==================== block 1
**Block 1: power grid**

Bar = 100 um. Pins as bars on the die edge.
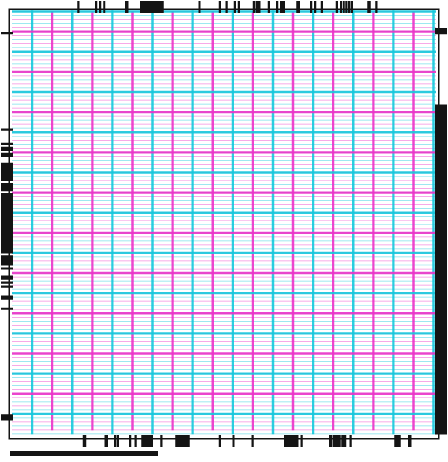
**Block 1: placed cells, one colour a class**

Bar = 100 um.
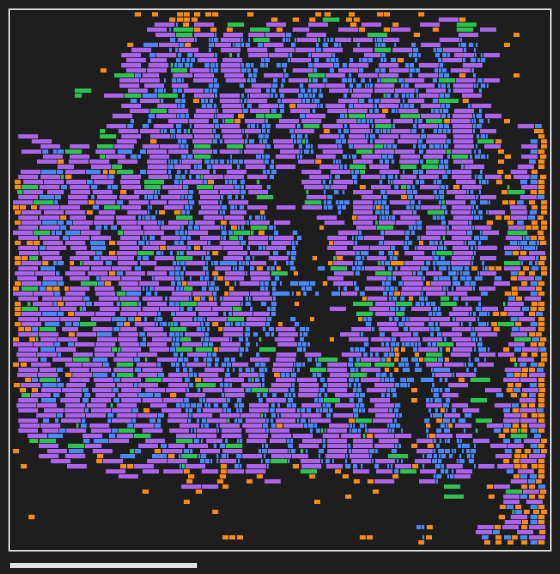
==> config.mk <==
export PLATFORM = sky130hd
export DESIGN_NAME = softreg_cmd_seq
export DESIGN_NICKNAME = d
export VERILOG_FILES = /design/src/rtl/softreg_pkg.sv /design/src/rtl/softreg_cmd_table.sv /design/src/rtl/softreg_cmd_seq.sv
export SDC_FILE = /design/constraint.sdc
export NUM_CORES = 1
export LEC_CHECK = 0
export CORE_UTILIZATION = 49
export DETAILED_ROUTE_END_ITERATION = 10
export PLACE_DENSITY = 0.8
export SETUP_SLACK_MARGIN = 0.1
export SKIP_CTS_REPAIR_TIMING = 1
export SYNTH_ARGS = -nofsm -noshare
export SYNTH_HDL_FRONTEND = slang
export SYNTH_SLANG_ARGS = --single-unit
==> constraint.sdc <==
create_clock -name clk -period 10.8 [get_ports clk]
set_input_delay 2.16 -clock clk [delete_from_list [all_inputs] [get_ports clk]]
set_output_delay 2.16 -clock clk [all_outputs]
set_load 0.01 [all_outputs]
==> src/rtl/softreg_pkg.sv <==
// -----------------------------------------------------------------------------
// softreg_pkg
// Shared definitions for the SoftReg host-side command sequencer:
//   - sequencer FSM state encoding
//   - softreg_cmd_t, one command-table entry {is_write, poll, addr, data}
//   - SoftReg address map constants used by the PageRank register block
// Table entries are stored at the maximum supported widths (SR_ADDR_MAX /
// SR_DATA_MAX); the sequencer's ADDR_W / DATA_W must not exceed them.
// -----------------------------------------------------------------------------
package softreg_pkg;

  localparam int SR_ADDR_MAX = 32;
  localparam int SR_DATA_MAX = 64;

  // SoftReg address map.
  localparam logic [31:0] WRITE_ADDR0 = 32'h0000_0010;
  localparam logic [31:0] DONE_ALL    = 32'h0000_0030;

  typedef enum logic [2:0] {
    IDLE  = 3'd0,
    ISSUE = 3'd1,
    WAIT  = 3'd2,
    GAP   = 3'd3,
    DONE  = 3'd4
  } seq_state_e;

  typedef struct packed {
    logic                   is_write;
    logic                   poll;
    logic [SR_ADDR_MAX-1:0] addr;
    logic [SR_DATA_MAX-1:0] data;
  } softreg_cmd_t;

endpackage

==> src/rtl/softreg_cmd_table.sv <==
// -----------------------------------------------------------------------------
// softreg_cmd_table
// Command storage for softreg_cmd_seq: synchronous write, asynchronous read.
// Contents are not reset.
// Ports:
//   clk        in   clock
//   wr_en_i    in   write strobe (caller guarantees wr_idx_i < N_CMDS)
//   wr_idx_i   in   write index
//   wr_cmd_i   in   entry to store
//   rd_idx_i   in   read index
//   rd_cmd_o   out  entry at rd_idx_i (combinational)
// -----------------------------------------------------------------------------
module softreg_cmd_table
  import softreg_pkg::*;
#(
  parameter int N_CMDS = 8,
  parameter int IDX_W  = $clog2(N_CMDS)
) (
  input  logic             clk,
  input  logic             wr_en_i,
  input  logic [IDX_W-1:0] wr_idx_i,
  input  softreg_cmd_t     wr_cmd_i,
  input  logic [IDX_W-1:0] rd_idx_i,
  output softreg_cmd_t     rd_cmd_o
);

  softreg_cmd_t mem_q [0:N_CMDS-1];

  // Table write port.
  always_ff @(posedge clk) begin
    if (wr_en_i) begin
      mem_q[wr_idx_i] <= wr_cmd_i;
    end
  end

  assign rd_cmd_o = mem_q[rd_idx_i];

endmodule

==> src/rtl/softreg_cmd_seq.sv <==
// -----------------------------------------------------------------------------
// softreg_cmd_seq
// Host-side SoftReg command sequencer. A table of N_CMDS write/read commands
// is loaded while idle; on start the first cmd_count entries are issued in
// order, each read waiting (bounded by TIMEOUT_CYC) for its response. GAP_CYC
// idle cycles follow every completed command. All outputs are registered.
//
// Optional feature (macro SOFTREG_CMD_SEQ_POLL_EN): adds port cmd_wr_poll and
// a per-entry poll bit. A poll read answered with zero is reissued after the
// gap until a nonzero response arrives or the total timeout expires.
//
// Ports:
//   clk, rst                    clock; asynchronous active-low reset
//   cmd_wr_en/idx/is_write/
//   cmd_wr_addr/cmd_wr_data     table load port (IDLE only)
//   cmd_wr_poll                 poll bit (only with SOFTREG_CMD_SEQ_POLL_EN)
//   cmd_count, start            run length and run trigger
//   softreg_req_*               request channel (valid is a 1-cycle strobe)
//   softreg_resp_valid/data     read response channel
//   res_valid/idx/data          completed-read report
//   busy, done, timeout_err     status (timeout_err sticky until next run)
// -----------------------------------------------------------------------------
module softreg_cmd_seq
  import softreg_pkg::*;
#(
  parameter int N_CMDS      = 8,
  parameter int IDX_W       = $clog2(N_CMDS),
  parameter int ADDR_W      = 32,
  parameter int DATA_W      = 64,
  parameter int GAP_CYC     = 2,
  parameter int TIMEOUT_CYC = 1024
) (
  input  logic              clk,
  input  logic              rst,
  input  logic              cmd_wr_en,
  input  logic [IDX_W-1:0]  cmd_wr_idx,
  input  logic              cmd_wr_is_write,
  input  logic [ADDR_W-1:0] cmd_wr_addr,
  input  logic [DATA_W-1:0] cmd_wr_data,
`ifdef SOFTREG_CMD_SEQ_POLL_EN
  input  logic              cmd_wr_poll,
`endif
  input  logic [IDX_W:0]    cmd_count,
  input  logic              start,
  output logic              softreg_req_valid,
  output logic              softreg_req_isWrite,
  output logic [ADDR_W-1:0] softreg_req_addr,
  output logic [DATA_W-1:0] softreg_req_data,
  input  logic              softreg_resp_valid,
  input  logic [DATA_W-1:0] softreg_resp_data,
  output logic              res_valid,
  output logic [IDX_W-1:0]  res_idx,
  output logic [DATA_W-1:0] res_data,
  output logic              busy,
  output logic              done,
  output logic              timeout_err
);

  localparam int CW = IDX_W + 1;
  localparam int GW = $clog2(GAP_CYC + 2);
  // Headroom so the poll-mode count cannot wrap while crossing a gap.
  localparam int TW = $clog2(TIMEOUT_CYC + GAP_CYC + 4) + 1;

  seq_state_e        state_q, state_d;
  logic [IDX_W-1:0]  idx_q, idx_d;
  logic [CW-1:0]     count_q, count_d;
  logic [GW-1:0]     gap_q, gap_d;
  logic [TW-1:0]     tmo_q, tmo_d;
  logic              in_poll_q, in_poll_d;
  logic              cur_poll_q, cur_poll_d;
  logic              req_valid_q, req_valid_d;
  logic              req_iswrite_q, req_iswrite_d;
  logic [ADDR_W-1:0] req_addr_q, req_addr_d;
  logic [DATA_W-1:0] req_data_q, req_data_d;
  logic              res_valid_q, res_valid_d;
  logic [IDX_W-1:0]  res_idx_q, res_idx_d;
  logic [DATA_W-1:0] res_data_q, res_data_d;
  logic              done_q, done_d;
  logic              terr_q, terr_d;

  logic              load_req_s;
  logic              cmd_end_s;
  logic              next_cmd_s;
  logic              count_ok_s;
  logic              last_s;
  logic              tbl_we_s;
  softreg_cmd_t      wr_cmd_s;
  softreg_cmd_t      rd_cmd_s;

  assign count_ok_s = (cmd_count != CW'(0)) && (int'(cmd_count) <= N_CMDS);
  assign last_s     = (CW'(idx_q) == (count_q - CW'(1)));
  assign tbl_we_s   = (state_q == IDLE) && cmd_wr_en && (int'(cmd_wr_idx) < N_CMDS);

  // Pack the load port into a table entry.
  always_comb begin
    wr_cmd_s          = '0;
    wr_cmd_s.is_write = cmd_wr_is_write;
`ifdef SOFTREG_CMD_SEQ_POLL_EN
    wr_cmd_s.poll     = cmd_wr_poll;
`else
    wr_cmd_s.poll     = 1'b0;
`endif
    wr_cmd_s.addr     = SR_ADDR_MAX'(cmd_wr_addr);
    wr_cmd_s.data     = SR_DATA_MAX'(cmd_wr_data);
  end

  // The read port looks at the index the FSM moves to, so the request
  // registers can be loaded on the same edge as the entry into ISSUE.
  softreg_cmd_table #(
    .N_CMDS (N_CMDS),
    .IDX_W  (IDX_W)
  ) u_table (
    .clk      (clk),
    .wr_en_i  (tbl_we_s),
    .wr_idx_i (cmd_wr_idx),
    .wr_cmd_i (wr_cmd_s),
    .rd_idx_i (idx_d),
    .rd_cmd_o (rd_cmd_s)
  );

  // Sequencer next-state logic.
  always_comb begin
    state_d     = state_q;
    idx_d       = idx_q;
    count_d     = count_q;
    gap_d       = gap_q;
    tmo_d       = tmo_q;
    in_poll_d   = in_poll_q;
    terr_d      = terr_q;
    done_d      = 1'b0;
    res_valid_d = 1'b0;
    res_idx_d   = res_idx_q;
    res_data_d  = res_data_q;
    load_req_s  = 1'b0;
    cmd_end_s   = 1'b0;
    next_cmd_s  = 1'b0;

    case (state_q)
      IDLE: begin
        if (start) begin
          if (count_ok_s) begin
            state_d    = ISSUE;
            idx_d      = IDX_W'(0);
            count_d    = cmd_count;
            terr_d     = 1'b0;
            in_poll_d  = 1'b0;
            load_req_s = 1'b1;
          end else begin
            // Empty or oversized run: report completion without issuing.
            done_d = 1'b1;
          end
        end else begin
          state_d = IDLE;
        end
      end
      ISSUE: begin
        if (req_iswrite_q) begin
          cmd_end_s = 1'b1;
        end else begin
          state_d = WAIT;
          // A poll reissue keeps counting from the first issue.
          tmo_d   = in_poll_q ? (tmo_q + TW'(1)) : TW'(0);
        end
      end
      WAIT: begin
        if (softreg_resp_valid) begin
          if (cur_poll_q && (softreg_resp_data == DATA_W'(0))) begin
            in_poll_d = 1'b1;
            tmo_d     = tmo_q + TW'(1);
            if (GAP_CYC > 0) begin
              state_d = GAP;
              gap_d   = GW'(0);
            end else begin
              state_d    = ISSUE;
              load_req_s = 1'b1;
            end
          end else begin
            res_valid_d = 1'b1;
            res_idx_d   = idx_q;
            res_data_d  = softreg_resp_data;
            in_poll_d   = 1'b0;
            cmd_end_s   = 1'b1;
          end
        end else if (int'(tmo_q) >= (TIMEOUT_CYC - 1)) begin
          // Response checked first: one arriving on the last cycle still wins.
          terr_d    = 1'b1;
          in_poll_d = 1'b0;
          state_d   = DONE;
          done_d    = 1'b1;
        end else begin
          tmo_d = tmo_q + TW'(1);
        end
      end
      GAP: begin
        if (in_poll_q) begin
          tmo_d = tmo_q + TW'(1);
        end else begin
          tmo_d = tmo_q;
        end
        if (int'(gap_q) >= (GAP_CYC - 1)) begin
          if (in_poll_q) begin
            state_d    = ISSUE;
            load_req_s = 1'b1;
          end else begin
            next_cmd_s = 1'b1;
          end
        end else begin
          gap_d = gap_q + GW'(1);
        end
      end
      DONE: begin
        state_d = IDLE;
      end
      default: begin
        state_d = IDLE;
      end
    endcase

    // Completed command: insert the gap, or go straight to the next one.
    if (cmd_end_s) begin
      if (GAP_CYC > 0) begin
        state_d = GAP;
        gap_d   = GW'(0);
      end else begin
        next_cmd_s = 1'b1;
      end
    end else begin
      next_cmd_s = next_cmd_s;
    end

    if (next_cmd_s) begin
      if (last_s) begin
        state_d = DONE;
        done_d  = 1'b1;
      end else begin
        idx_d      = idx_q + IDX_W'(1);
        state_d    = ISSUE;
        load_req_s = 1'b1;
      end
    end else begin
      idx_d = idx_d;
    end
  end

  // Request register loading from the table entry being issued.
  always_comb begin
    req_valid_d   = 1'b0;
    req_iswrite_d = req_iswrite_q;
    req_addr_d    = req_addr_q;
    req_data_d    = req_data_q;
    cur_poll_d    = cur_poll_q;
    if (load_req_s) begin
      req_valid_d   = 1'b1;
      req_iswrite_d = rd_cmd_s.is_write;
      req_addr_d    = ADDR_W'(rd_cmd_s.addr);
      req_data_d    = DATA_W'(rd_cmd_s.data);
      cur_poll_d    = rd_cmd_s.poll & ~rd_cmd_s.is_write;
    end else begin
      req_valid_d = 1'b0;
    end
  end

  // State and output registers.
  always_ff @(posedge clk or negedge rst) begin
    if (!rst) begin
      state_q       <= IDLE;
      idx_q         <= IDX_W'(0);
      count_q       <= CW'(0);
      gap_q         <= GW'(0);
      tmo_q         <= TW'(0);
      in_poll_q     <= 1'b0;
      cur_poll_q    <= 1'b0;
      req_valid_q   <= 1'b0;
      req_iswrite_q <= 1'b0;
      req_addr_q    <= ADDR_W'(0);
      req_data_q    <= DATA_W'(0);
      res_valid_q   <= 1'b0;
      res_idx_q     <= IDX_W'(0);
      res_data_q    <= DATA_W'(0);
      done_q        <= 1'b0;
      terr_q        <= 1'b0;
    end else begin
      state_q       <= state_d;
      idx_q         <= idx_d;
      count_q       <= count_d;
      gap_q         <= gap_d;
      tmo_q         <= tmo_d;
      in_poll_q     <= in_poll_d;
      cur_poll_q    <= cur_poll_d;
      req_valid_q   <= req_valid_d;
      req_iswrite_q <= req_iswrite_d;
      req_addr_q    <= req_addr_d;
      req_data_q    <= req_data_d;
      res_valid_q   <= res_valid_d;
      res_idx_q     <= res_idx_d;
      res_data_q    <= res_data_d;
      done_q        <= done_d;
      terr_q        <= terr_d;
    end
  end

  assign softreg_req_valid   = req_valid_q;
  assign softreg_req_isWrite = req_iswrite_q;
  assign softreg_req_addr    = req_addr_q;
  assign softreg_req_data    = req_data_q;
  assign res_valid           = res_valid_q;
  assign res_idx             = res_idx_q;
  assign res_data            = res_data_q;
  assign busy                = (state_q != IDLE);
  assign done                = done_q;
  assign timeout_err         = terr_q;

endmodule

==> impl_metrics.env <==
# physical design summary
export IMPL_outcome="complete, no violations"
export IMPL_dp_cells=4022
export IMPL_worstReg2RegStart="count_q[0]"
export IMPL_hold_violations=0
export IMPL_clkbuf_count=127
export IMPL_fa_ha_area_share_pct=0.124
export IMPL_fmax_mhz=154
export IMPL_ys_cells=2836
export IMPL_max_cap_viol_count=0
export IMPL_grt_overflow_total=0
export IMPL_cpPeakStageDelay_ps=830
export IMPL_cts_tree="built"
export IMPL_min_path_type="flip-flop to flip-flop"
export IMPL_seq_share_pct=58.6
export IMPL_period_used_pct=60.2
export IMPL_crit_arrival_ps=7030
export IMPL_largest_register="u_table.mem_q"
export IMPL_power_internal_w=0.00847
export IMPL_ys_sh_aoi_pct=16.5
export IMPL_slew_violations=0
export IMPL_syn_inst=2836
export IMPL_nNonClkBuffers=387
export IMPL_crit_end="softreg_req_data[41]"
export IMPL_avgViaCountPerCell=6.58
export IMPL_synth_edff_count=776
export IMPL_worst_pin_slew_ps=1180
export IMPL_lay_top_cells="edfxtp_1 (776), clkdlybuf4s50_1 (340), nand2_1 (226)"
Notes on 'power grid' of block 1 above:
legend:
  cyan:
    net: VSS
  magenta:
    net: VDD
rows: 105
met1 rails: 106
met4 straps: 21
met5 straps: 21
Horiz. Die Dim: 289 um
Placeable Area: 81800 um2

Notes on 'placed cells, one colour a class' of block 1 above:
legend:
  purple:
    class: registers
    cells: 968
    share_of_their_area: 60%
  orange:
    class: remaining buffers and delay cells
    cells: 387
    share_of_their_area: 8.1%
  blue:
    class: remaining logic cells
    cells: 1597
    share_of_their_area: 24%
  green:
    class: clock drivers and dummy loads
    cells: 182
    share_of_their_area: 7.4%

[metrics by stage]
stage / hold slack (ps) / utilization [%] / area, um2 / setup WS (ps)
after CTS: 490 / 58.6 / 48000 / 4410
after global routing: 508 / 58.7 / 48000 / 4060
after detailed placement: 471 / 54.4 / 44600 / 3730
after floorplan: 464 / - / 40500 / 1190
after global placement: 473 / 54.4 / 44600 / 3850
final: 485 / 58.7 / 48000 / 4300
[layer usage]
metal	track usage [%]	up-vias	share of wire [%]
li1	-	11800	-
met1	33.3	13800	37
met2	42.4	1823	49
met3	6.69	288	12
met4	9.38	18	2.7
met5	0	-	0.10

==================== block 2
$ cat config.mk
export PLATFORM = sky130hd
export DESIGN_NAME = vga_timing_driver
export DESIGN_NICKNAME = d
export VERILOG_FILES = /design/src/rtl/vga_timing_driver.sv
export SDC_FILE = /design/constraint.sdc
export NUM_CORES = 1
export LEC_CHECK = 0
export ABC_AREA = 1
export CAP_MARGIN = 20
export CORE_MARGIN = 1.5
export CORE_UTILIZATION = 48
export CTS_CLUSTER_DIAMETER = 50
export CTS_CLUSTER_SIZE = 40
export DETAILED_ROUTE_END_ITERATION = 7
export PLACE_DENSITY = 0.86
export SYNTH_ARGS = -nofsm -noshare
export SYNTH_HDL_FRONTEND = slang
export SYNTH_SLANG_ARGS = --single-unit
$ cat constraint.sdc
create_clock -name vgaClk -period 1.5 [get_ports vgaClk]
set_input_delay 0.3 -clock vgaClk [delete_from_list [all_inputs] [get_ports vgaClk]]
set_output_delay 0.3 -clock vgaClk [all_outputs]
set_load 0.02 [all_outputs]
$ cat src/rtl/vga_timing_driver.sv
// Raster timing generator and pixel output stage for the VGA display path.
// Ports: vgaClk/reset in; color_data in; x,y,active,frame_start,hsync,vsync,vga_r/g/b out.
module vga_timing_driver #(
  parameter int H_ACTIVE   = 1280,
  parameter int H_FP       = 48,
  parameter int H_SYNC     = 112,
  parameter int H_BP       = 248,
  parameter int V_ACTIVE   = 1024,
  parameter int V_FP       = 1,
  parameter int V_SYNC     = 3,
  parameter int V_BP       = 38,
  parameter bit SYNC_POL   = 1'b1,
  parameter int PIPE_DELAY = 2
) (
  input  logic        vgaClk,
  input  logic        reset,
  input  logic [11:0] color_data,
  output logic [11:0] x,
  output logic [11:0] y,
  output logic        active,
  output logic        frame_start,
  output logic        hsync,
  output logic        vsync,
  output logic [3:0]  vga_r,
  output logic [3:0]  vga_g,
  output logic [3:0]  vga_b
);

  localparam logic [11:0] HT_M1 =
    12'(H_ACTIVE + H_FP + H_SYNC + H_BP - 1);
  localparam logic [11:0] VT_M1 =
    12'(V_ACTIVE + V_FP + V_SYNC + V_BP - 1);
  localparam logic [11:0] HA     = 12'(H_ACTIVE);
  localparam logic [11:0] VA     = 12'(V_ACTIVE);
  localparam logic [11:0] HS_ON  = 12'(H_ACTIVE + H_FP);
  localparam logic [11:0] HS_OFF = 12'(H_ACTIVE + H_FP + H_SYNC);
  localparam logic [11:0] VS_ON  = 12'(V_ACTIVE + V_FP);
  localparam logic [11:0] VS_OFF = 12'(V_ACTIVE + V_FP + V_SYNC);
  localparam logic        IDLE   = ~SYNC_POL;

  logic [11:0] x_q, x_d;
  logic [11:0] y_q, y_d;
  logic        hs_raw, vs_raw;
  logic [2:0]  tap_in, tap_out;
  logic        hsync_q, vsync_q;
  logic [11:0] rgb_q;

  always_comb begin
    x_d = x_q + 12'd1;
    y_d = y_q;
    if (x_q == HT_M1) begin
      x_d = '0;
      y_d = (y_q == VT_M1) ? '0 : y_q + 12'd1;
    end
  end

  always_ff @(posedge vgaClk) begin
    if (reset) begin
      x_q <= '0;
      y_q <= '0;
    end else begin
      x_q <= x_d;
      y_q <= y_d;
    end
  end

  assign active      = (x_q < HA) && (y_q < VA);
  assign frame_start = (x_q == '0) && (y_q == '0);
  assign hs_raw      = (x_q >= HS_ON) && (x_q < HS_OFF);
  assign vs_raw      = (y_q >= VS_ON) && (y_q < VS_OFF);
  assign tap_in      = {hs_raw, vs_raw, active};

  // Delay line matching the colour source latency; bits are {hs, vs, act}.
  if (PIPE_DELAY == 0) begin : g_wire
    assign tap_out = tap_in;
  end else begin : g_pipe
    logic [2:0] pipe_q [PIPE_DELAY];
    always_ff @(posedge vgaClk) begin
      if (reset) begin
        for (int i = 0; i < PIPE_DELAY; i++)
          pipe_q[i] <= '0;
      end else begin
        pipe_q[0] <= tap_in;
        for (int i = 1; i < PIPE_DELAY; i++)
          pipe_q[i] <= pipe_q[i-1];
      end
    end
    assign tap_out = pipe_q[PIPE_DELAY-1];
  end

  always_ff @(posedge vgaClk) begin
    if (reset) begin
      hsync_q <= IDLE;
      vsync_q <= IDLE;
      rgb_q   <= '0;
    end else begin
      hsync_q <= tap_out[2] ? SYNC_POL : IDLE;
      vsync_q <= tap_out[1] ? SYNC_POL : IDLE;
      rgb_q   <= tap_out[0] ? color_data : 12'h000;
    end
  end

  assign x     = x_q;
  assign y     = y_q;
  assign hsync = hsync_q;
  assign vsync = vsync_q;
  assign vga_r = rgb_q[11:8];
  assign vga_g = rgb_q[7:4];
  assign vga_b = rgb_q[3:0];

endmodule

**Block 2: power grid**

Bar = 20 um. Pins as bars on the die edge.
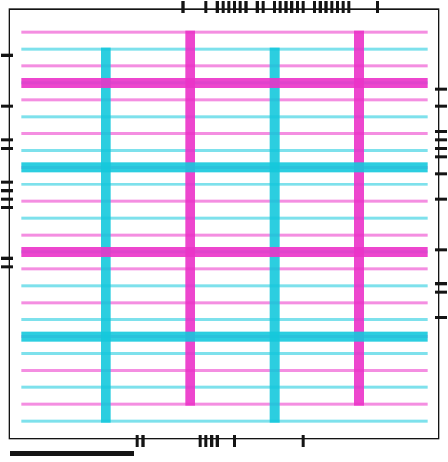
legend:
  cyan:
    net: VSS
  magenta:
    net: VDD
met1 rails: 24
signal pins: 54
met4 straps: 4
met5 straps: 4
Die Ht: 68.8 um
maximum vdd drop: 0.000648 V
Horiz. Die Dim: 68.8 um
Placeable Area: 4090 um2

**Block 2: placed cells, one colour a class**

Bar = 20 um.
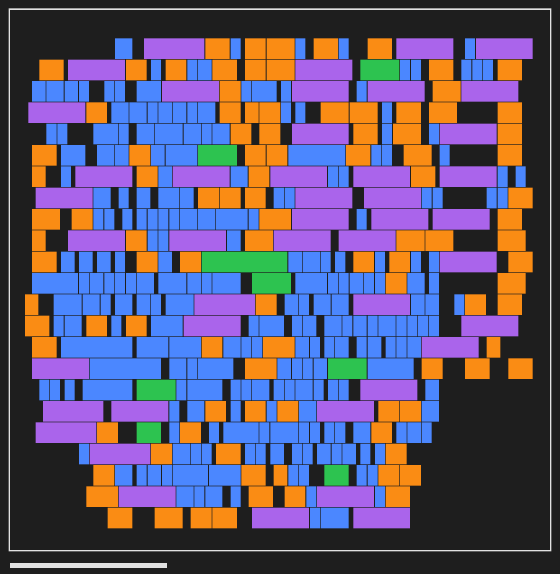
legend:
  green:
    class: clock drivers and dummy loads
    cells: 8
    share_of_their_area: 3.7%
  blue:
    class: remaining logic cells
    cells: 240
    share_of_their_area: 41%
  orange:
    class: remaining buffers and delay cells
    cells: 101
    share_of_their_area: 27%
  purple:
    class: registers
    cells: 44
    share_of_their_area: 28%
floorplan row count: 23
flop share of the area: 27.8%
Layout Utilization: 78.1%
final instance area: 3190 um2

area by class of cell:
type / count / area [um2] / share of cell area, %
inverters: 50 / 193 / 6.04
flip-flops and latches: 44 / 887 / 27.8
multi-input cells: 190 / 1100 / 34.5
clock buffers: 5 / 68.8 / 2.16
clock inverters: 3 / 47.5 / 1.49
well taps: 50 / 62.6 / 1.96
repair buffers: 101 / 833 / 26.1
per-layer routing:
layer / routed length (um) / GRT usage [%]
met3: 479 / 6.49
met5: 0 / 0
met2: 3450 / 48.7
met4: 351 / 18.1
met1: 2540 / 29.5
==> impl_metrics.env <==
# physical design summary
export IMPL_cts_hold_buf=0
export IMPL_ys_seq_share_pct=42.3
export IMPL_cts_buffers=5
export IMPL_synth_warning_count=0
export IMPL_clockBufferDepth=2
export IMPL_grt_total_usage_pct=27.7
export IMPL_ys_sh_xor_pct=1.26
export IMPL_fillers=264
export IMPL_insertion_delay_ps=310
export IMPL_synth_main_ff_cell="dfxtp_1"
export IMPL_worst_pin_slew_ps=417
export IMPL_crit_arrival_ps=1530
export IMPL_crit_path_top_delay_cell="dfxtp_2"
export IMPL_fa_ha_area_share_pct=3.01
export IMPL_crit_type="flip-flop to output port"
export IMPL_synth_cell_types=30
export IMPL_grt_overflow_total=0
export IMPL_mux_share_pct=0
export IMPL_crit_family="simple AND/OR/NAND/NOR gates"
export IMPL_antenna_found_initial=0
export IMPL_yosysChipArea_um2=2080
export IMPL_syn_inst=288
export IMPL_min_path_type="flip-flop to flip-flop"
export IMPL_p_total_w=0.00236
export IMPL_p_leak_nw=1.52
export IMPL_crit_required_ps=1200
export IMPL_area_growth_pct=53.4
export IMPL_min_to="g_pipe.pipe_q[0][4]"
export IMPL_violations="setup timing"
export IMPL_synth_edff_count=0
export IMPL_setup_viol_count_final=3
export IMPL_clk_pin_slew_ps=90
export IMPL_outcome="complete, but fails checks"
export IMPL_timing_final_ws_setup_ps=-330
export IMPL_power_internal_w=0.00178
export IMPL_place_congestion=0.920

==================== block 3
File: src/rtl/cdb_arbiter_pkg.sv
// Shared types and constants for the CDB arbiter slice.
// Tags and words carried on the common data bus.
package cdb_arbiter_pkg;

    localparam int ROB_IDX_W = 4;
    localparam int WORD_W    = 32;
    localparam int ENTRY_W   = ROB_IDX_W + WORD_W;

    typedef logic [ROB_IDX_W-1:0] ROB_IDX_TP;
    typedef logic [WORD_W-1:0]    WORD_TP;

    localparam ROB_IDX_TP ZERO_ROB_IDX = '0;
    localparam WORD_TP    ZERO_WORD    = '0;

    localparam logic TRUE  = 1'b1;
    localparam logic FALSE = 1'b0;

    localparam logic CDB_SRC_ALU = 1'b0;
    localparam logic CDB_SRC_LD  = 1'b1;

    typedef struct packed {
        ROB_IDX_TP src;
        WORD_TP    val;
    } cdb_entry_t;

endpackage

File: src/rtl/cdb_result_fifo.sv
// Per-producer circular result queue with synchronous flush.
// Define DEBUG to trap pushes into a full queue.
module cdb_result_fifo
    import cdb_arbiter_pkg::*;
#(
    parameter int Q_BIT  = 2,
    parameter int Q_SIZE = 1 << Q_BIT
) (
    input  logic               clk,
    input  logic               rst_n,
    input  logic               en,
    input  logic               flush,
    input  logic               push,
    input  logic               pop,
    input  logic [ENTRY_W-1:0] din,
    output logic [Q_BIT:0]     count,
    output logic [ENTRY_W-1:0] head
);

    localparam logic [Q_BIT:0] FULL_CNT = (Q_BIT + 1)'(Q_SIZE);

    logic [ENTRY_W-1:0] mem [Q_SIZE];
    logic [Q_BIT-1:0]   hd_ptr;
    logic [Q_BIT-1:0]   tl_ptr;
    logic               do_pop;
    logic               do_push;

    assign do_pop  = pop && (count != '0);
    assign do_push = push && ((count != FULL_CNT) || do_pop);
    assign head    = mem[hd_ptr];

    // Pointer, count and storage update; flush wins over a frozen pipe.
    always_ff @(posedge clk or negedge rst_n) begin
        if (!rst_n) begin
            hd_ptr <= '0;
            tl_ptr <= '0;
            count  <= '0;
            for (int i = 0; i < Q_SIZE; i++) mem[i] <= '0;
        end else if (flush) begin
            hd_ptr <= '0;
            tl_ptr <= '0;
            count  <= '0;
        end else if (en) begin
            if (do_push) begin
                mem[tl_ptr] <= din;
                tl_ptr      <= tl_ptr + 1'b1;
            end
            if (do_pop) hd_ptr <= hd_ptr + 1'b1;
            count <= count + {{Q_BIT{1'b0}}, do_push}
                           - {{Q_BIT{1'b0}}, do_pop};
        end
    end

`ifdef DEBUG
    // Trap a producer writing into a full queue instead of dropping it.
    always @(posedge clk) begin
        if (rst_n && en && !flush && push && !do_push) begin
            $display("cdb_result_fifo: push into full queue");
            $fatal(1, "cdb_result_fifo overflow");
        end
    end
`endif

endmodule

File: src/rtl/cdb_arbiter.sv
// Round-robin arbiter sharing one CDB lane between ALU and load unit.
// Define CDB_ARB_STATS_EN to add grant/throttle statistics ports.
module cdb_arbiter
    import cdb_arbiter_pkg::*;
#(
    parameter int Q_BIT           = 2,
    parameter int Q_SIZE          = 1 << Q_BIT,
    parameter int THROTTLE_MARGIN = 2
) (
    input  logic                 clk,
    input  logic                 rst_n,
    input  logic                 rdy,
    input  logic                 rb,
    input  logic                 alu_valid,
    input  logic [ROB_IDX_W-1:0] alu_src,
    input  logic [WORD_W-1:0]    alu_val,
    input  logic                 ld_valid,
    input  logic [ROB_IDX_W-1:0] ld_src,
    input  logic [WORD_W-1:0]    ld_val,
    output logic                 cdb_valid,
    output logic [ROB_IDX_W-1:0] cdb_src,
    output logic [WORD_W-1:0]    cdb_val,
    output logic                 arb_throttle
`ifdef CDB_ARB_STATS_EN
    ,
    output logic [31:0]          stat_alu_grants,
    output logic [31:0]          stat_ld_grants,
    output logic [31:0]          stat_throttle_cycles
`endif
);

    localparam logic [Q_BIT:0] FULL_CNT = (Q_BIT + 1)'(Q_SIZE);
    localparam logic [Q_BIT:0] THR_CNT  =
        (Q_BIT + 1)'(Q_SIZE - THROTTLE_MARGIN);

    logic             alu_in, ld_in;
    logic             alu_has, ld_has;
    logic             alu_cand, ld_cand;
    logic             gnt_alu, gnt_ld;
    logic             alu_push, ld_push;
    logic             alu_pop, ld_pop;
    logic             rr_ptr, rr_nxt;
    logic             thr_nxt;
    logic [Q_BIT:0]   alu_cnt, ld_cnt;
    logic [Q_BIT:0]   alu_cnt_nxt, ld_cnt_nxt;
    logic [ENTRY_W-1:0] alu_head, ld_head;
    cdb_entry_t       alu_cd, ld_cd, gnt_e;

    assign alu_in  = alu_valid && (alu_src != ZERO_ROB_IDX);
    assign ld_in   = ld_valid && (ld_src != ZERO_ROB_IDX);
    assign alu_has = alu_cnt != '0;
    assign ld_has  = ld_cnt != '0;
    assign alu_cand = alu_has || alu_in;
    assign ld_cand  = ld_has || ld_in;
    assign alu_cd = alu_has ? cdb_entry_t'(alu_head)
                            : cdb_entry_t'({alu_src, alu_val});
    assign ld_cd  = ld_has ? cdb_entry_t'(ld_head)
                           : cdb_entry_t'({ld_src, ld_val});

    // Grant selection; the pointer only flips when both sources compete.
    always_comb begin
        gnt_alu = FALSE;
        gnt_ld  = FALSE;
        rr_nxt  = rr_ptr;
        if (alu_cand && ld_cand) begin
            gnt_alu = (rr_ptr == CDB_SRC_ALU);
            gnt_ld  = (rr_ptr == CDB_SRC_LD);
            rr_nxt  = ~rr_ptr;
        end else begin
            gnt_alu = alu_cand;
            gnt_ld  = ld_cand;
        end
    end

    // Queue traffic, next counts and the throttle look-ahead.
    always_comb begin
        alu_push = alu_in && (alu_has || !gnt_alu);
        ld_push  = ld_in && (ld_has || !gnt_ld);
        alu_pop  = gnt_alu && alu_has;
        ld_pop   = gnt_ld && ld_has;
        gnt_e    = gnt_alu ? alu_cd : ld_cd;
        alu_cnt_nxt = alu_cnt
            + {{Q_BIT{1'b0}}, alu_push && (alu_cnt != FULL_CNT || alu_pop)}
            - {{Q_BIT{1'b0}}, alu_pop};
        ld_cnt_nxt = ld_cnt
            + {{Q_BIT{1'b0}}, ld_push && (ld_cnt != FULL_CNT || ld_pop)}
            - {{Q_BIT{1'b0}}, ld_pop};
        thr_nxt = (alu_cnt_nxt >= THR_CNT) || (ld_cnt_nxt >= THR_CNT);
    end

    cdb_result_fifo #(.Q_BIT(Q_BIT), .Q_SIZE(Q_SIZE)) u_alu_q (
        .clk   (clk),
        .rst_n (rst_n),
        .en    (rdy),
        .flush (rb),
        .push  (alu_push),
        .pop   (alu_pop),
        .din   ({alu_src, alu_val}),
        .count (alu_cnt),
        .head  (alu_head)
    );

    cdb_result_fifo #(.Q_BIT(Q_BIT), .Q_SIZE(Q_SIZE)) u_ld_q (
        .clk   (clk),
        .rst_n (rst_n),
        .en    (rdy),
        .flush (rb),
        .push  (ld_push),
        .pop   (ld_pop),
        .din   ({ld_src, ld_val}),
        .count (ld_cnt),
        .head  (ld_head)
    );

    // Registered broadcast, throttle and round-robin pointer.
    always_ff @(posedge clk or negedge rst_n) begin
        if (!rst_n) begin
            cdb_valid    <= FALSE;
            cdb_src      <= ZERO_ROB_IDX;
            cdb_val      <= ZERO_WORD;
            arb_throttle <= FALSE;
            rr_ptr       <= CDB_SRC_ALU;
        end else if (rb) begin
            cdb_valid    <= FALSE;
            arb_throttle <= FALSE;
            rr_ptr       <= CDB_SRC_ALU;
        end else if (rdy) begin
            cdb_valid <= gnt_alu || gnt_ld;
            if (gnt_alu || gnt_ld) begin
                cdb_src <= gnt_e.src;
                cdb_val <= gnt_e.val;
            end
            arb_throttle <= thr_nxt;
            rr_ptr       <= rr_nxt;
        end
    end

`ifdef CDB_ARB_STATS_EN
    logic [31:0] alu_grant_cnt, ld_grant_cnt, throttle_cycles;

    assign stat_alu_grants      = alu_grant_cnt;
    assign stat_ld_grants       = ld_grant_cnt;
    assign stat_throttle_cycles = throttle_cycles;

    // Saturating statistics; survive rollback, cleared only by reset.
    always_ff @(posedge clk or negedge rst_n) begin
        if (!rst_n) begin
            alu_grant_cnt   <= '0;
            ld_grant_cnt    <= '0;
            throttle_cycles <= '0;
        end else if (rdy) begin
            if (!rb && gnt_alu && alu_grant_cnt != '1)
                alu_grant_cnt <= alu_grant_cnt + 1'b1;
            if (!rb && gnt_ld && ld_grant_cnt != '1)
                ld_grant_cnt <= ld_grant_cnt + 1'b1;
            if (arb_throttle && throttle_cycles != '1)
                throttle_cycles <= throttle_cycles + 1'b1;
        end
    end
`endif

endmodule

File: config.mk
export PLATFORM = sky130hd
export DESIGN_NAME = cdb_arbiter
export DESIGN_NICKNAME = d
export VERILOG_FILES = /design/src/rtl/cdb_arbiter_pkg.sv /design/src/rtl/cdb_result_fifo.sv /design/src/rtl/cdb_arbiter.sv
export SDC_FILE = /design/constraint.sdc
export NUM_CORES = 1
export LEC_CHECK = 0
export CAP_MARGIN = 30
export CORE_UTILIZATION = 59
export CTS_CLUSTER_SIZE = 24
export DETAILED_ROUTE_END_ITERATION = 10
export PLACE_DENSITY_LB_ADDON = 0.2
export SLEW_MARGIN = 10
export SYNTH_ARGS = -nofsm -noshare
export SYNTH_HDL_FRONTEND = slang
export SYNTH_SLANG_ARGS = --single-unit
export TNS_END_PERCENT = 1
File: constraint.sdc
create_clock -name clk -period 4 [get_ports clk]
set_input_delay 1 -clock clk [delete_from_list [all_inputs] [get_ports clk]]
set_output_delay 1 -clock clk [all_outputs]
set_load 0.005 [all_outputs]
**Block 3: power grid**

Bar = 50 um. Pins as bars on the die edge.
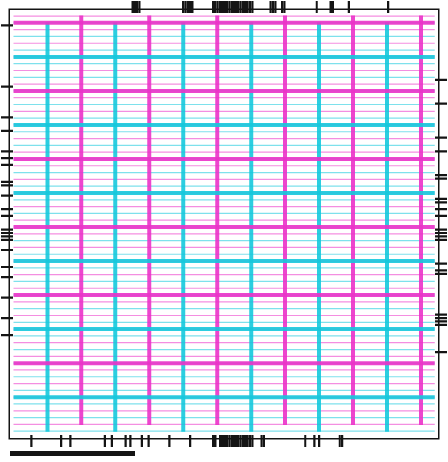
legend:
  cyan:
    net: VSS
  magenta:
    net: VDD
met5 straps: 12
signal pins: 116
met1 rails: 62
rows: 61
met4 straps: 12
Horiz. Die Dim: 171 um
Placeable Area: 27900 um2

==> impl_metrics.env <==
# physical design summary
export IMPL_cts_buffers=37
export IMPL_crit_start="alu_src[1]"
export IMPL_cellPowerDensity_nw_per_um2=662
export IMPL_combPwrFrac_pct=34.9
export IMPL_p_total_w=0.0132
export IMPL_ys_sh_xor_pct=0.779
export IMPL_netlist_area_leader_share_pct=50.6
export IMPL_worstReg2RegStart="u_alu_q.count[1]"
export IMPL_met1_usage_pct=39.6
export IMPL_topCombFamilyByArea="multiplexers"
export IMPL_yosys_top_cells_count="dfrtp_1 (341), nand2_1 (191), mux2_4 (150)"
export IMPL_p_seq_share_pct=38.3
export IMPL_grt_overflow_total=0
export IMPL_crit_family="AND-OR/OR-AND gates"
export IMPL_r2r_setup_slack_ps=1060
export IMPL_outcome="complete, no violations"
**Block 3: placed cells, one colour a class**

Bar = 50 um.
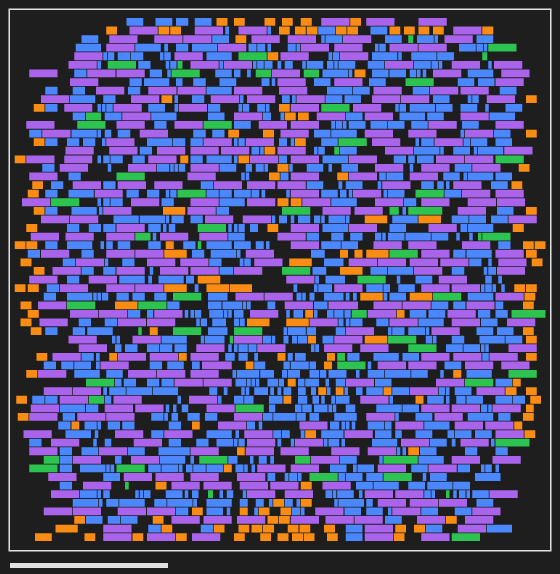
legend:
  orange:
    class: remaining buffers and delay cells
    cells: 162
    share_of_their_area: 8.9%
  blue:
    class: remaining logic cells
    cells: 772
    share_of_their_area: 41%
  green:
    class: clock drivers and dummy loads
    cells: 64
    share_of_their_area: 6.5%
  purple:
    class: registers
    cells: 341
    share_of_their_area: 44%

-- area by class of cell --
class	instances	area share, %
Sequential cell	341	42.9
Inverter	12	0.227
Clock inverter	11	0.812
Tap cell	378	2.38
Clock buffer	53	5.58
Multi-Input combinational cell	760	39.3
Timing Repair Buffer	162	8.72
-- through the flow --
step                      worst slack (ps)  instances
after floorplan                        716       1192
after global placement                 133       1653
after detailed placement              36.4       1653
after CTS                              630       1717
after global routing                   469       1717
final                                  604       1717

==================== block 4
File: config.mk
export PLATFORM = sky130hd
export DESIGN_NAME = matrix_fill
export DESIGN_NICKNAME = d
export VERILOG_FILES = /design/src/rtl/matrix_fill_pkg.sv /design/src/rtl/matrix_lfsr.sv /design/src/rtl/matrix_fill.sv
export SDC_FILE = /design/constraint.sdc
export NUM_CORES = 1
export LEC_CHECK = 0
export CORE_MARGIN = 1.5
export CORE_UTILIZATION = 42
export CTS_CLUSTER_SIZE = 16
export DETAILED_ROUTE_END_ITERATION = 7
export DONT_BUFFER_PORTS = 1
export PLACE_DENSITY = 0.54
export SYNTH_ARGS = -nofsm -noshare
export SYNTH_HDL_FRONTEND = slang
export SYNTH_SLANG_ARGS = --single-unit
File: constraint.sdc
create_clock -name clk -period 4.2 [get_ports clk]
set_clock_uncertainty 0.1 [all_clocks]
set_input_delay 0.84 -clock clk [delete_from_list [all_inputs] [get_ports clk]]
set_output_delay 0.84 -clock clk [all_outputs]
set_load 0.05 [all_outputs]
File: src/rtl/matrix_fill_pkg.sv
// matrix_fill_pkg
//   Shared types and constants for the matrix_fill generator:
//   - fill_mode_e  : element fill mode as presented on the mode input
//   - fill_state_e : generator FSM state encoding
//   - LFSR_TAPS / LFSR_DEFAULT_SEED : 16-bit Fibonacci LFSR definition
//   - lfsr_next()  : one LFSR step (shift left, feedback into bit 0)
package matrix_fill_pkg;

  typedef enum logic [1:0] {
    MODE_RANDOM   = 2'd0,
    MODE_ZERO     = 2'd1,
    MODE_IDENTITY = 2'd2,
    MODE_CONST    = 2'd3
  } fill_mode_e;

  typedef enum logic [1:0] {
    ST_IDLE      = 2'd0,
    ST_WRITE_DIM = 2'd1,
    ST_FILL      = 2'd2
  } fill_state_e;

  // Taps at bits 15, 13, 12 and 10.
  localparam logic [15:0] LFSR_TAPS         = 16'hB400;
  localparam logic [15:0] LFSR_DEFAULT_SEED = 16'hACE1;

  function automatic logic [15:0] lfsr_next(input logic [15:0] s);
    return {s[14:0], ^(s & LFSR_TAPS)};
  endfunction

endpackage

File: src/rtl/matrix_lfsr.sv
// matrix_lfsr
//   16-bit Fibonacci LFSR register used as the random element source.
//   Ports:
//     clk, rst_n : clock, asynchronous active-low reset (loads SEED)
//     adv        : advance one step on the next edge
//     load       : load seed_in on the next edge (a zero seed loads SEED,
//                  since the all-zero state would lock the LFSR)
//     seed_in    : value for load
//     state      : current register value
module matrix_lfsr
  import matrix_fill_pkg::*;
#(
  parameter logic [15:0] SEED = LFSR_DEFAULT_SEED
) (
  input  logic        clk,
  input  logic        rst_n,
  input  logic        adv,
  input  logic        load,
  input  logic [15:0] seed_in,
  output logic [15:0] state
);

  logic [15:0] state_q;
  logic [15:0] state_d;

  always_comb begin
    state_d = state_q;
    if (load) begin
      state_d = (seed_in == 16'h0000) ? SEED : seed_in;
    end else if (adv) begin
      state_d = lfsr_next(state_q);
    end
  end

  always_ff @(posedge clk or negedge rst_n) begin
    if (!rst_n) begin
      state_q <= SEED;
    end else begin
      state_q <= state_d;
    end
  end

  assign state = state_q;

endmodule

File: src/rtl/matrix_fill.sv
// matrix_fill
//   Fills a matrix slot: on an accepted start it writes the dimensions
//   once, then every element in row-major order (one per cycle) using the
//   selected fill mode (RANDOM / ZERO / IDENTITY / CONST).
//   Optional feature macro: MATRIX_FILL_SEED_LOAD_EN adds seed_we/seed_in
//   so the LFSR can be reseeded while idle.
//   Ports:
//     clk, rst_n           : clock, asynchronous active-low reset
//     start, abort         : job request (sampled in IDLE) / cancel
//     mode, target_m/n,
//     target_slot,
//     rand_bits, fill_val  : job parameters, latched at start
//     seed_we, seed_in     : LFSR reseed (only with the macro defined)
//     gen_slot_idx, gen_row, gen_col, gen_data, gen_we : element write
//     gen_dim_m, gen_dim_n, gen_dim_we                 : dimension write
//     busy, done, err      : status
module matrix_fill
  import matrix_fill_pkg::*;
#(
  parameter int          DATA_W    = 16,
  parameter int          DIM_W     = 3,
  parameter int          SLOT_W    = 2,
  parameter int          MAX_DIM   = 5,
  parameter logic [15:0] LFSR_SEED = LFSR_DEFAULT_SEED
) (
  input  logic              clk,
  input  logic              rst_n,
  input  logic              start,
  input  logic              abort,
  input  logic [1:0]        mode,
  input  logic [DIM_W-1:0]  target_m,
  input  logic [DIM_W-1:0]  target_n,
  input  logic [SLOT_W-1:0] target_slot,
  input  logic [4:0]        rand_bits,
  input  logic [DATA_W-1:0] fill_val,
`ifdef MATRIX_FILL_SEED_LOAD_EN
  input  logic              seed_we,
  input  logic [15:0]       seed_in,
`endif
  output logic [SLOT_W-1:0] gen_slot_idx,
  output logic [DIM_W-1:0]  gen_row,
  output logic [DIM_W-1:0]  gen_col,
  output logic [DATA_W-1:0] gen_data,
  output logic              gen_we,
  output logic [DIM_W-1:0]  gen_dim_m,
  output logic [DIM_W-1:0]  gen_dim_n,
  output logic              gen_dim_we,
  output logic              busy,
  output logic              done,
  output logic              err
);

  localparam logic [DIM_W-1:0] MAX_DIM_L = DIM_W'(MAX_DIM);
  localparam logic [DIM_W-1:0] DIM_ONE   = DIM_W'(1);
  localparam logic [4:0]       DATA_W_5  = 5'(DATA_W);

  // Saturate the requested random width into 1..DATA_W.
  function automatic logic [4:0] clamp_rand_bits(input logic [4:0] rb);
    if (rb == 5'd0) begin
      return 5'd1;
    end else if (rb > DATA_W_5) begin
      return DATA_W_5;
    end else begin
      return rb;
    end
  endfunction

  // FSM and job context
  fill_state_e       state_q, state_d;
  fill_mode_e        mode_q, mode_d;
  logic [DIM_W-1:0]  m_q, m_d;
  logic [DIM_W-1:0]  n_q, n_d;
  logic [SLOT_W-1:0] slot_q, slot_d;
  logic [4:0]        rb_q, rb_d;
  logic [DATA_W-1:0] fill_q, fill_d;
  logic [DIM_W-1:0]  cur_row_q, cur_row_d;
  logic [DIM_W-1:0]  cur_col_q, cur_col_d;

  // Registered outputs
  logic [SLOT_W-1:0] gen_slot_idx_q, gen_slot_idx_d;
  logic [DIM_W-1:0]  gen_row_q, gen_row_d;
  logic [DIM_W-1:0]  gen_col_q, gen_col_d;
  logic [DATA_W-1:0] gen_data_q, gen_data_d;
  logic              gen_we_q, gen_we_d;
  logic [DIM_W-1:0]  gen_dim_m_q, gen_dim_m_d;
  logic [DIM_W-1:0]  gen_dim_n_q, gen_dim_n_d;
  logic              gen_dim_we_q, gen_dim_we_d;
  logic              busy_q, busy_d;
  logic              done_q, done_d;
  logic              err_q, err_d;

  // LFSR interface
  logic [15:0] lfsr_state;
  logic        lfsr_adv;
  logic        lfsr_load;
  logic [15:0] lfsr_seed;

`ifdef MATRIX_FILL_SEED_LOAD_EN
  // Reseeding is only honoured while idle so a running job keeps its sequence.
  assign lfsr_load = (state_q == ST_IDLE) && seed_we;
  assign lfsr_seed = seed_in;
`else
  assign lfsr_load = 1'b0;
  assign lfsr_seed = 16'h0000;
`endif

  matrix_lfsr #(
    .SEED (LFSR_SEED)
  ) u_lfsr (
    .clk     (clk),
    .rst_n   (rst_n),
    .adv     (lfsr_adv),
    .load    (lfsr_load),
    .seed_in (lfsr_seed),
    .state   (lfsr_state)
  );

  // Element value for the current cursor position
  logic              dims_ok;
  logic              last_elem;
  logic [15:0]       rand_mask;
  logic [15:0]       rand_val;
  logic [DATA_W-1:0] elem_data;

  assign dims_ok = (target_m != '0) && (target_n != '0) &&
                   (target_m <= MAX_DIM_L) && (target_n <= MAX_DIM_L);

  assign last_elem = (cur_row_q == (m_q - DIM_ONE)) && (cur_col_q == (n_q - DIM_ONE));

  // rb_q of 16 shifts the one out entirely; the subtraction then wraps to all ones.
  assign rand_mask = (16'd1 << rb_q) - 16'd1;
  assign rand_val  = lfsr_state & rand_mask;

  always_comb begin
    elem_data = '0;
    case (mode_q)
      MODE_RANDOM:   elem_data = rand_val[DATA_W-1:0];
      MODE_ZERO:     elem_data = '0;
      MODE_IDENTITY: elem_data = (cur_row_q == cur_col_q) ? {{(DATA_W-1){1'b0}}, 1'b1} : '0;
      MODE_CONST:    elem_data = fill_q;
      default:       elem_data = '0;
    endcase
  end

  always_comb begin
    state_d        = state_q;
    mode_d         = mode_q;
    m_d            = m_q;
    n_d            = n_q;
    slot_d         = slot_q;
    rb_d           = rb_q;
    fill_d         = fill_q;
    cur_row_d      = cur_row_q;
    cur_col_d      = cur_col_q;
    gen_slot_idx_d = gen_slot_idx_q;
    gen_row_d      = gen_row_q;
    gen_col_d      = gen_col_q;
    gen_data_d     = gen_data_q;
    gen_dim_m_d    = gen_dim_m_q;
    gen_dim_n_d    = gen_dim_n_q;
    busy_d         = busy_q;
    gen_we_d       = 1'b0;
    gen_dim_we_d   = 1'b0;
    done_d         = 1'b0;
    err_d          = 1'b0;
    lfsr_adv       = 1'b0;

    case (state_q)
      ST_IDLE: begin
        busy_d = 1'b0;
        if (start) begin
          if (dims_ok) begin
            state_d = ST_WRITE_DIM;
            mode_d  = fill_mode_e'(mode);
            m_d     = target_m;
            n_d     = target_n;
            slot_d  = target_slot;
            rb_d    = clamp_rand_bits(rand_bits);
            fill_d  = fill_val;
            busy_d  = 1'b1;
          end else begin
            err_d = 1'b1;
          end
        end
      end

      ST_WRITE_DIM: begin
        if (abort) begin
          state_d = ST_IDLE;
          busy_d  = 1'b0;
        end else begin
          gen_dim_we_d   = 1'b1;
          gen_dim_m_d    = m_q;
          gen_dim_n_d    = n_q;
          gen_slot_idx_d = slot_q;
          cur_row_d      = '0;
          cur_col_d      = '0;
          state_d        = ST_FILL;
        end
      end

      ST_FILL: begin
        if (abort) begin
          state_d = ST_IDLE;
          busy_d  = 1'b0;
        end else begin
          gen_we_d       = 1'b1;
          gen_row_d      = cur_row_q;
          gen_col_d      = cur_col_q;
          gen_data_d     = elem_data;
          gen_slot_idx_d = slot_q;
          lfsr_adv       = (mode_q == MODE_RANDOM);
          if (last_elem) begin
            // busy stays high through the done cycle; IDLE drops it next edge.
            done_d  = 1'b1;
            state_d = ST_IDLE;
          end else if (cur_col_q == (n_q - DIM_ONE)) begin
            cur_col_d = '0;
            cur_row_d = cur_row_q + DIM_ONE;
          end else begin
            cur_col_d = cur_col_q + DIM_ONE;
          end
        end
      end

      default: begin
        state_d = ST_IDLE;
        busy_d  = 1'b0;
      end
    endcase
  end

  always_ff @(posedge clk or negedge rst_n) begin
    if (!rst_n) begin
      state_q        <= ST_IDLE;
      mode_q         <= MODE_RANDOM;
      m_q            <= '0;
      n_q            <= '0;
      slot_q         <= '0;
      rb_q           <= 5'd1;
      fill_q         <= '0;
      cur_row_q      <= '0;
      cur_col_q      <= '0;
      gen_slot_idx_q <= '0;
      gen_row_q      <= '0;
      gen_col_q      <= '0;
      gen_data_q     <= '0;
      gen_we_q       <= 1'b0;
      gen_dim_m_q    <= '0;
      gen_dim_n_q    <= '0;
      gen_dim_we_q   <= 1'b0;
      busy_q         <= 1'b0;
      done_q         <= 1'b0;
      err_q          <= 1'b0;
    end else begin
      state_q        <= state_d;
      mode_q         <= mode_d;
      m_q            <= m_d;
      n_q            <= n_d;
      slot_q         <= slot_d;
      rb_q           <= rb_d;
      fill_q         <= fill_d;
      cur_row_q      <= cur_row_d;
      cur_col_q      <= cur_col_d;
      gen_slot_idx_q <= gen_slot_idx_d;
      gen_row_q      <= gen_row_d;
      gen_col_q      <= gen_col_d;
      gen_data_q     <= gen_data_d;
      gen_we_q       <= gen_we_d;
      gen_dim_m_q    <= gen_dim_m_d;
      gen_dim_n_q    <= gen_dim_n_d;
      gen_dim_we_q   <= gen_dim_we_d;
      busy_q         <= busy_d;
      done_q         <= done_d;
      err_q          <= err_d;
    end
  end

  assign gen_slot_idx = gen_slot_idx_q;
  assign gen_row      = gen_row_q;
  assign gen_col      = gen_col_q;
  assign gen_data     = gen_data_q;
  assign gen_we       = gen_we_q;
  assign gen_dim_m    = gen_dim_m_q;
  assign gen_dim_n    = gen_dim_n_q;
  assign gen_dim_we   = gen_dim_we_q;
  assign busy         = busy_q;
  assign done         = done_q;
  assign err          = err_q;

endmodule

**Block 4: power grid**

Bar = 20 um. Pins as bars on the die edge.
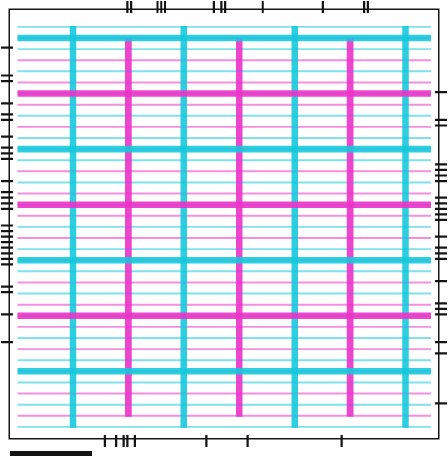
legend:
  magenta:
    net: VDD
  cyan:
    net: VSS
met1 rails: 37
met5 straps: 7
Horiz. Die Dim: 105 um
Placeable Area: 9910 um2
maximum vdd drop: 0.000334 V
Die Ht: 105 um

**Block 4: placed cells, one colour a class**

Bar = 20 um.
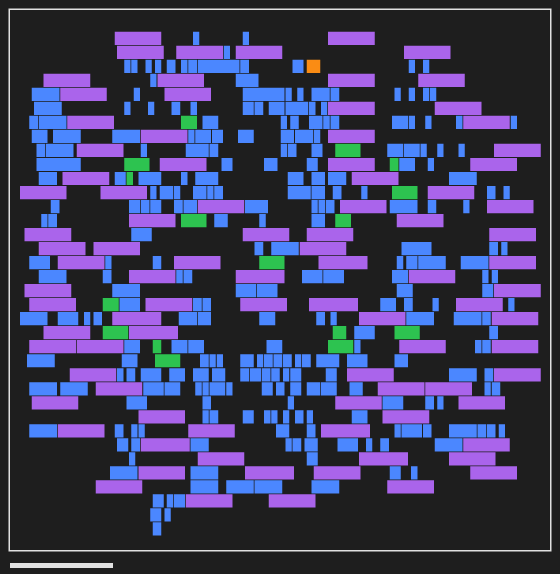
legend:
  purple:
    class: registers
    cells: 90
    share_of_their_area: 51%
  blue:
    class: remaining logic cells
    cells: 275
    share_of_their_area: 45%
  orange:
    class: remaining buffers and delay cells
    cells: 1
    share_of_their_area: 0.17%
  green:
    class: clock drivers and dummy loads
    cells: 16
    share_of_their_area: 3.9%

## sequential cells by signal, indices dropped and copies added, names as in the netlist
| signal | flops |
|---|---|
| busy | 1 |
| cur_col_q | 3 |
| cur_row_q | 3 |
| done | 1 |
| err | 1 |
| fill_q | 16 |
| gen_col | 3 |
| gen_data | 16 |
| gen_dim_m | 3 |
| gen_dim_n | 3 |
| gen_dim_we | 1 |
| gen_row | 3 |
| gen_slot_idx | 2 |
| gen_we | 1 |
| m_q | 3 |
| mode_q | 2 |
| n_q | 3 |
| rb_q | 5 |
| slot_q | 2 |
| state_q | 2 |
| u_lfsr.state | 16 |
==> impl_metrics.env <==
# physical design summary
export IMPL_p_seq_share_pct=55.7
export IMPL_firstDrtPassIters=4
export IMPL_ff_count=90
export IMPL_synth_area_um2=4350
export IMPL_rows=36
export IMPL_grt_pass1_vias=2835
export IMPL_ys_seq_share_pct=52.0
export IMPL_crit_start="rb_q[1]"
export IMPL_syn_avg_cell_area_um2=11.3
export IMPL_rsz0062_at_grt="no"
export IMPL_whs_ps=58.2
export IMPL_combPwrFrac_pct=30.0
export IMPL_warning_count=28
export IMPL_outcome="complete, no violations"
export IMPL_topCombFamilyByArea="multiplexers"
export IMPL_timing_final_ws_setup_ps=1550
export IMPL_yosysChipArea_um2=4350
export IMPL_clockRootBuffer="clkbuf_8"
export IMPL_layout_nonclk_buf_share_pct=0.164
export IMPL_fp_utilization_pct=43.9
export IMPL_taps=133
export IMPL_lay_top_cells="dfrtp_1 (81), nand2_1 (48), mux2_4 (29)"
export IMPL_met1_usage_pct=25.8
export IMPL_yosys_top_cells_count="dfrtp_1 (81), nand2_1 (48), mux2_4 (29)"
export IMPL_synth_warning_count=0
export IMPL_netSwitchingPower_w=0.00169
export IMPL_cpPeakStageDelay_ps=580
export IMPL_topCellsByArea="dfrtp_1 (47%), mux2_4 (10%), dfstp_2 (5.4%)"
export IMPL_comb_area_share_pct=41.7
export IMPL_grt_max_degree=91

==================== block 5
### src/rtl/vec_int_ctrl_if.sv
// Bus bundle between the vectored interrupt controller and its surroundings:
// interrupt sources, the CSR file, the EX stage and the pipeline hold logic.
// The controller connects through the slave modport; the core/environment
// side connects through the master modport.
interface vec_int_ctrl_if #(
  parameter int N_INT  = 8,
  parameter int DATA_W = 16
);
  logic [N_INT-1:0]         int_req;
  logic [N_INT-1:0]         int_mask;
  logic                     global_int_en;
  logic [DATA_W-1:0]        inst_addr;
  logic                     jump_flag;
  logic [DATA_W-1:0]        jump_addr;
  logic                     mret;
  logic [DATA_W-1:0]        csr_mtvec;
  logic [DATA_W-1:0]        csr_mepc;
  logic [DATA_W-1:0]        csr_mstatus;
  logic                     hold_flag_int;
  logic                     csr_we;
  logic [11:0]              csr_waddr;
  logic [DATA_W-1:0]        csr_wdata;
  logic                     int_assert;
  logic [DATA_W-1:0]        int_addr;
  logic [$clog2(N_INT)-1:0] int_id;

  modport master (
    output int_req, int_mask, global_int_en, inst_addr, jump_flag, jump_addr,
           mret, csr_mtvec, csr_mepc, csr_mstatus,
    input  hold_flag_int, csr_we, csr_waddr, csr_wdata, int_assert, int_addr,
           int_id
  );

  modport slave (
    input  int_req, int_mask, global_int_en, inst_addr, jump_flag, jump_addr,
           mret, csr_mtvec, csr_mepc, csr_mstatus,
    output hold_flag_int, csr_we, csr_waddr, csr_wdata, int_assert, int_addr,
           int_id
  );
endinterface

### src/rtl/vec_int_ctrl.sv
// Vectored interrupt controller: latches level/edge requests, arbitrates
// (fixed or round-robin), holds the pipeline while it saves mepc, mcause and
// mstatus, then redirects fetch to the trap vector. Also sequences mret.
module vec_int_ctrl #(
  parameter int               N_INT     = 8,
  parameter int               DATA_W    = 16,
  parameter logic [N_INT-1:0] EDGE_MASK = '0,
  parameter bit               RR_MODE   = 1'b0
) (
  input  logic          clk,
  input  logic          rst_n,
  vec_int_ctrl_if.slave bus
);

  localparam int          ID_W         = $clog2(N_INT);
  localparam logic [11:0] ADDR_MSTATUS = 12'h300;
  localparam logic [11:0] ADDR_MEPC    = 12'h341;
  localparam logic [11:0] ADDR_MCAUSE  = 12'h342;

  typedef enum logic [2:0] {
    IDLE, SAVE_EPC, SAVE_CAUSE, SAVE_STATUS, ASSERT, MRET_STATUS, MRET_JUMP
  } state_t;

  state_t            state;
  logic [N_INT-1:0]  pend, req_q, elig, rise, clr, pend_nxt;
  logic [ID_W-1:0]   id, last_id, win_id;
  logic              win_vld, take_idle, mret_idle;
  logic [DATA_W-1:0] epc_sel;
  int                search_base, srch;

  logic              csr_we_r;
  logic [11:0]       csr_waddr_r;
  logic [DATA_W-1:0] csr_wdata_r;
  logic              int_assert_r;
  logic [DATA_W-1:0] int_addr_r;

  // Trap entry: MPIE takes the old MIE, MIE is cleared.
  function automatic logic [DATA_W-1:0] trap_status(input logic [DATA_W-1:0] s);
    logic [DATA_W-1:0] r;
    r    = s;
    r[7] = s[3];
    r[3] = 1'b0;
    return r;
  endfunction

  // Trap return: MIE restored from MPIE, MPIE set.
  function automatic logic [DATA_W-1:0] mret_status(input logic [DATA_W-1:0] s);
    logic [DATA_W-1:0] r;
    r    = s;
    r[3] = s[7];
    r[7] = 1'b1;
    return r;
  endfunction

  // Interrupt cause: MSB flags an interrupt, code 11 + channel.
  function automatic logic [DATA_W-1:0] cause_val(input logic [ID_W-1:0] ch);
    logic [DATA_W-1:0] r;
    r            = DATA_W'(11) + DATA_W'(ch);
    r[DATA_W-1]  = 1'b1;
    return r;
  endfunction

  // Trap target: mtvec mode 01 vectors by 4*channel, anything else is direct.
  function automatic logic [DATA_W-1:0] trap_target(input logic [DATA_W-1:0] tvec,
                                                    input logic [ID_W-1:0]   ch);
    logic [DATA_W-1:0] base;
    base = {tvec[DATA_W-1:2], 2'b00};
    if (tvec[1:0] == 2'b01) return base + (DATA_W'(ch) << 2);
    return base;
  endfunction

  assign elig        = pend & bus.int_mask;
  assign search_base = (!RR_MODE || int'(last_id) == N_INT - 1) ? 0 : int'(last_id) + 1;

  // Arbiter: first eligible channel scanning upward from the search base, wrapping.
  always_comb begin
    win_vld = 1'b0;
    win_id  = '0;
    srch    = 0;
    for (int k = 0; k < N_INT; k++) begin
      srch = search_base + k;
      if (srch >= N_INT) srch = srch - N_INT;
      if (!win_vld && elig[ID_W'(srch)]) begin
        win_vld = 1'b1;
        win_id  = ID_W'(srch);
      end
    end
  end

  // MRET outranks a take; both are only honoured while IDLE.
  assign mret_idle = (state == IDLE) && bus.mret;
  assign take_idle = (state == IDLE) && bus.global_int_en && win_vld && !bus.mret;
  assign epc_sel   = bus.jump_flag ? bus.jump_addr : bus.inst_addr;

  // Edge channels latch a rising edge until taken (a new edge beats the clear);
  // level channels simply follow the request one cycle late.
  assign rise     = bus.int_req & ~req_q;
  assign clr      = take_idle ? (N_INT'(1) << win_id) : '0;
  assign pend_nxt = (EDGE_MASK & (rise | (pend & ~clr))) | (~EDGE_MASK & bus.int_req);

  // Pending and edge-detect registers.
  always_ff @(posedge clk) begin
    if (!rst_n) begin
      pend  <= '0;
      req_q <= '0;
    end else begin
      pend  <= pend_nxt;
      req_q <= bus.int_req;
    end
  end

  // Save/return sequencer; outputs are registered alongside the next state,
  // so the mepc value captured on take lives in the write-data register.
  always_ff @(posedge clk) begin
    if (!rst_n) begin
      state        <= IDLE;
      id           <= '0;
      last_id      <= ID_W'(N_INT - 1);
      csr_we_r     <= 1'b0;
      csr_waddr_r  <= '0;
      csr_wdata_r  <= '0;
      int_assert_r <= 1'b0;
      int_addr_r   <= '0;
    end else begin
      csr_we_r     <= 1'b0;
      csr_waddr_r  <= '0;
      csr_wdata_r  <= '0;
      int_assert_r <= 1'b0;
      int_addr_r   <= '0;
      unique case (state)
        IDLE: begin
          if (mret_idle) begin
            state       <= MRET_STATUS;
            csr_we_r    <= 1'b1;
            csr_waddr_r <= ADDR_MSTATUS;
            csr_wdata_r <= mret_status(bus.csr_mstatus);
          end else if (take_idle) begin
            state       <= SAVE_EPC;
            id          <= win_id;
            last_id     <= win_id;
            csr_we_r    <= 1'b1;
            csr_waddr_r <= ADDR_MEPC;
            csr_wdata_r <= epc_sel;
          end
        end
        SAVE_EPC: begin
          state       <= SAVE_CAUSE;
          csr_we_r    <= 1'b1;
          csr_waddr_r <= ADDR_MCAUSE;
          csr_wdata_r <= cause_val(id);
        end
        SAVE_CAUSE: begin
          state       <= SAVE_STATUS;
          csr_we_r    <= 1'b1;
          csr_waddr_r <= ADDR_MSTATUS;
          csr_wdata_r <= trap_status(bus.csr_mstatus);
        end
        SAVE_STATUS: begin
          state        <= ASSERT;
          int_assert_r <= 1'b1;
          int_addr_r   <= trap_target(bus.csr_mtvec, id);
        end
        MRET_STATUS: begin
          state        <= MRET_JUMP;
          int_assert_r <= 1'b1;
          int_addr_r   <= bus.csr_mepc;
        end
        ASSERT, MRET_JUMP: state <= IDLE;
        default:           state <= IDLE;
      endcase
    end
  end

  assign bus.hold_flag_int = (state != IDLE) || take_idle || mret_idle;
  assign bus.csr_we        = csr_we_r;
  assign bus.csr_waddr     = csr_waddr_r;
  assign bus.csr_wdata     = csr_wdata_r;
  assign bus.int_assert    = int_assert_r;
  assign bus.int_addr      = int_addr_r;
  assign bus.int_id        = id;

endmodule

### src/flat_wrapper.sv
// flat-port wrapper written by rule: the top's interface ports become plain ports
module vec_int_ctrl_flat 
#(
  parameter int               N_INT     = 8,
  parameter int               DATA_W    = 16,
  parameter logic [N_INT-1:0] EDGE_MASK = '0,
  parameter bit               RR_MODE   = 1'b0
)
  (clk, rst_n, bus_int_req, bus_int_mask, bus_global_int_en, bus_inst_addr, bus_jump_flag, bus_jump_addr, bus_mret, bus_csr_mtvec, bus_csr_mepc, bus_csr_mstatus, bus_hold_flag_int, bus_csr_we, bus_csr_waddr, bus_csr_wdata, bus_int_assert, bus_int_addr, bus_int_id);
  vec_int_ctrl_if #(.N_INT(N_INT), .DATA_W(DATA_W)) bus_i ();
  input  logic clk;
  input  logic rst_n;
  input wire logic [$bits(bus_i.int_req)-1:0] bus_int_req;
  input wire logic [$bits(bus_i.int_mask)-1:0] bus_int_mask;
  input wire logic [$bits(bus_i.global_int_en)-1:0] bus_global_int_en;
  input wire logic [$bits(bus_i.inst_addr)-1:0] bus_inst_addr;
  input wire logic [$bits(bus_i.jump_flag)-1:0] bus_jump_flag;
  input wire logic [$bits(bus_i.jump_addr)-1:0] bus_jump_addr;
  input wire logic [$bits(bus_i.mret)-1:0] bus_mret;
  input wire logic [$bits(bus_i.csr_mtvec)-1:0] bus_csr_mtvec;
  input wire logic [$bits(bus_i.csr_mepc)-1:0] bus_csr_mepc;
  input wire logic [$bits(bus_i.csr_mstatus)-1:0] bus_csr_mstatus;
  output wire logic [$bits(bus_i.hold_flag_int)-1:0] bus_hold_flag_int;
  output wire logic [$bits(bus_i.csr_we)-1:0] bus_csr_we;
  output wire logic [$bits(bus_i.csr_waddr)-1:0] bus_csr_waddr;
  output wire logic [$bits(bus_i.csr_wdata)-1:0] bus_csr_wdata;
  output wire logic [$bits(bus_i.int_assert)-1:0] bus_int_assert;
  output wire logic [$bits(bus_i.int_addr)-1:0] bus_int_addr;
  output wire logic [$bits(bus_i.int_id)-1:0] bus_int_id;
  assign bus_i.int_req = bus_int_req;
  assign bus_i.int_mask = bus_int_mask;
  assign bus_i.global_int_en = bus_global_int_en;
  assign bus_i.inst_addr = bus_inst_addr;
  assign bus_i.jump_flag = bus_jump_flag;
  assign bus_i.jump_addr = bus_jump_addr;
  assign bus_i.mret = bus_mret;
  assign bus_i.csr_mtvec = bus_csr_mtvec;
  assign bus_i.csr_mepc = bus_csr_mepc;
  assign bus_i.csr_mstatus = bus_csr_mstatus;
  assign bus_hold_flag_int = bus_i.hold_flag_int;
  assign bus_csr_we = bus_i.csr_we;
  assign bus_csr_waddr = bus_i.csr_waddr;
  assign bus_csr_wdata = bus_i.csr_wdata;
  assign bus_int_assert = bus_i.int_assert;
  assign bus_int_addr = bus_i.int_addr;
  assign bus_int_id = bus_i.int_id;
  vec_int_ctrl #(.N_INT(N_INT), .DATA_W(DATA_W), .EDGE_MASK(EDGE_MASK), .RR_MODE(RR_MODE)) u_core (.clk(clk), .rst_n(rst_n), .bus(bus_i));
endmodule
### config.mk
export PLATFORM = sky130hd
export DESIGN_NAME = vec_int_ctrl_flat
export DESIGN_NICKNAME = d
export VERILOG_FILES = /design/src/rtl/vec_int_ctrl_if.sv /design/src/rtl/vec_int_ctrl.sv /design/src/flat_wrapper.sv
export SDC_FILE = /design/constraint.sdc
export NUM_CORES = 1
export LEC_CHECK = 0
export CORE_MARGIN = 2
export CORE_UTILIZATION = 38
export CTS_CLUSTER_DIAMETER = 50
export DETAILED_ROUTE_END_ITERATION = 7
export PLACE_DENSITY = 0.92
export SYNTH_ARGS = -nofsm -noshare
export SYNTH_HDL_FRONTEND = slang
export SYNTH_SLANG_ARGS = --single-unit
### constraint.sdc
create_clock -name clk -period 4.5 [get_ports clk]
set_input_delay 0.675 -clock clk [delete_from_list [all_inputs] [get_ports clk]]
set_output_delay 0.675 -clock clk [all_outputs]
set_load 0.02 [all_outputs]
**Block 5: power grid**

Bar = 20 um. Pins as bars on the die edge.
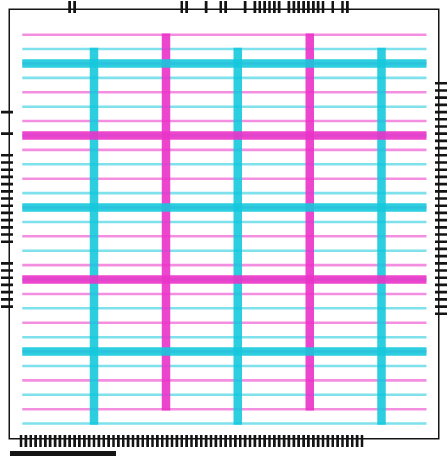
legend:
  cyan:
    net: VSS
  magenta:
    net: VDD
met5 straps: 5
signal pins: 151
rows: 27
met4 straps: 5

**Block 5: placed cells, one colour a class**

Bar = 20 um.
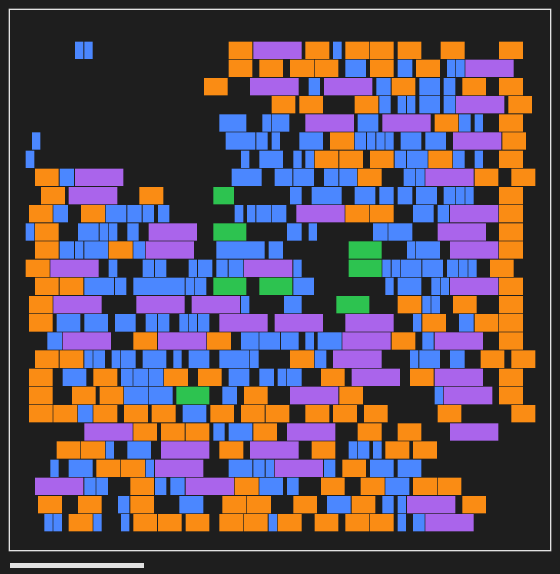
legend:
  orange:
    class: remaining buffers and delay cells
    cells: 134
    share_of_their_area: 37%
  purple:
    class: registers
    cells: 46
    share_of_their_area: 26%
  blue:
    class: remaining logic cells
    cells: 195
    share_of_their_area: 34%
  green:
    class: clock drivers and dummy loads
    cells: 8
    share_of_their_area: 2.9%
Layout Utilization: 65.5%
Placeable Area: 5610 um2
floorplan row count: 27
final instance area: 3670 um2
flop share of the area: 25.1%

**Block 5: clock wires, drivers and flops**

Bar = 20 um.
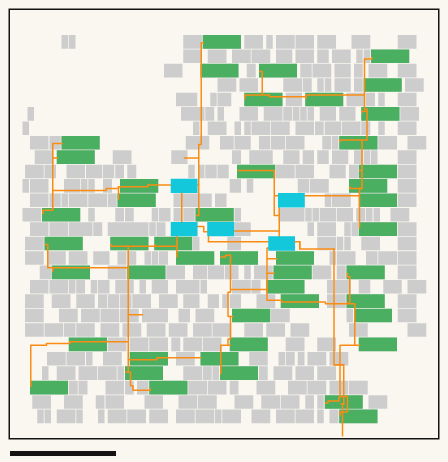
legend:
  cyan:
    item: clock-net drivers
    count: 5
  green:
    item: flip-flops
    count: 46
  orange:
    item: clock wires
    length: 524 um
routed clock nets: 6
flops lie: all over the die

==> impl_metrics.env <==
# physical design summary
export IMPL_antenna_found_initial=0
export IMPL_place_congestion=0.780
export IMPL_met2_usage_pct=39.1
export IMPL_syn_avg_cell_area_um2=8.79
export IMPL_hold_violations=0
export IMPL_outcome="complete, no violations"
export IMPL_grt_pass1_wl_mm=10.3
export IMPL_crit_type="input port to output port"
export IMPL_netlist_area_leader_share_pct=41.1
export IMPL_netSwitchingPower_w=0.000312
export IMPL_drtAntennaViolNets=0
export IMPL_cts_hold_buf=0
export IMPL_p_clk_w=0.000278
export IMPL_critPathMostFrequentCell="clkdlybuf4s50_1"
export IMPL_yosys_top_cells_count="dfxtp_1 (46), nand2_1 (37), o21ai_0 (24)"
export IMPL_tns_ps=0
export IMPL_dp_cells=447
export IMPL_largest_cell_class="buffers"
-- path summary, 6_finish.rpt --
path / startpoint / cells past startpoint / to
min reg2reg: u_core.bus.int_id[1] / 2 / u_core.bus.int_id[1]
min: u_core.bus.int_id[1] / 2 / u_core.bus.int_id[1]
max: bus_int_mask[2] / 5 / bus_hold_flag_int
max reg2reg: u_core.bus.int_id[0] / 7 / u_core.bus.int_addr[10]

==================== block 6
## config.mk

```make
export PLATFORM = sky130hd
export DESIGN_NAME = cy_cdc_hs_tx_v1_0
export DESIGN_NICKNAME = d
export VERILOG_FILES = /design/src/rtl/cy_cdc_hs_tx_v1_0.sv
export SDC_FILE = /design/constraint.sdc
export NUM_CORES = 1
export LEC_CHECK = 0
export ABC_AREA = 1
export CAP_MARGIN = 0
export CORE_UTILIZATION = 39
export DETAILED_ROUTE_END_ITERATION = 7
export GPL_ROUTABILITY_DRIVEN = 1
export PLACE_DENSITY = 0.78
export SYNTH_ARGS = -nofsm -noshare
export SYNTH_HDL_FRONTEND = slang
export SYNTH_SLANG_ARGS = --single-unit
export TNS_END_PERCENT = 20
```

## constraint.sdc

```tcl
create_clock -name clock -period 1.85 [get_ports clock]
set_input_delay 0.4625 -clock clock [delete_from_list [all_inputs] [get_ports clock]]
set_output_delay 0.4625 -clock clock [all_outputs]
set_load 0.01 [all_outputs]
```

## src/rtl/cy_cdc_hs_tx_v1_0.sv

```systemverilog
// Transmit side of a two-phase toggle req/ack clock-domain crossing.
// Holds an accepted word on data_out, toggles req_out, and waits for the synchronized ack toggle.
module cy_cdc_hs_tx_v1_0 #(
   parameter int unsigned DataWidth     = 8,
   parameter int unsigned SyncStages    = 2,
   parameter int unsigned TimeoutCycles = 0
) (
   input  logic                 clock,
   input  logic                 reset,
   input  logic [DataWidth-1:0] in_data,
   input  logic                 in_valid,
   output logic                 in_ready,
   output logic [DataWidth-1:0] data_out,
   output logic                 req_out,
   input  logic                 ack_in,
   output logic                 busy,
   output logic                 done,
   output logic                 timeout_err,
   output logic                 proto_err,
   input  logic                 err_clear
);

   typedef enum logic {
      ST_IDLE = 1'b0,
      ST_WAIT = 1'b1
   } state_t;

   localparam bit          TO_EN   = (TimeoutCycles != 0);
   localparam logic [15:0] TO_LAST = 16'((TimeoutCycles == 0) ? 0 : TimeoutCycles - 1);

   state_t                 r_state;
   state_t                 w_state_nxt;
   logic [SyncStages-1:0]  r_sync;
   logic [DataWidth-1:0]   r_data;
   logic                   r_req;
   logic [15:0]            r_cnt;
   logic                   r_done;
   logic                   r_timeout_err;
   logic                   r_proto_err;

   logic                   w_ack_s;
   logic                   w_ack_match;
   logic                   w_ready;
   logic                   w_accept;
   logic                   w_done_set;
   logic                   w_to_set;
   logic                   w_proto_set;

   assign w_ack_s     = r_sync[SyncStages-1];
   assign w_ack_match = (w_ack_s == r_req);

   always_comb begin
      w_state_nxt = r_state;
      w_ready     = 1'b0;
      w_accept    = 1'b0;
      w_done_set  = 1'b0;
      w_to_set    = 1'b0;
      w_proto_set = 1'b0;
      case (r_state)
         ST_IDLE: begin
            w_ready  = !reset;
            w_accept = in_valid && !reset;
            if (w_accept) begin
               w_state_nxt = ST_WAIT;
            end
            // A stray ack toggle is only a protocol error when no word is being launched.
            w_proto_set = !w_ack_match && !w_accept;
         end
         ST_WAIT: begin
            if (w_ack_match) begin
               w_state_nxt = ST_IDLE;
               w_done_set  = 1'b1;
            end else begin
               w_to_set = TO_EN && (r_cnt >= TO_LAST);
            end
         end
         default: w_state_nxt = ST_IDLE;
      endcase
   end

   always_ff @(posedge clock) begin
      if (reset) begin
         r_state       <= ST_IDLE;
         r_sync        <= '0;
         r_data        <= '0;
         r_req         <= 1'b0;
         r_cnt         <= '0;
         r_done        <= 1'b0;
         r_timeout_err <= 1'b0;
         r_proto_err   <= 1'b0;
      end else begin
         r_state <= w_state_nxt;
         r_sync  <= {r_sync[SyncStages-2:0], ack_in};
         r_done  <= w_done_set;
         if (w_accept) begin
            r_data <= in_data;
            r_req  <= ~r_req;
            r_cnt  <= '0;
         end else if (r_state == ST_WAIT && !w_ack_match && r_cnt != '1) begin
            r_cnt <= r_cnt + 16'd1;
         end
         // Sticky flags: a set condition in the same cycle as err_clear wins.
         if (w_to_set) begin
            r_timeout_err <= 1'b1;
         end else if (err_clear) begin
            r_timeout_err <= 1'b0;
         end
         if (w_proto_set) begin
            r_proto_err <= 1'b1;
         end else if (err_clear) begin
            r_proto_err <= 1'b0;
         end
      end
   end

   assign in_ready    = w_ready;
   assign data_out    = r_data;
   assign req_out     = r_req;
   assign busy        = (r_state == ST_WAIT);
   assign done        = r_done;
   assign timeout_err = r_timeout_err;
   assign proto_err   = r_proto_err;

endmodule

```

**Block 6: signal wires by layer**

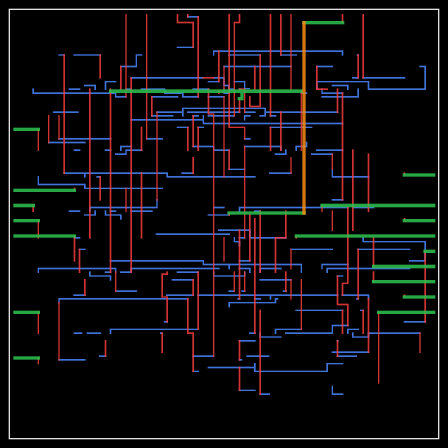
legend:
  blue:
    layer: M1
    wire_length: 448 um
  green:
    layer: M3
    wire_length: 94.8 um
  orange:
    layer: M4
    wire_length: 17.0 um
  red:
    layer: M2
    wire_length: 422 um
drt total wl: 982 um
via count: 487
GR Util All Layers: 15.7%

**Block 6: clock wires, drivers and flops**

Bar = 10 um.
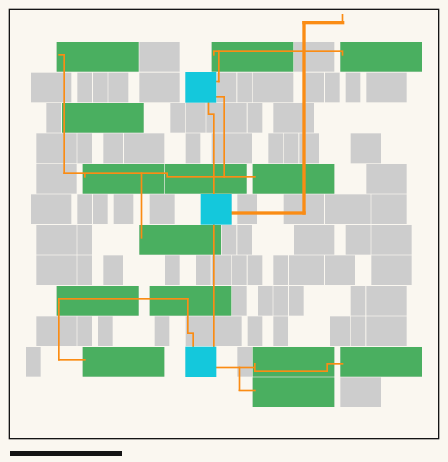
legend:
  orange:
    item: clock wires
    length: 160 um
  cyan:
    item: clock-net drivers
    count: 3
  green:
    item: flip-flops
    count: 14
routed clock nets: 4
clk latency late pin: 270 ps
P_clk: 0.000210 W

==> impl_metrics.env <==
# physical design summary
export IMPL_outcome="complete, no violations"
export IMPL_clockBufferDepth=2
export IMPL_setup_viol_count_final=0
export IMPL_diodes=0
export IMPL_drive_above_1_share_pct=11.5
export IMPL_drtAntennaViolNets=0
export IMPL_min_to="r_sync[1]"
export IMPL_fin_skew_ps=4.41
export IMPL_post_cts_resized=1
export IMPL_ys_seq_elements=14
export IMPL_ys_cells=66
export IMPL_die_area_um2=1460
export IMPL_netlist_area_leader_share_pct=54.9
export IMPL_syn_avg_cell_area_um2=7.73
export IMPL_power_internal_w=0.000515
export IMPL_endpoint_kind="output port"
export IMPL_most_common_cell="nand2_1"
export IMPL_crit_family="buffers and inverters"
export IMPL_die_x_um=38.2
export IMPL_clk_pin_slew_ps=80
export IMPL_netSwitchingPower_w=0.000153
export IMPL_htreeDepth=1
export IMPL_synth_warning_count=0
export IMPL_min_delay_start="r_sync[0]"
export IMPL_path_max_fanout=2
export IMPL_fp_utilization_pct=44.2
export IMPL_fmax_mhz=572
export IMPL_grt_pass1_wl_mm=1.53
-- kinds of logic after synthesis --
family | synth area share, %
AOI/OAI and AO/OA | 3.67
DFF | 54.9
other | 0.735
buffers and inverters | 7.84
and+or+nand+nor | 32.8
-- per-stage QoR --
stage                     hold WS, ps  total power (W)  area [um2]
after CTS                         413         0.000681         821
after floorplan                   388         0.000389         510
final                             411         0.000668         821
after global placement            392         0.000466         786
after global routing              457         0.000709         821
after detailed placement          402         0.000468         786
-- final cells by class --
cell class	instances	area, um2
sequential	14	280
timing repair buffer	27	264
fill	93	335
clock buffer	4	36.3
multi-input combinational	43	190
tap	14	17.5
inverter	8	32.5

==================== block 7
$ cat src/rtl/vc_fifo_pkg.sv
// vc_fifo_pkg: default sizes and width helpers shared by the VC FIFO bank
package vc_fifo_pkg;
   localparam int BW_DEF = 16;
   localparam int DEPTH_DEF = 8;
   localparam int N_VC_DEF = 2;
   function automatic int clog2(input int n);
      int r;
      r = 0;
      while ((1 << r) < n) r++;
      return r;
   endfunction
   function automatic int cnt_w(input int depth);
      return clog2(depth) + 1;
   endfunction
   function automatic int vc_w(input int n_vc);
      return (n_vc > 1) ? clog2(n_vc) : 1;
   endfunction
endpackage

$ cat src/rtl/vc_fifo_chan.sv
// vc_fifo_chan: one circular FIFO with occupancy count and threshold flags
module vc_fifo_chan
   import vc_fifo_pkg::*;
#(
   parameter int BW = BW_DEF,
   parameter int DEPTH = DEPTH_DEF,
   parameter int PTR_W = clog2(DEPTH),
   parameter int CNT_W = PTR_W + 1
) (
   input  logic             clk,
   input  logic             reset,
   input  logic             push_i,
   input  logic             pop_i,
   input  logic [BW-1:0]    din_i,
   input  logic [CNT_W-1:0] af_thr_i,
   input  logic [CNT_W-1:0] ae_thr_i,
   output logic [BW-1:0]    dout_comb_o,
   output logic             full_o,
   output logic             empty_o,
   output logic             almost_full_o,
   output logic             almost_empty_o
);
   logic [BW-1:0]    mem_q [DEPTH];
   logic [PTR_W-1:0] wptr_q, wptr_d, rptr_q, rptr_d;
   logic [CNT_W-1:0] cnt_q, cnt_d;
   logic             wr_ok;
   assign full_o = cnt_q == CNT_W'(DEPTH);
   assign empty_o = cnt_q == '0;
   assign almost_full_o = cnt_q >= af_thr_i;
   assign almost_empty_o = cnt_q <= ae_thr_i;
   assign dout_comb_o = mem_q[rptr_q];
   // a full FIFO still accepts a write when the same cycle pops a slot free
   always_comb begin
      wr_ok = push_i && (!full_o || pop_i);
      wptr_d = wr_ok ? wptr_q + PTR_W'(1) : wptr_q;
      rptr_d = pop_i ? rptr_q + PTR_W'(1) : rptr_q;
      cnt_d = (wr_ok && !pop_i) ? cnt_q + CNT_W'(1) : (pop_i && !wr_ok) ? cnt_q - CNT_W'(1) : cnt_q;
   end
   always_ff @(posedge clk) begin
      if (reset) begin
         wptr_q <= '0;
         rptr_q <= '0;
         cnt_q <= '0;
      end else begin
         wptr_q <= wptr_d;
         rptr_q <= rptr_d;
         cnt_q <= cnt_d;
      end
   end
   always_ff @(posedge clk) begin
      if (wr_ok) mem_q[wptr_q] <= din_i;
   end
endmodule

$ cat src/rtl/vc_fifo_bank.sv
// vc_fifo_bank: N_VC FIFOs drained through one arbitrated read port; VC_FIFO_RR_ARB_EN selects round-robin over strict priority
module vc_fifo_bank
   import vc_fifo_pkg::*;
#(
   parameter int BW = BW_DEF,
   parameter int DEPTH = DEPTH_DEF,
   parameter int N_VC = N_VC_DEF,
   parameter int PTR_W = clog2(DEPTH),
   parameter int CNT_W = PTR_W + 1,
   parameter int VC_W = vc_w(N_VC)
) (
   input  logic               clk,
   input  logic               reset,
   input  logic [N_VC-1:0]    wr_en,
   input  logic [N_VC*BW-1:0] wr_data,
   input  logic               rd_req,
   input  logic [CNT_W-1:0]   af_thr,
   input  logic [CNT_W-1:0]   ae_thr,
   output logic [BW-1:0]      data_out,
   output logic               valid_out,
   output logic [VC_W-1:0]    vc_out,
   output logic [N_VC-1:0]    full,
   output logic [N_VC-1:0]    empty,
   output logic [N_VC-1:0]    almost_full,
   output logic [N_VC-1:0]    almost_empty,
   output logic [N_VC-1:0]    error
);
   logic [BW-1:0]   dout [N_VC];
   logic [N_VC-1:0] pop;
   logic [VC_W-1:0] gnt;
   logic            grant;
   logic [BW-1:0]   data_q, data_d;
   logic            valid_q, valid_d;
   logic [VC_W-1:0] vc_q, vc_d;
   logic [N_VC-1:0] err_q, err_d;
   for (genvar i = 0; i < N_VC; i++) begin : g_chan
      vc_fifo_chan #(.BW(BW), .DEPTH(DEPTH), .PTR_W(PTR_W), .CNT_W(CNT_W)) u_chan (
         .clk(clk),
         .reset(reset),
         .push_i(wr_en[i]),
         .pop_i(pop[i]),
         .din_i(wr_data[i*BW +: BW]),
         .af_thr_i(af_thr),
         .ae_thr_i(ae_thr),
         .dout_comb_o(dout[i]),
         .full_o(full[i]),
         .empty_o(empty[i]),
         .almost_full_o(almost_full[i]),
         .almost_empty_o(almost_empty[i])
      );
   end
`ifdef VC_FIFO_RR_ARB_EN
   // rr_q holds the VC the next search starts from (one past the last grant)
   logic [VC_W-1:0] rr_q, rr_d;
   always_comb begin
      gnt = '0;
      for (int k = N_VC - 1; k >= 0; k--)
         if (!empty[(int'(rr_q) + k) % N_VC]) gnt = VC_W'((int'(rr_q) + k) % N_VC);
      rr_d = (rd_req && !(&empty)) ? VC_W'((int'(gnt) + 1) % N_VC) : rr_q;
   end
   always_ff @(posedge clk) begin
      rr_q <= reset ? '0 : rr_d;
   end
`else
   always_comb begin
      gnt = '0;
      for (int k = 0; k < N_VC; k++)
         if (!empty[k]) gnt = VC_W'(k);
   end
`endif
   always_comb begin
      grant = rd_req && !(&empty);
      pop = '0;
      for (int k = 0; k < N_VC; k++)
         pop[k] = grant && (gnt == VC_W'(k));
      data_d = grant ? dout[gnt] : data_q;
      vc_d = grant ? gnt : vc_q;
      valid_d = grant;
      err_d = err_q | (wr_en & full & ~pop);
   end
   always_ff @(posedge clk) begin
      if (reset) begin
         data_q <= '0;
         valid_q <= 1'b0;
         vc_q <= '0;
         err_q <= '0;
      end else begin
         data_q <= data_d;
         valid_q <= valid_d;
         vc_q <= vc_d;
         err_q <= err_d;
      end
   end
   assign data_out = data_q;
   assign valid_out = valid_q;
   assign vc_out = vc_q;
   assign error = err_q;
endmodule

$ cat config.mk
export PLATFORM = sky130hd
export DESIGN_NAME = vc_fifo_bank
export DESIGN_NICKNAME = d
export VERILOG_FILES = /design/src/rtl/vc_fifo_pkg.sv /design/src/rtl/vc_fifo_chan.sv /design/src/rtl/vc_fifo_bank.sv
export SDC_FILE = /design/constraint.sdc
export NUM_CORES = 1
export LEC_CHECK = 0
export CAP_MARGIN = 20
export CORE_AREA = 2 2 249 128
export DETAILED_ROUTE_END_ITERATION = 6
export DIE_AREA = 0 0 251 130
export GPL_TIMING_DRIVEN = 0
export PLACE_DENSITY = 0.55
export SLEW_MARGIN = 15
export SYNTH_ARGS = -nofsm -noshare
export SYNTH_HDL_FRONTEND = slang
export SYNTH_SLANG_ARGS = --single-unit
$ cat constraint.sdc
create_clock -name clk -period 4.7 [get_ports clk]
set_input_delay 0.94 -clock clk [delete_from_list [all_inputs] [get_ports clk]]
set_output_delay 0.94 -clock clk [all_outputs]
set_load 0.02 [all_outputs]
==> impl_metrics.env <==
# physical design summary
export IMPL_dr_wl_met2_mm=12.0
export IMPL_r2r_setup_slack_ps=1440
export IMPL_ff2ff_path_depth=10
export IMPL_wl_per_cell_um=22.0
export IMPL_largest_area_cell="edfxtp_1"
export IMPL_numClockSinks=302
export IMPL_diodes=0
export IMPL_simple_gate_area_share_pct=4.24
export IMPL_grt_most_used_layer="met2"
export IMPL_tns_ps=0
export IMPL_ys_sh_aoi_pct=3.17
export IMPL_r2r_end="g_chan[0].u_chan.cnt_q[3]"
export IMPL_grt_total_usage_pct=16.6
export IMPL_fp_utilization_pct=39.1
export IMPL_htreeDepth=1
export IMPL_synth_edff_count=256
export IMPL_fa_ha_area_share_pct=3.03
export IMPL_die_y_um=130
export IMPL_p_leak_nw=4.89
export IMPL_topCellsByArea="edfxtp_1 (64%), mux4_2 (12%), dfxtp_1 (7.6%)"
export IMPL_crit_start="ae_thr[1]"
export IMPL_rsz0062_at_grt="no"
export IMPL_num_multi_input_gates=302
export IMPL_fin_skew_ps=13.0
export IMPL_drc=0
export IMPL_crit_arrival_ps=3080
export IMPL_placed_area_um2=13600
export IMPL_drive_above_1_share_pct=21.2
export IMPL_slew_violations=0
export IMPL_insertion_delay_ps=560
export IMPL_met1_usage_pct=24.1
export IMPL_ff_count=302
export IMPL_worst_pin_slew_ps=964
export IMPL_largest_reg_flops=256
export IMPL_relSlewSlack_pct=35.7
export IMPL_die_x_um=251
export IMPL_ys_cells=656
export IMPL_comb_area_share_pct=22.5
export IMPL_cellPowerDensity_nw_per_um2=488
export IMPL_drt_initial_drc_count=434
export IMPL_outcome="complete, no violations"
export IMPL_largest_register="g_chan.u_chan.mem_q"
export IMPL_clockRootBuffer="clkbuf_16"
export IMPL_yosysChipArea_um2=12100
[power breakdown]
part / switching (W) / internal, W
Clock: 0.000956 / 0.00115
Sequential: 0.000138 / 0.00313
Combinational: 0.000858 / 0.000798
[cells in the final DEF, fill, tap and decap left out, types with 7 or more instances in the layout]
cell type,count
a21o_1,8
dfxtp_1,46
nor2_2,12
clkinv_1,7
buf_4,14
a211o_1,16
nand2b_1,7
nor2_1,59
xor2_1,7
clkdlybuf4s50_1,71
ha_1,26
buf_2,10
a21oi_1,8
mux4_2,64
buf_6,9
clkbuf_16,28
inv_1,15
clkbuf_1,18
edfxtp_1,256
mux2i_1,38
**Block 7: power grid**

Bar = 100 um. Pins as bars on the die edge.
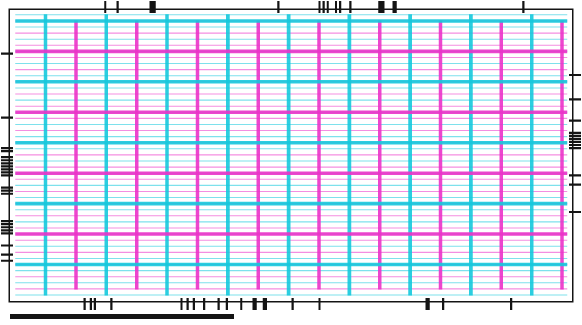
legend:
  magenta:
    net: VDD
  cyan:
    net: VSS
signal pins: 73
met5 straps: 9
met4 straps: 18
met1 rails: 47
rows: 46


==================== block 8
**Block 8: signal wires by layer**

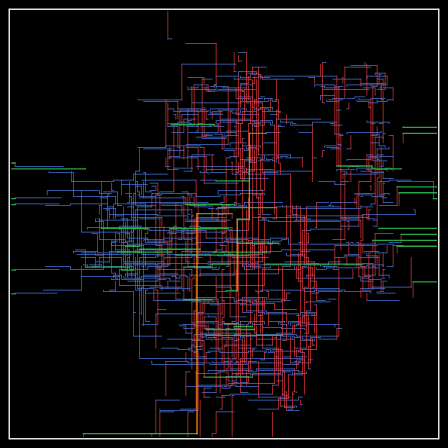
**Block 8: power grid**

Bar = 20 um. Pins as bars on the die edge.
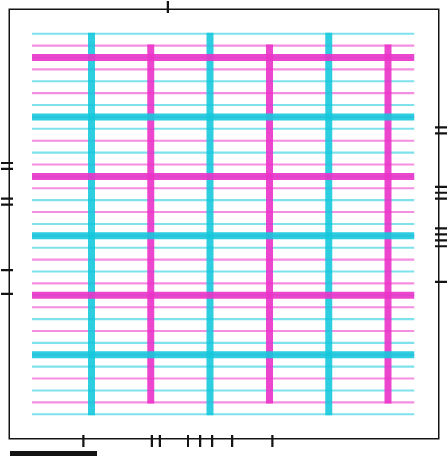
**Block 8: placed cells, one colour a class**

Bar = 20 um.
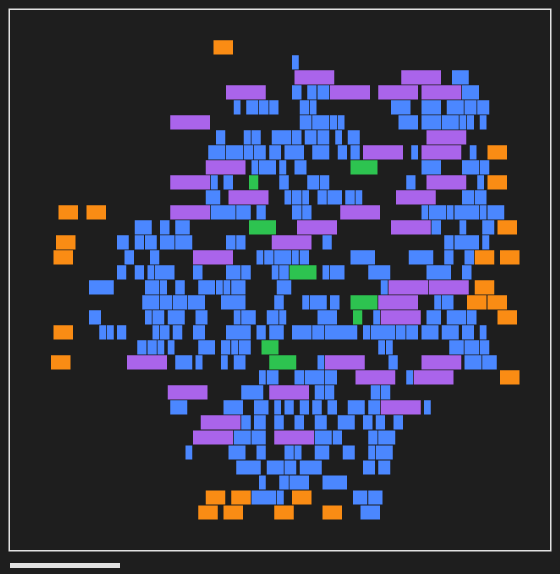
===== config.mk =====
export PLATFORM = sky130hd
export DESIGN_NAME = countdown_timer_ctrl
export DESIGN_NICKNAME = d
export VERILOG_FILES = /design/src/rtl/countdown_timer_pkg.sv /design/src/rtl/countdown_timer_ctrl_blink_gen.sv /design/src/rtl/countdown_timer_ctrl.sv
export SDC_FILE = /design/constraint.sdc
export NUM_CORES = 1
export LEC_CHECK = 0
export CORE_MARGIN = 5
export CORE_UTILIZATION = 32
export CTS_CLUSTER_DIAMETER = 30
export DETAILED_ROUTE_END_ITERATION = 12
export GPL_TIMING_DRIVEN = 1
export HOLD_SLACK_MARGIN = 0.05
export PLACE_DENSITY = 0.59
export SLEW_MARGIN = 15
export SYNTH_ARGS = -nofsm -noshare
export SYNTH_HDL_FRONTEND = slang
export SYNTH_SLANG_ARGS = --single-unit

===== constraint.sdc =====
create_clock -name clk -period 5.7 [get_ports clk]
set_clock_uncertainty 0.2 [all_clocks]
set_input_delay 0.855 -clock clk [delete_from_list [all_inputs] [get_ports clk]]
set_output_delay 0.855 -clock clk [all_outputs]
set_load 0.005 [all_outputs]

===== src/rtl/countdown_timer_pkg.sv =====
// Shared state encoding and field-step helper for the countdown timer slice.
package countdown_timer_pkg;

  typedef enum logic [1:0] {IDLE, RUN, PAUSE, EXPIRED} timer_state_t;

  localparam int SEC_MAX = 59;

  function automatic logic [5:0] sec_step(input logic [5:0] s, input logic dn);
    if (dn) return (s == 6'd0) ? 6'(SEC_MAX) : s - 6'd1;
    else    return (s == 6'(SEC_MAX)) ? 6'd0 : s + 6'd1;
  endfunction

endpackage


===== src/rtl/countdown_timer_ctrl_blink_gen.sv =====
// Blink generator: rises on activation, then toggles every BLINK_HALF ticks.
module blink_gen
  import countdown_timer_pkg::*;
#(
  parameter int BLINK_HALF = 250
) (
  input  logic clk,
  input  logic rst_n,
  input  logic active,
  input  logic tick,
  output logic blink
);

  localparam int CNT_W = (BLINK_HALF > 1) ? $clog2(BLINK_HALF) : 1;

  logic [CNT_W-1:0] cnt;
  logic             armed;

  // First active cycle only arms the output so the entry edge shows blink=1.
  always_ff @(posedge clk) begin
    if (!rst_n || !active) begin
      cnt   <= '0;
      blink <= 1'b0;
      armed <= 1'b0;
    end else if (!armed) begin
      cnt   <= '0;
      blink <= 1'b1;
      armed <= 1'b1;
    end else if (tick) begin
      if (cnt == CNT_W'(BLINK_HALF - 1)) begin
        cnt   <= '0;
        blink <= ~blink;
      end else begin
        cnt <= cnt + CNT_W'(1);
      end
    end
  end

endmodule


===== src/rtl/countdown_timer_ctrl.sv =====
// Countdown timer FSM (IDLE/RUN/PAUSE/EXPIRED) with bidirectional setting.
// Optional auto-reload on expiry: define COUNTDOWN_TIMER_AUTORELOAD_EN.
module countdown_timer_ctrl
  import countdown_timer_pkg::*;
#(
  parameter  int MAX_MIN       = 59,
  parameter  int TICKS_PER_SEC = 1000,
  parameter  int BLINK_HALF    = 250,
  localparam int MIN_W         = $clog2(MAX_MIN + 1)
) (
  input  logic             clk,
  input  logic             rst_n,
  input  logic             tick_1ms,
  input  logic             en,
  input  logic             start,
  input  logic             stop,
  input  logic             clear,
  input  logic             inc_min,
  input  logic             inc_sec,
  input  logic             down,
  output logic [MIN_W-1:0] minutes,
  output logic [5:0]       seconds,
  output logic             running,
  output logic             expired,
  output logic             blink
);

  localparam int MS_W = (TICKS_PER_SEC > 1) ? $clog2(TICKS_PER_SEC) : 1;

  timer_state_t     state_q, state_d;
  logic [MIN_W-1:0] min_q, min_d;
  logic [5:0]       sec_q, sec_d;
  logic [MS_W-1:0]  ms_q, ms_d;
  logic             tick_g, time_zero, last_sec, run_cnt;
`ifdef COUNTDOWN_TIMER_AUTORELOAD_EN
  logic [MIN_W-1:0] rl_min;
  logic [5:0]       rl_sec;
  logic             capture, exp_evt;
`endif

  assign tick_g    = tick_1ms & en;
  assign time_zero = (min_q == '0) && (sec_q == 6'd0);
  assign last_sec  = (min_q == '0) && (sec_q == 6'd1);
  // Counting continues in RUN unless clear or an acting stop takes the cycle.
  assign run_cnt   = (state_q == RUN) && !clear && !(stop && !start);

  function automatic logic [MIN_W-1:0] min_step(input logic [MIN_W-1:0] m, input logic dn);
    if (dn) return (m == '0) ? MIN_W'(MAX_MIN) : m - MIN_W'(1);
    else    return (m == MIN_W'(MAX_MIN)) ? '0 : m + MIN_W'(1);
  endfunction

  always_comb begin
    state_d = state_q;
    min_d   = min_q;
    sec_d   = sec_q;
    ms_d    = ms_q;
`ifdef COUNTDOWN_TIMER_AUTORELOAD_EN
    capture = 1'b0;
    exp_evt = 1'b0;
`endif
    if (clear) begin
      state_d = IDLE;
      min_d   = '0;
      sec_d   = 6'd0;
      ms_d    = '0;
    end else if (start) begin
      if ((state_q == IDLE || state_q == PAUSE) && !time_zero) begin
        state_d = RUN;
        if (state_q == IDLE) begin
          ms_d = '0;
`ifdef COUNTDOWN_TIMER_AUTORELOAD_EN
          capture = 1'b1;
`endif
        end
      end
    end else if (stop) begin
      if (state_q == RUN) state_d = PAUSE;
    end else if ((inc_min || inc_sec) && state_q != RUN) begin
      if (inc_min) min_d = min_step(min_q, down);
      if (inc_sec) sec_d = sec_step(sec_q, down);
      if (state_q == EXPIRED) state_d = IDLE;
    end

    if (run_cnt && tick_g) begin
      if (ms_q == MS_W'(TICKS_PER_SEC - 1)) begin
        ms_d = '0;
        if (sec_q != 6'd0) begin
          sec_d = sec_q - 6'd1;
        end else begin
          min_d = min_q - MIN_W'(1);
          sec_d = 6'(SEC_MAX);
        end
        if (last_sec) begin
`ifdef COUNTDOWN_TIMER_AUTORELOAD_EN
          min_d   = rl_min;
          sec_d   = rl_sec;
          exp_evt = 1'b1;
`else
          state_d = EXPIRED;
`endif
        end
      end else begin
        ms_d = ms_q + MS_W'(1);
      end
    end
  end

  always_ff @(posedge clk) begin
    if (!rst_n) begin
      state_q <= IDLE;
      min_q   <= '0;
      sec_q   <= 6'd0;
      ms_q    <= '0;
      running <= 1'b0;
      expired <= 1'b0;
    end else begin
      state_q <= state_d;
      min_q   <= min_d;
      sec_q   <= sec_d;
      ms_q    <= ms_d;
      running <= (state_d == RUN);
`ifdef COUNTDOWN_TIMER_AUTORELOAD_EN
      expired <= exp_evt;
`else
      expired <= (state_d == EXPIRED);
`endif
    end
  end

`ifdef COUNTDOWN_TIMER_AUTORELOAD_EN
  always_ff @(posedge clk) begin
    if (capture) begin
      rl_min <= min_d;
      rl_sec <= sec_d;
    end
  end
`endif

  assign minutes = min_q;
  assign seconds = sec_q;

  blink_gen #(.BLINK_HALF(BLINK_HALF)) u_blink (
    .clk    (clk),
    .rst_n  (rst_n),
    .active (state_d == EXPIRED),
    .tick   (tick_g),
    .blink  (blink)
  );

endmodule


==> impl_metrics.env <==
# physical design summary
export IMPL_warning_count=30
export IMPL_clk_pin_slew_ps=70
export IMPL_die_x_um=97.9
export IMPL_comb_area_share_pct=56.7
export IMPL_yosysChipArea_um2=2470
export IMPL_io_pins=25
export IMPL_path_max_fanout=11
export IMPL_ys_sh_aoi_pct=22.7
export IMPL_syn_avg_cell_area_um2=7.82
export IMPL_ff2ff_path_depth=7
export IMPL_area_growth_pct=15.0
export IMPL_htreeDepth=2
export IMPL_ys_cells=316
export IMPL_grt_pass1_vias=2189
export IMPL_switching_share_pct=26.5
export IMPL_final_common_cell="dfxtp_1"
export IMPL_p_clk_w=0.000178
export IMPL_min_to="u_blink.blink"
export IMPL_ys_seq_share_pct=29.1
export IMPL_drt_initial_drc_count=195
export IMPL_crit_type="input port to flip-flop"
export IMPL_avgViaCountPerCell=5.47
export IMPL_portBuffers=24
export IMPL_fmax_mhz=325
export IMPL_worstSetupPathDepth=5
export IMPL_outcome="complete, no violations"
export IMPL_worstReg2RegStart="seconds[0]"
export IMPL_lay_top_cells="dfxtp_1 (36), nand2_1 (26), clkdlybuf4s50_1 (24)"
export IMPL_period_used_pct=53.9
export IMPL_crit_chain="clkdlybuf4s50_1 -> or4_4 -> nor3_4 -> o211ai_2 -> nor3_2"
export IMPL_crit_required_ps=5720
export IMPL_min_delay_start="u_blink.armed"
export IMPL_hold_path_depth=1
export IMPL_async_reset_ff_share_pct=0
export IMPL_numClockSinks=36
export IMPL_topCombFamilyByArea="simple AND/OR/NAND/NOR gates"
export IMPL_most_common_cell="dfxtp_1"
About 'signal wires by layer' of block 8:
legend:
  green:
    layer: M3
    wire_length: 395 um
  orange:
    layer: M4
    wire_length: 86.4 um
  blue:
    layer: M1
    wire_length: 3190 um
  red:
    layer: M2
    wire_length: 2630 um
GR Util All Layers: 13.4%
post-detailed-route wirelength per cell: 14.6 um
drt total wl: 6.30 mm
via count: 2364

About 'power grid' of block 8:
legend:
  cyan:
    net: VSS
  magenta:
    net: VDD
met1 rails: 33
met4 straps: 6
signal pins: 25

About 'placed cells, one colour a class' of block 8:
legend:
  blue:
    class: remaining logic cells
    cells: 262
    share_of_their_area: 61%
  green:
    class: clock drivers and dummy loads
    cells: 8
    share_of_their_area: 3.2%
  orange:
    class: remaining buffers and delay cells
    cells: 24
    share_of_their_area: 8.8%
  purple:
    class: registers
    cells: 36
    share_of_their_area: 27%

## per-stage QoR
stage	util [%]	setup slack [ps]	total power [W]	hold WS, ps
global placement	36.2	2370	0.000317	255
global route	37.4	2350	0.000513	313
finish	37.4	2630	0.000490	276
CTS	37.4	2660	0.000497	279
detailed placement	36.2	2360	0.000317	277
floorplan	-	3190	0.000296	232
## metal layers
metal	part of all wire, %	track usage (%)	vias up
met5	0	0	-
met4	1.4	4.47	0
met3	6.3	2.64	8
met2	42	19.1	70
met1	51	20.0	1090
li1	-	-	1196

==================== block 9
`src/rtl/busy_rr_sched.sv`:
```
// busy_rr_sched
//   Round-robin scheduler that shares one fixed-duration busy resource among
//   NREQ requesters. Each grant launches the resource with a one-cycle
//   o_start pulse, holds the busy window for MAX_AMOUNT-1 cycles using an
//   internal countdown, acknowledges the owner, then re-arbitrates.
//
// Parameters
//   NREQ        number of requesters, 2..16
//   MAX_AMOUNT  busy window length (o_busy high MAX_AMOUNT-1 cycles), 2..65535
//
// Ports
//   i_clk      in   1              clock, all logic on posedge
//   i_reset_n  in   1              synchronous active-low reset
//   i_req      in   NREQ           per-requester request, held until its o_ack
//   o_grant    out  NREQ           one-hot owner while the window is busy
//   o_owner    out  clog2(NREQ)    binary index of current/last owner
//   o_start    out  1              one-cycle pulse on the first cycle of a grant
//   o_busy     out  1              resource busy (countdown != 0)
//   o_ack      out  NREQ           one-cycle one-hot completion pulse to owner

module busy_rr_sched #(
    parameter int NREQ       = 4,
    parameter int MAX_AMOUNT = 22
) (
    input  logic                    i_clk,
    input  logic                    i_reset_n,
    input  logic [NREQ-1:0]         i_req,
    output logic [NREQ-1:0]         o_grant,
    output logic [$clog2(NREQ)-1:0] o_owner,
    output logic                    o_start,
    output logic                    o_busy,
    output logic [NREQ-1:0]         o_ack
);

    localparam int OW = $clog2(NREQ);
    // One extra bit so pointer + offset (up to 2*NREQ-1) cannot overflow.
    localparam int CW = OW + 1;
    localparam logic [15:0] LOAD_VAL = 16'(MAX_AMOUNT - 1);

    if (NREQ < 2 || NREQ > 16) begin : g_bad_nreq
        $error("busy_rr_sched: NREQ must be in 2..16");
    end
    if (MAX_AMOUNT < 2 || MAX_AMOUNT > 65535) begin : g_bad_max
        $error("busy_rr_sched: MAX_AMOUNT must be in 2..65535");
    end

    typedef enum logic [1:0] {
        ST_IDLE = 2'd0,
        ST_BUSY = 2'd1,
        ST_DONE = 2'd2
    } state_t;

    state_t          state_q, state_d;
    logic [15:0]     count_q, count_d;
    logic [OW-1:0]   ptr_q,   ptr_d;
    logic [OW-1:0]   owner_q, owner_d;
    logic [NREQ-1:0] grant_q, grant_d;
    logic [NREQ-1:0] ack_q,   ack_d;
    logic            start_q, start_d;
    logic            busy_q,  busy_d;

    // Round-robin pick: first requester above the pointer, wrapping around.
    // The pointer itself is checked last, so the previous owner has lowest
    // priority on the next arbitration.
    logic          win_found;
    logic [OW-1:0] win_idx;
    logic [CW-1:0] cand;

    // NOTE: combinational blocks use blocking '=' and give every output a
    // default first, so no path leaves a value unassigned and no latch forms.
    always_comb begin
        win_found = 1'b0;
        win_idx   = '0;
        cand      = '0;
        for (int i = 1; i <= NREQ; i++) begin
            cand = {1'b0, ptr_q} + CW'(i);
            if (cand >= CW'(NREQ)) begin
                cand = cand - CW'(NREQ);
            end
            if (!win_found && i_req[cand[OW-1:0]]) begin
                win_found = 1'b1;
                win_idx   = cand[OW-1:0];
            end
        end
    end

    always_comb begin
        state_d = state_q;
        count_d = count_q;
        ptr_d   = ptr_q;
        owner_d = owner_q;
        grant_d = grant_q;
        ack_d   = '0;
        start_d = 1'b0;

        unique case (state_q)
            ST_IDLE: begin
                if (win_found) begin
                    state_d = ST_BUSY;
                    count_d = LOAD_VAL;
                    ptr_d   = win_idx;
                    owner_d = win_idx;
                    grant_d = NREQ'(1) << win_idx;
                    start_d = 1'b1;
                end
            end
            ST_BUSY: begin
                // Window is non-abortable: requests are not looked at here.
                // The count is always >= 1 in this state, so it cannot wrap.
                count_d = count_q - 16'd1;
                if (count_q == 16'd1) begin
                    state_d = ST_DONE;
                    grant_d = '0;
                    ack_d   = grant_q;
                end
            end
            ST_DONE: begin
                // Dead cycle so the acknowledged owner can drop its request
                // before IDLE samples again.
                state_d = ST_IDLE;
            end
            default: begin
                state_d = ST_IDLE;
                count_d = '0;
                grant_d = '0;
            end
        endcase

        busy_d = (count_d != 16'd0);
    end

    // NOTE: sequential state uses non-blocking '<=' so every flop samples the
    // pre-edge values; reset here is synchronous and wins over everything.
    always_ff @(posedge i_clk) begin
        if (!i_reset_n) begin
            state_q <= ST_IDLE;
            count_q <= '0;
            ptr_q   <= OW'(NREQ - 1);
            owner_q <= '0;
            grant_q <= '0;
            ack_q   <= '0;
            start_q <= 1'b0;
            busy_q  <= 1'b0;
        end else begin
            state_q <= state_d;
            count_q <= count_d;
            ptr_q   <= ptr_d;
            owner_q <= owner_d;
            grant_q <= grant_d;
            ack_q   <= ack_d;
            start_q <= start_d;
            busy_q  <= busy_d;
        end
    end

    assign o_grant = grant_q;
    assign o_owner = owner_q;
    assign o_start = start_q;
    assign o_busy  = busy_q;
    assign o_ack   = ack_q;

endmodule

```
`config.mk`:
```
export PLATFORM = sky130hd
export DESIGN_NAME = busy_rr_sched
export DESIGN_NICKNAME = d
export VERILOG_FILES = /design/src/rtl/busy_rr_sched.sv
export SDC_FILE = /design/constraint.sdc
export NUM_CORES = 1
export LEC_CHECK = 0
export ABC_AREA = 1
export CAP_MARGIN = 20
export CORE_MARGIN = 2
export CORE_UTILIZATION = 47
export DETAILED_ROUTE_END_ITERATION = 10
export PLACE_DENSITY = 0.67
export SETUP_SLACK_MARGIN = 0.5
export SLEW_MARGIN = 10
export SYNTH_ARGS = -nofsm -noshare
export SYNTH_HDL_FRONTEND = slang
export SYNTH_SLANG_ARGS = --single-unit
```
`constraint.sdc`:
```
create_clock -name i_clk -period 1.9 [get_ports i_clk]
set_input_delay 0.475 -clock i_clk [delete_from_list [all_inputs] [get_ports i_clk]]
set_output_delay 0.475 -clock i_clk [all_outputs]
set_load 0.1 [all_outputs]
```
**Block 9: power grid**

Bar = 20 um. Pins as bars on the die edge.
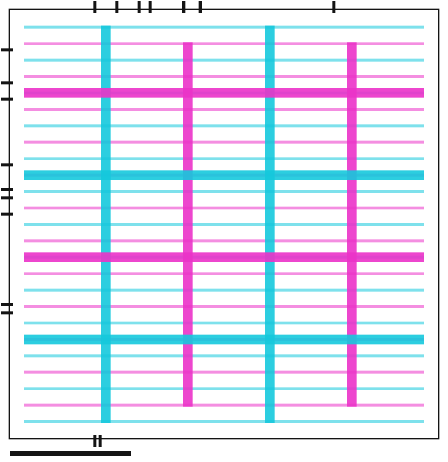
legend:
  magenta:
    net: VDD
  cyan:
    net: VSS
met4 straps: 4
met5 straps: 4
maximum vdd drop: 0.00155 V
Die Ht: 70.9 um
Horiz. Die Dim: 70.9 um
Placeable Area: 4320 um2

**Block 9: placed cells, one colour a class**

Bar = 20 um.
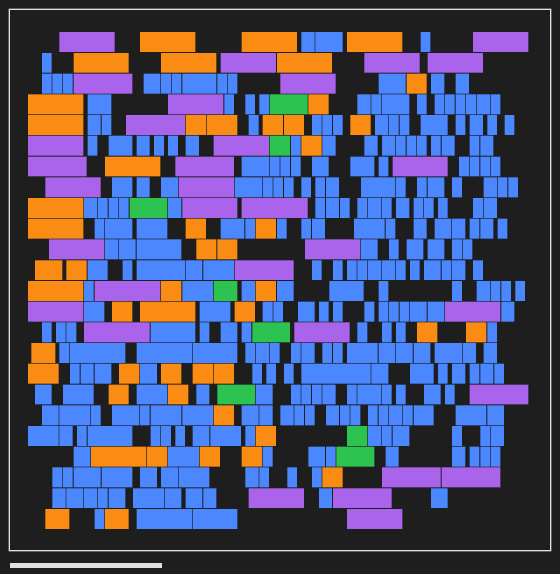
legend:
  blue:
    class: remaining logic cells
    cells: 306
    share_of_their_area: 57%
  purple:
    class: registers
    cells: 32
    share_of_their_area: 22%
  green:
    class: clock drivers and dummy loads
    cells: 8
    share_of_their_area: 3.0%
  orange:
    class: remaining buffers and delay cells
    cells: 50
    share_of_their_area: 18%

==> impl_metrics.env <==
# physical design summary
export IMPL_outcome="complete, no violations"
export IMPL_drive_above_1_share_pct=35.9
export IMPL_num_multi_input_gates=256
export IMPL_place_congestion=0.912
export IMPL_p_total_w=0.00547
export IMPL_clockBufferDepth=2
export IMPL_min_path_type="flip-flop to flip-flop"
export IMPL_topCellsByArea="dfxtp_1 (30%), nand2_1 (18%), nor2_1 (8.4%)"
export IMPL_yosysChipArea_um2=2100
export IMPL_post_cts_resized=21
export IMPL_slew_violations=0
export IMPL_largest_register="count_q"
export IMPL_worstReg2RegStart="ptr_q[0]"
export IMPL_netSwitchingPower_w=0.00285
export IMPL_period_used_pct=92.6
export IMPL_grt_pass1_wl_mm=9.85
export IMPL_p_clk_w=0.000547
export IMPL_p_leak_nw=1.44
export IMPL_hpwl_mm=4.24
export IMPL_crit_arrival_ps=1990
export IMPL_grt_overflow_total=0
export IMPL_seq_power_w=0.00107
export IMPL_async_reset_ff_share_pct=0
export IMPL_startpoint_type="flip-flop"
export IMPL_crit_buf_inv=3
export IMPL_largest_area_cell="dfxtp_1"
export IMPL_top_power_group="combinational logic"
export IMPL_grt_total_usage_pct=24.7
export IMPL_drc=0
export IMPL_simple_gate_area_share_pct=45.2
export IMPL_ys_cells=344
export IMPL_synth_nets=352
export IMPL_combPwrFrac_pct=70.5
export IMPL_flop_area_um2=663
export IMPL_netlist_area_leader_share_pct=30.5
export IMPL_taps=52
export IMPL_crit_chain="buf_12 -> nand2_4 -> nand2_8 -> nand2_4 -> nand2_4 -> nor2_8 -> nand2_4 -> buf_4 -> nor3_4 -> nor2_4 -> inv_2 -> nand3_2 -> a21oi_2"
export IMPL_synth_main_ff_cell="dfxtp_1"
export IMPL_max_cap_viol_count=0
export IMPL_insertion_delay_ps=290
export IMPL_p_clk_share_pct=10.0
export IMPL_layout_nets=403
export IMPL_fp_utilization_pct=48.6
==> layout by cell type, fill, tap and decap left out, types with 3 or more instances in the layout <==
master	instances
nor2_1	33
o21ai_4	3
buf_12	14
nand2_1	78
nand4_1	10
inv_2	6
nand2_4	12
nand2_2	14
nand3_1	26
dfxtp_2	9
dlygate4sd2_1	3
dfxtp_1	20
inv_1	40
nor2_2	10
dfxtp_4	3
nor2_4	6
o21ai_0	7
nand3_2	9
a21oi_1	24
buf_4	30
clkbuf_8	5

==================== block 10
==> config.mk <==
export PLATFORM = sky130hd
export DESIGN_NAME = reset_requester
export DESIGN_NICKNAME = d
export VERILOG_FILES = /design/src/rtl/reset_requester.sv
export SDC_FILE = /design/constraint.sdc
export NUM_CORES = 1
export LEC_CHECK = 0
export CAP_MARGIN = 20
export CORE_ASPECT_RATIO = 0.5
export CORE_UTILIZATION = 45
export DETAILED_ROUTE_END_ITERATION = 12
export GPL_ROUTABILITY_DRIVEN = 0
export MAX_ROUTING_LAYER = met4
export PLACE_DENSITY = 0.83
export SYNTH_ARGS = -nofsm -noshare
export SYNTH_HDL_FRONTEND = slang
export SYNTH_SLANG_ARGS = --single-unit
==> constraint.sdc <==
create_clock -name clk -period 4.52 [get_ports clk]
set_input_delay 1.13 -clock clk [delete_from_list [all_inputs] [get_ports clk]]
set_output_delay 1.13 -clock clk [all_outputs]
set_load 0.1 [all_outputs]
==> src/rtl/reset_requester.sv <==
// Reset request originator: merges software, debug and watchdog triggers into one
// registered active-low request, and keeps a sticky cause register that survives reset.
module reset_requester #(
  parameter int WDT_WIDTH   = 32,
  parameter int WARN_CYCLES = 1024
) (
  input  logic                 clk,
  input  logic                 rst,
  input  logic                 sw_req,
  input  logic                 dbg_req,
  input  logic                 wdt_en,
  input  logic                 wdt_kick,
  input  logic [WDT_WIDTH-1:0] wdt_load,
  input  logic                 cause_clear,
  output logic                 rst_req_n,
  output logic                 wdt_warn,
  output logic [WDT_WIDTH-1:0] wdt_cnt,
  output logic [3:0]           cause
);

  typedef enum logic {
    IDLE = 1'b0,
    REQ  = 1'b1
  } state_t;

  localparam logic [WDT_WIDTH-1:0] ZERO       = '0;
  localparam logic [WDT_WIDTH-1:0] ONE        = WDT_WIDTH'(1);
  localparam logic [WDT_WIDTH-1:0] WARN_LIMIT = WDT_WIDTH'(WARN_CYCLES);

  state_t     state;
  logic       expire;
  logic       trigger;
  logic [3:0] set_bits;

  // Configuration-time value: the cause register is never touched by rst.
  logic [3:0] cause_q = 4'b0001;

  // A kick on the last count wins over expiry; a count of 0 never expires.
  assign expire   = wdt_en && !wdt_kick && (wdt_cnt == ONE);
  assign trigger  = sw_req || dbg_req || expire;
  assign set_bits = {dbg_req, expire, sw_req, 1'b0};
  assign cause    = cause_q;

  always_ff @(posedge clk) begin
    if (rst) begin
      state     <= IDLE;
      rst_req_n <= 1'b1;
      wdt_cnt   <= ZERO;
      wdt_warn  <= 1'b0;
    end else begin
      wdt_warn <= wdt_en && (wdt_cnt != ZERO) && (wdt_cnt <= WARN_LIMIT);

      if (!wdt_en || wdt_kick || (wdt_cnt == ZERO) || (wdt_cnt == ONE)) begin
        wdt_cnt <= wdt_load;
      end else begin
        wdt_cnt <= wdt_cnt - ONE;
      end

      // REQ is only left through rst, the reset generator's acknowledge.
      if ((state == IDLE) && trigger) begin
        state     <= REQ;
        rst_req_n <= 1'b0;
      end
    end
  end

  // Set wins over clear so a trigger in the clearing cycle is not lost.
  always_ff @(posedge clk) begin
    if (!rst) begin
      cause_q <= (cause_clear ? 4'b0000 : cause_q) | set_bits;
    end
  end

endmodule

**Block 10: power grid**

Bar = 20 um. Pins as bars on the die edge.
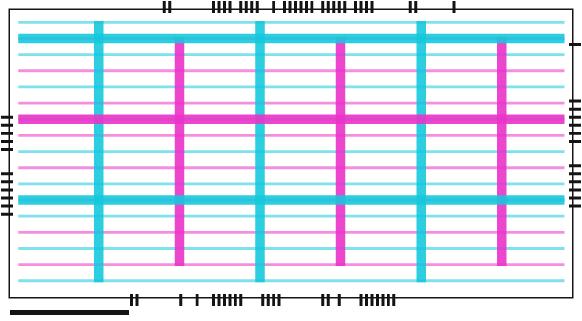
legend:
  magenta:
    net: VDD
  cyan:
    net: VSS
met5 straps: 3
met4 straps: 6
signal pins: 77
met1 rails: 17
rows: 16

**Block 10: placed cells, one colour a class**

Bar = 20 um.
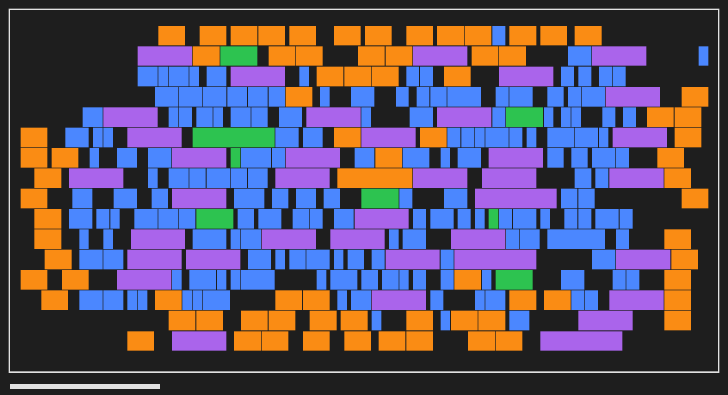
legend:
  orange:
    class: remaining buffers and delay cells
    cells: 76
    share_of_their_area: 28%
  purple:
    class: registers
    cells: 38
    share_of_their_area: 29%
  blue:
    class: remaining logic cells
    cells: 171
    share_of_their_area: 39%
  green:
    class: clock drivers and dummy loads
    cells: 8
    share_of_their_area: 3.9%
final instance area: 2830 um2
flop share of the area: 28.0%
floorplan row count: 16
Layout Utilization: 70.6%
Placeable Area: 4000 um2

==> impl_metrics.env <==
# physical design summary
export IMPL_fmax_mhz=320
export IMPL_drtAntennaViolNets=0
export IMPL_avgViaCountPerCell=5.56
export IMPL_io_pins=77
export IMPL_crit_required_ps=3390
export IMPL_worst_pin_slew_ps=987
export IMPL_taps=54
export IMPL_outcome="complete, no violations"
export IMPL_synth_nets=262
export IMPL_mux_share_pct=1.04
export IMPL_routed_wl_mm=5.04
export IMPL_r2r_end="wdt_cnt[1]"
export IMPL_crit_end="wdt_cnt[24]"
export IMPL_drc=0
export IMPL_p_total_w=0.00104
export IMPL_clkbuf_count=7
export IMPL_topCombFamilyByArea="simple AND/OR/NAND/NOR gates"
export IMPL_vdd_ir_drop_max_v=0.000170
export IMPL_die_area_um2=4570
export IMPL_syn_inst=221
export IMPL_cellPowerDensity_nw_per_um2=367
export IMPL_area_growth_pct=46.5
export IMPL_inverters_excl_clock=8
export IMPL_max_cap_viol_count=0
export IMPL_drt_initial_drc_count=79
export IMPL_vias=1929
export IMPL_grt_pass1_vias=1768
export IMPL_firstDrtPassIters=4
export IMPL_ff2ff_path_depth=6
export IMPL_ys_sh_aoi_pct=17.6
export IMPL_crit_arrival_ps=1990
export IMPL_htreeDepth=2
export IMPL_drive_above_1_share_pct=5.80
export IMPL_largest_area_cell="dfxtp_1"
export IMPL_crit_type="flip-flop to output port"
export IMPL_syn_avg_cell_area_um2=8.74
export IMPL_min_period_ps=3120
export IMPL_min_path_type="flip-flop to flip-flop"
**Block 10: clock wires, drivers and flops**

Bar = 20 um.
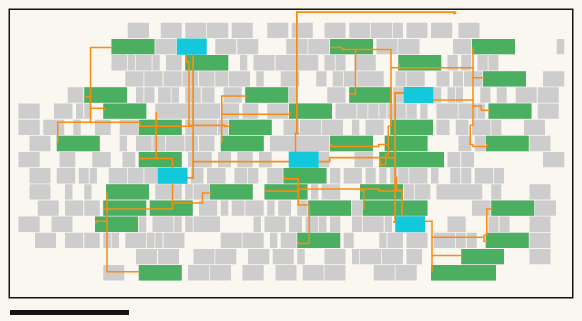
legend:
  green:
    item: flip-flops
    count: 38
  cyan:
    item: clock-net drivers
    count: 5
  orange:
    item: clock wires
    length: 487 um
flops lie: all over the die
routed clock nets: 6
clk latency late pin: 300 ps
P_clk: 0.000287 W
Setup Skew: 10.2 ps
clock network fraction of total power: 27.6%

[routing by layer]
layer | track usage [%] | part of all wire [%]
met5 | - | 0
met4 | 10.1 | 2.0
met3 | 4.87 | 4.9
met2 | 37.8 | 48
met1 | 28.9 | 45
[sequential cells by signal (all words and copies together) (netlist names)]
name / cells
state: 1
cause: 3
wdt_cnt: 32
rst_req_n: 1
wdt_warn: 1
[where the power goes]
part / internal (W) / total (W) / leakage, nW / switching (W)
sequential: 0.000364 / 0.000399 / 0.321 / 0.0000348
combinational: 0.000110 / 0.000354 / 0.594 / 0.000243
clock: 0.000165 / 0.000287 / 0.0524 / 0.000121


## Gallery

Clock wires, drivers and flops.
panel A
Bar = 20 um.
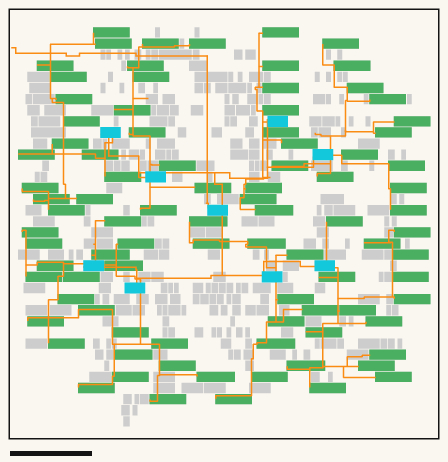
panel B
Bar = 20 um.
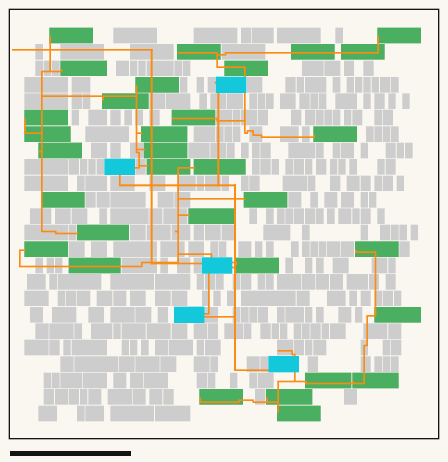
panel C
Bar = 50 um.
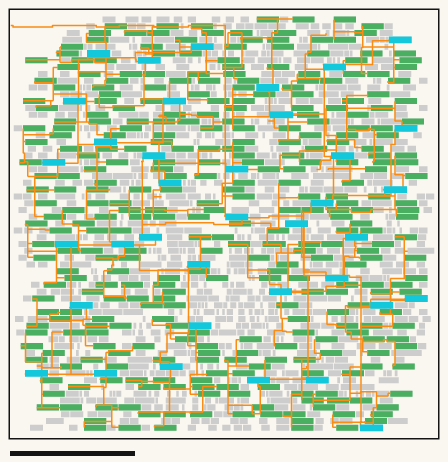
panel D
Bar = 20 um.
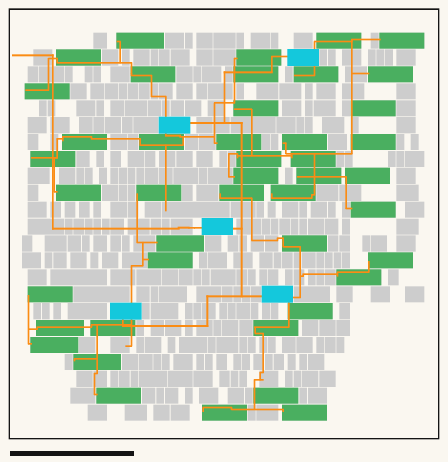
panel E
Bar = 20 um.
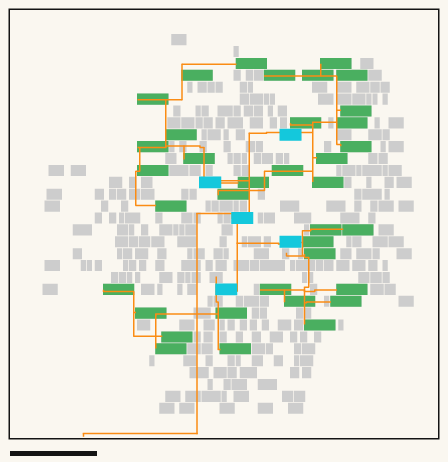
panel F
Bar = 100 um.
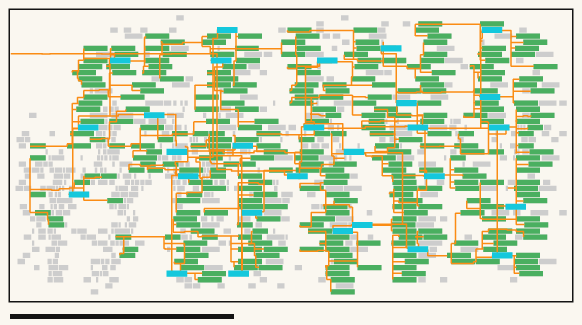
- block 8 = panel E
- block 2 = panel D
- block 9 = panel B
- block 7 = panel F
- block 3 = panel C
- block 4 = panel A

Key to panel C:
legend:
  cyan:
    item: clock-net drivers
    count: 37
  orange:
    item: clock wires
    length: 4080 um
  green:
    item: flip-flops
    count: 341
routed clock nets: 38


==> layout pictures side by side <==
Signal wires by layer.
image #1
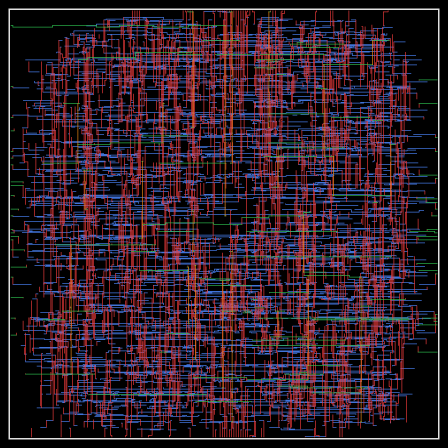
image #2
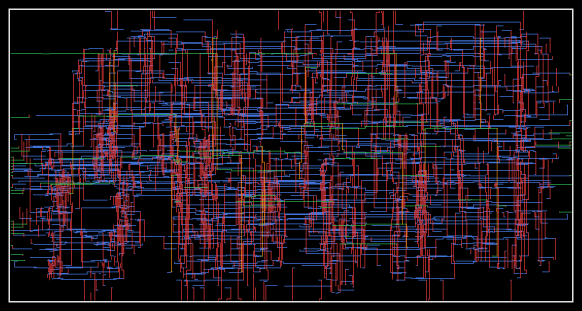
image #3
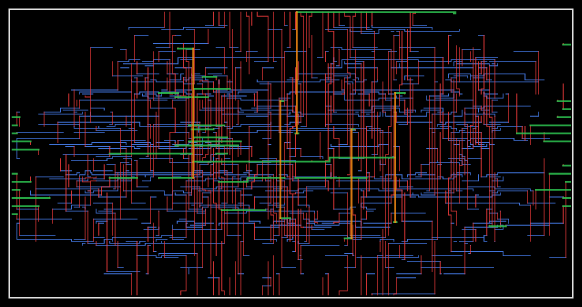
image #4
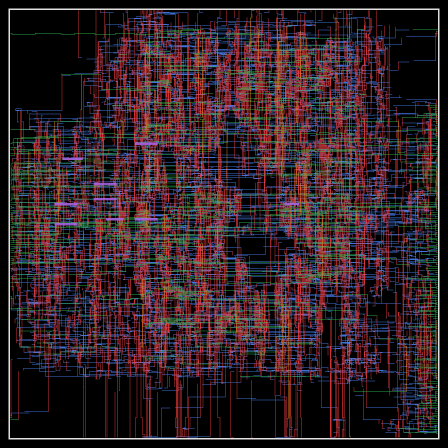
image #5
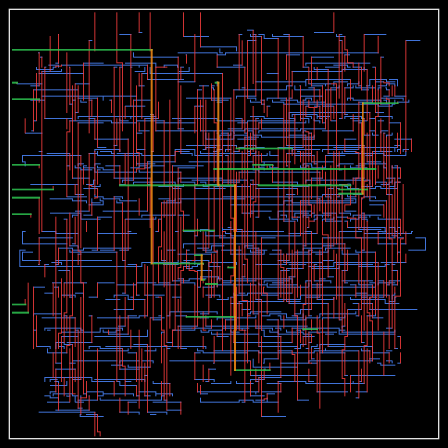
image #6
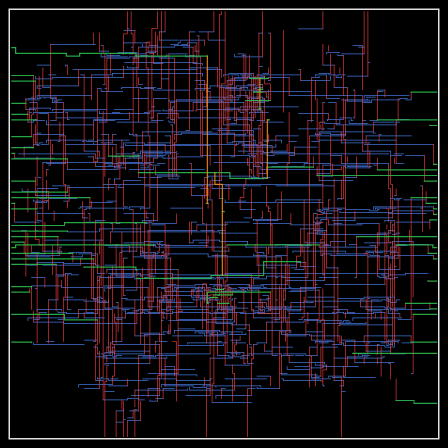
image #1: block 3
image #5: block 9
image #4: block 1
image #2: block 7
image #6: block 4
image #3: block 10

Key to image #1:
legend:
  orange:
    layer: M4
    wire_length: 783 um
  red:
    layer: M2
    wire_length: 17900 um
  blue:
    layer: M1
    wire_length: 17200 um
  green:
    layer: M3
    wire_length: 1540 um

No activity file was given, so power comes from the tool's default toggle rates.
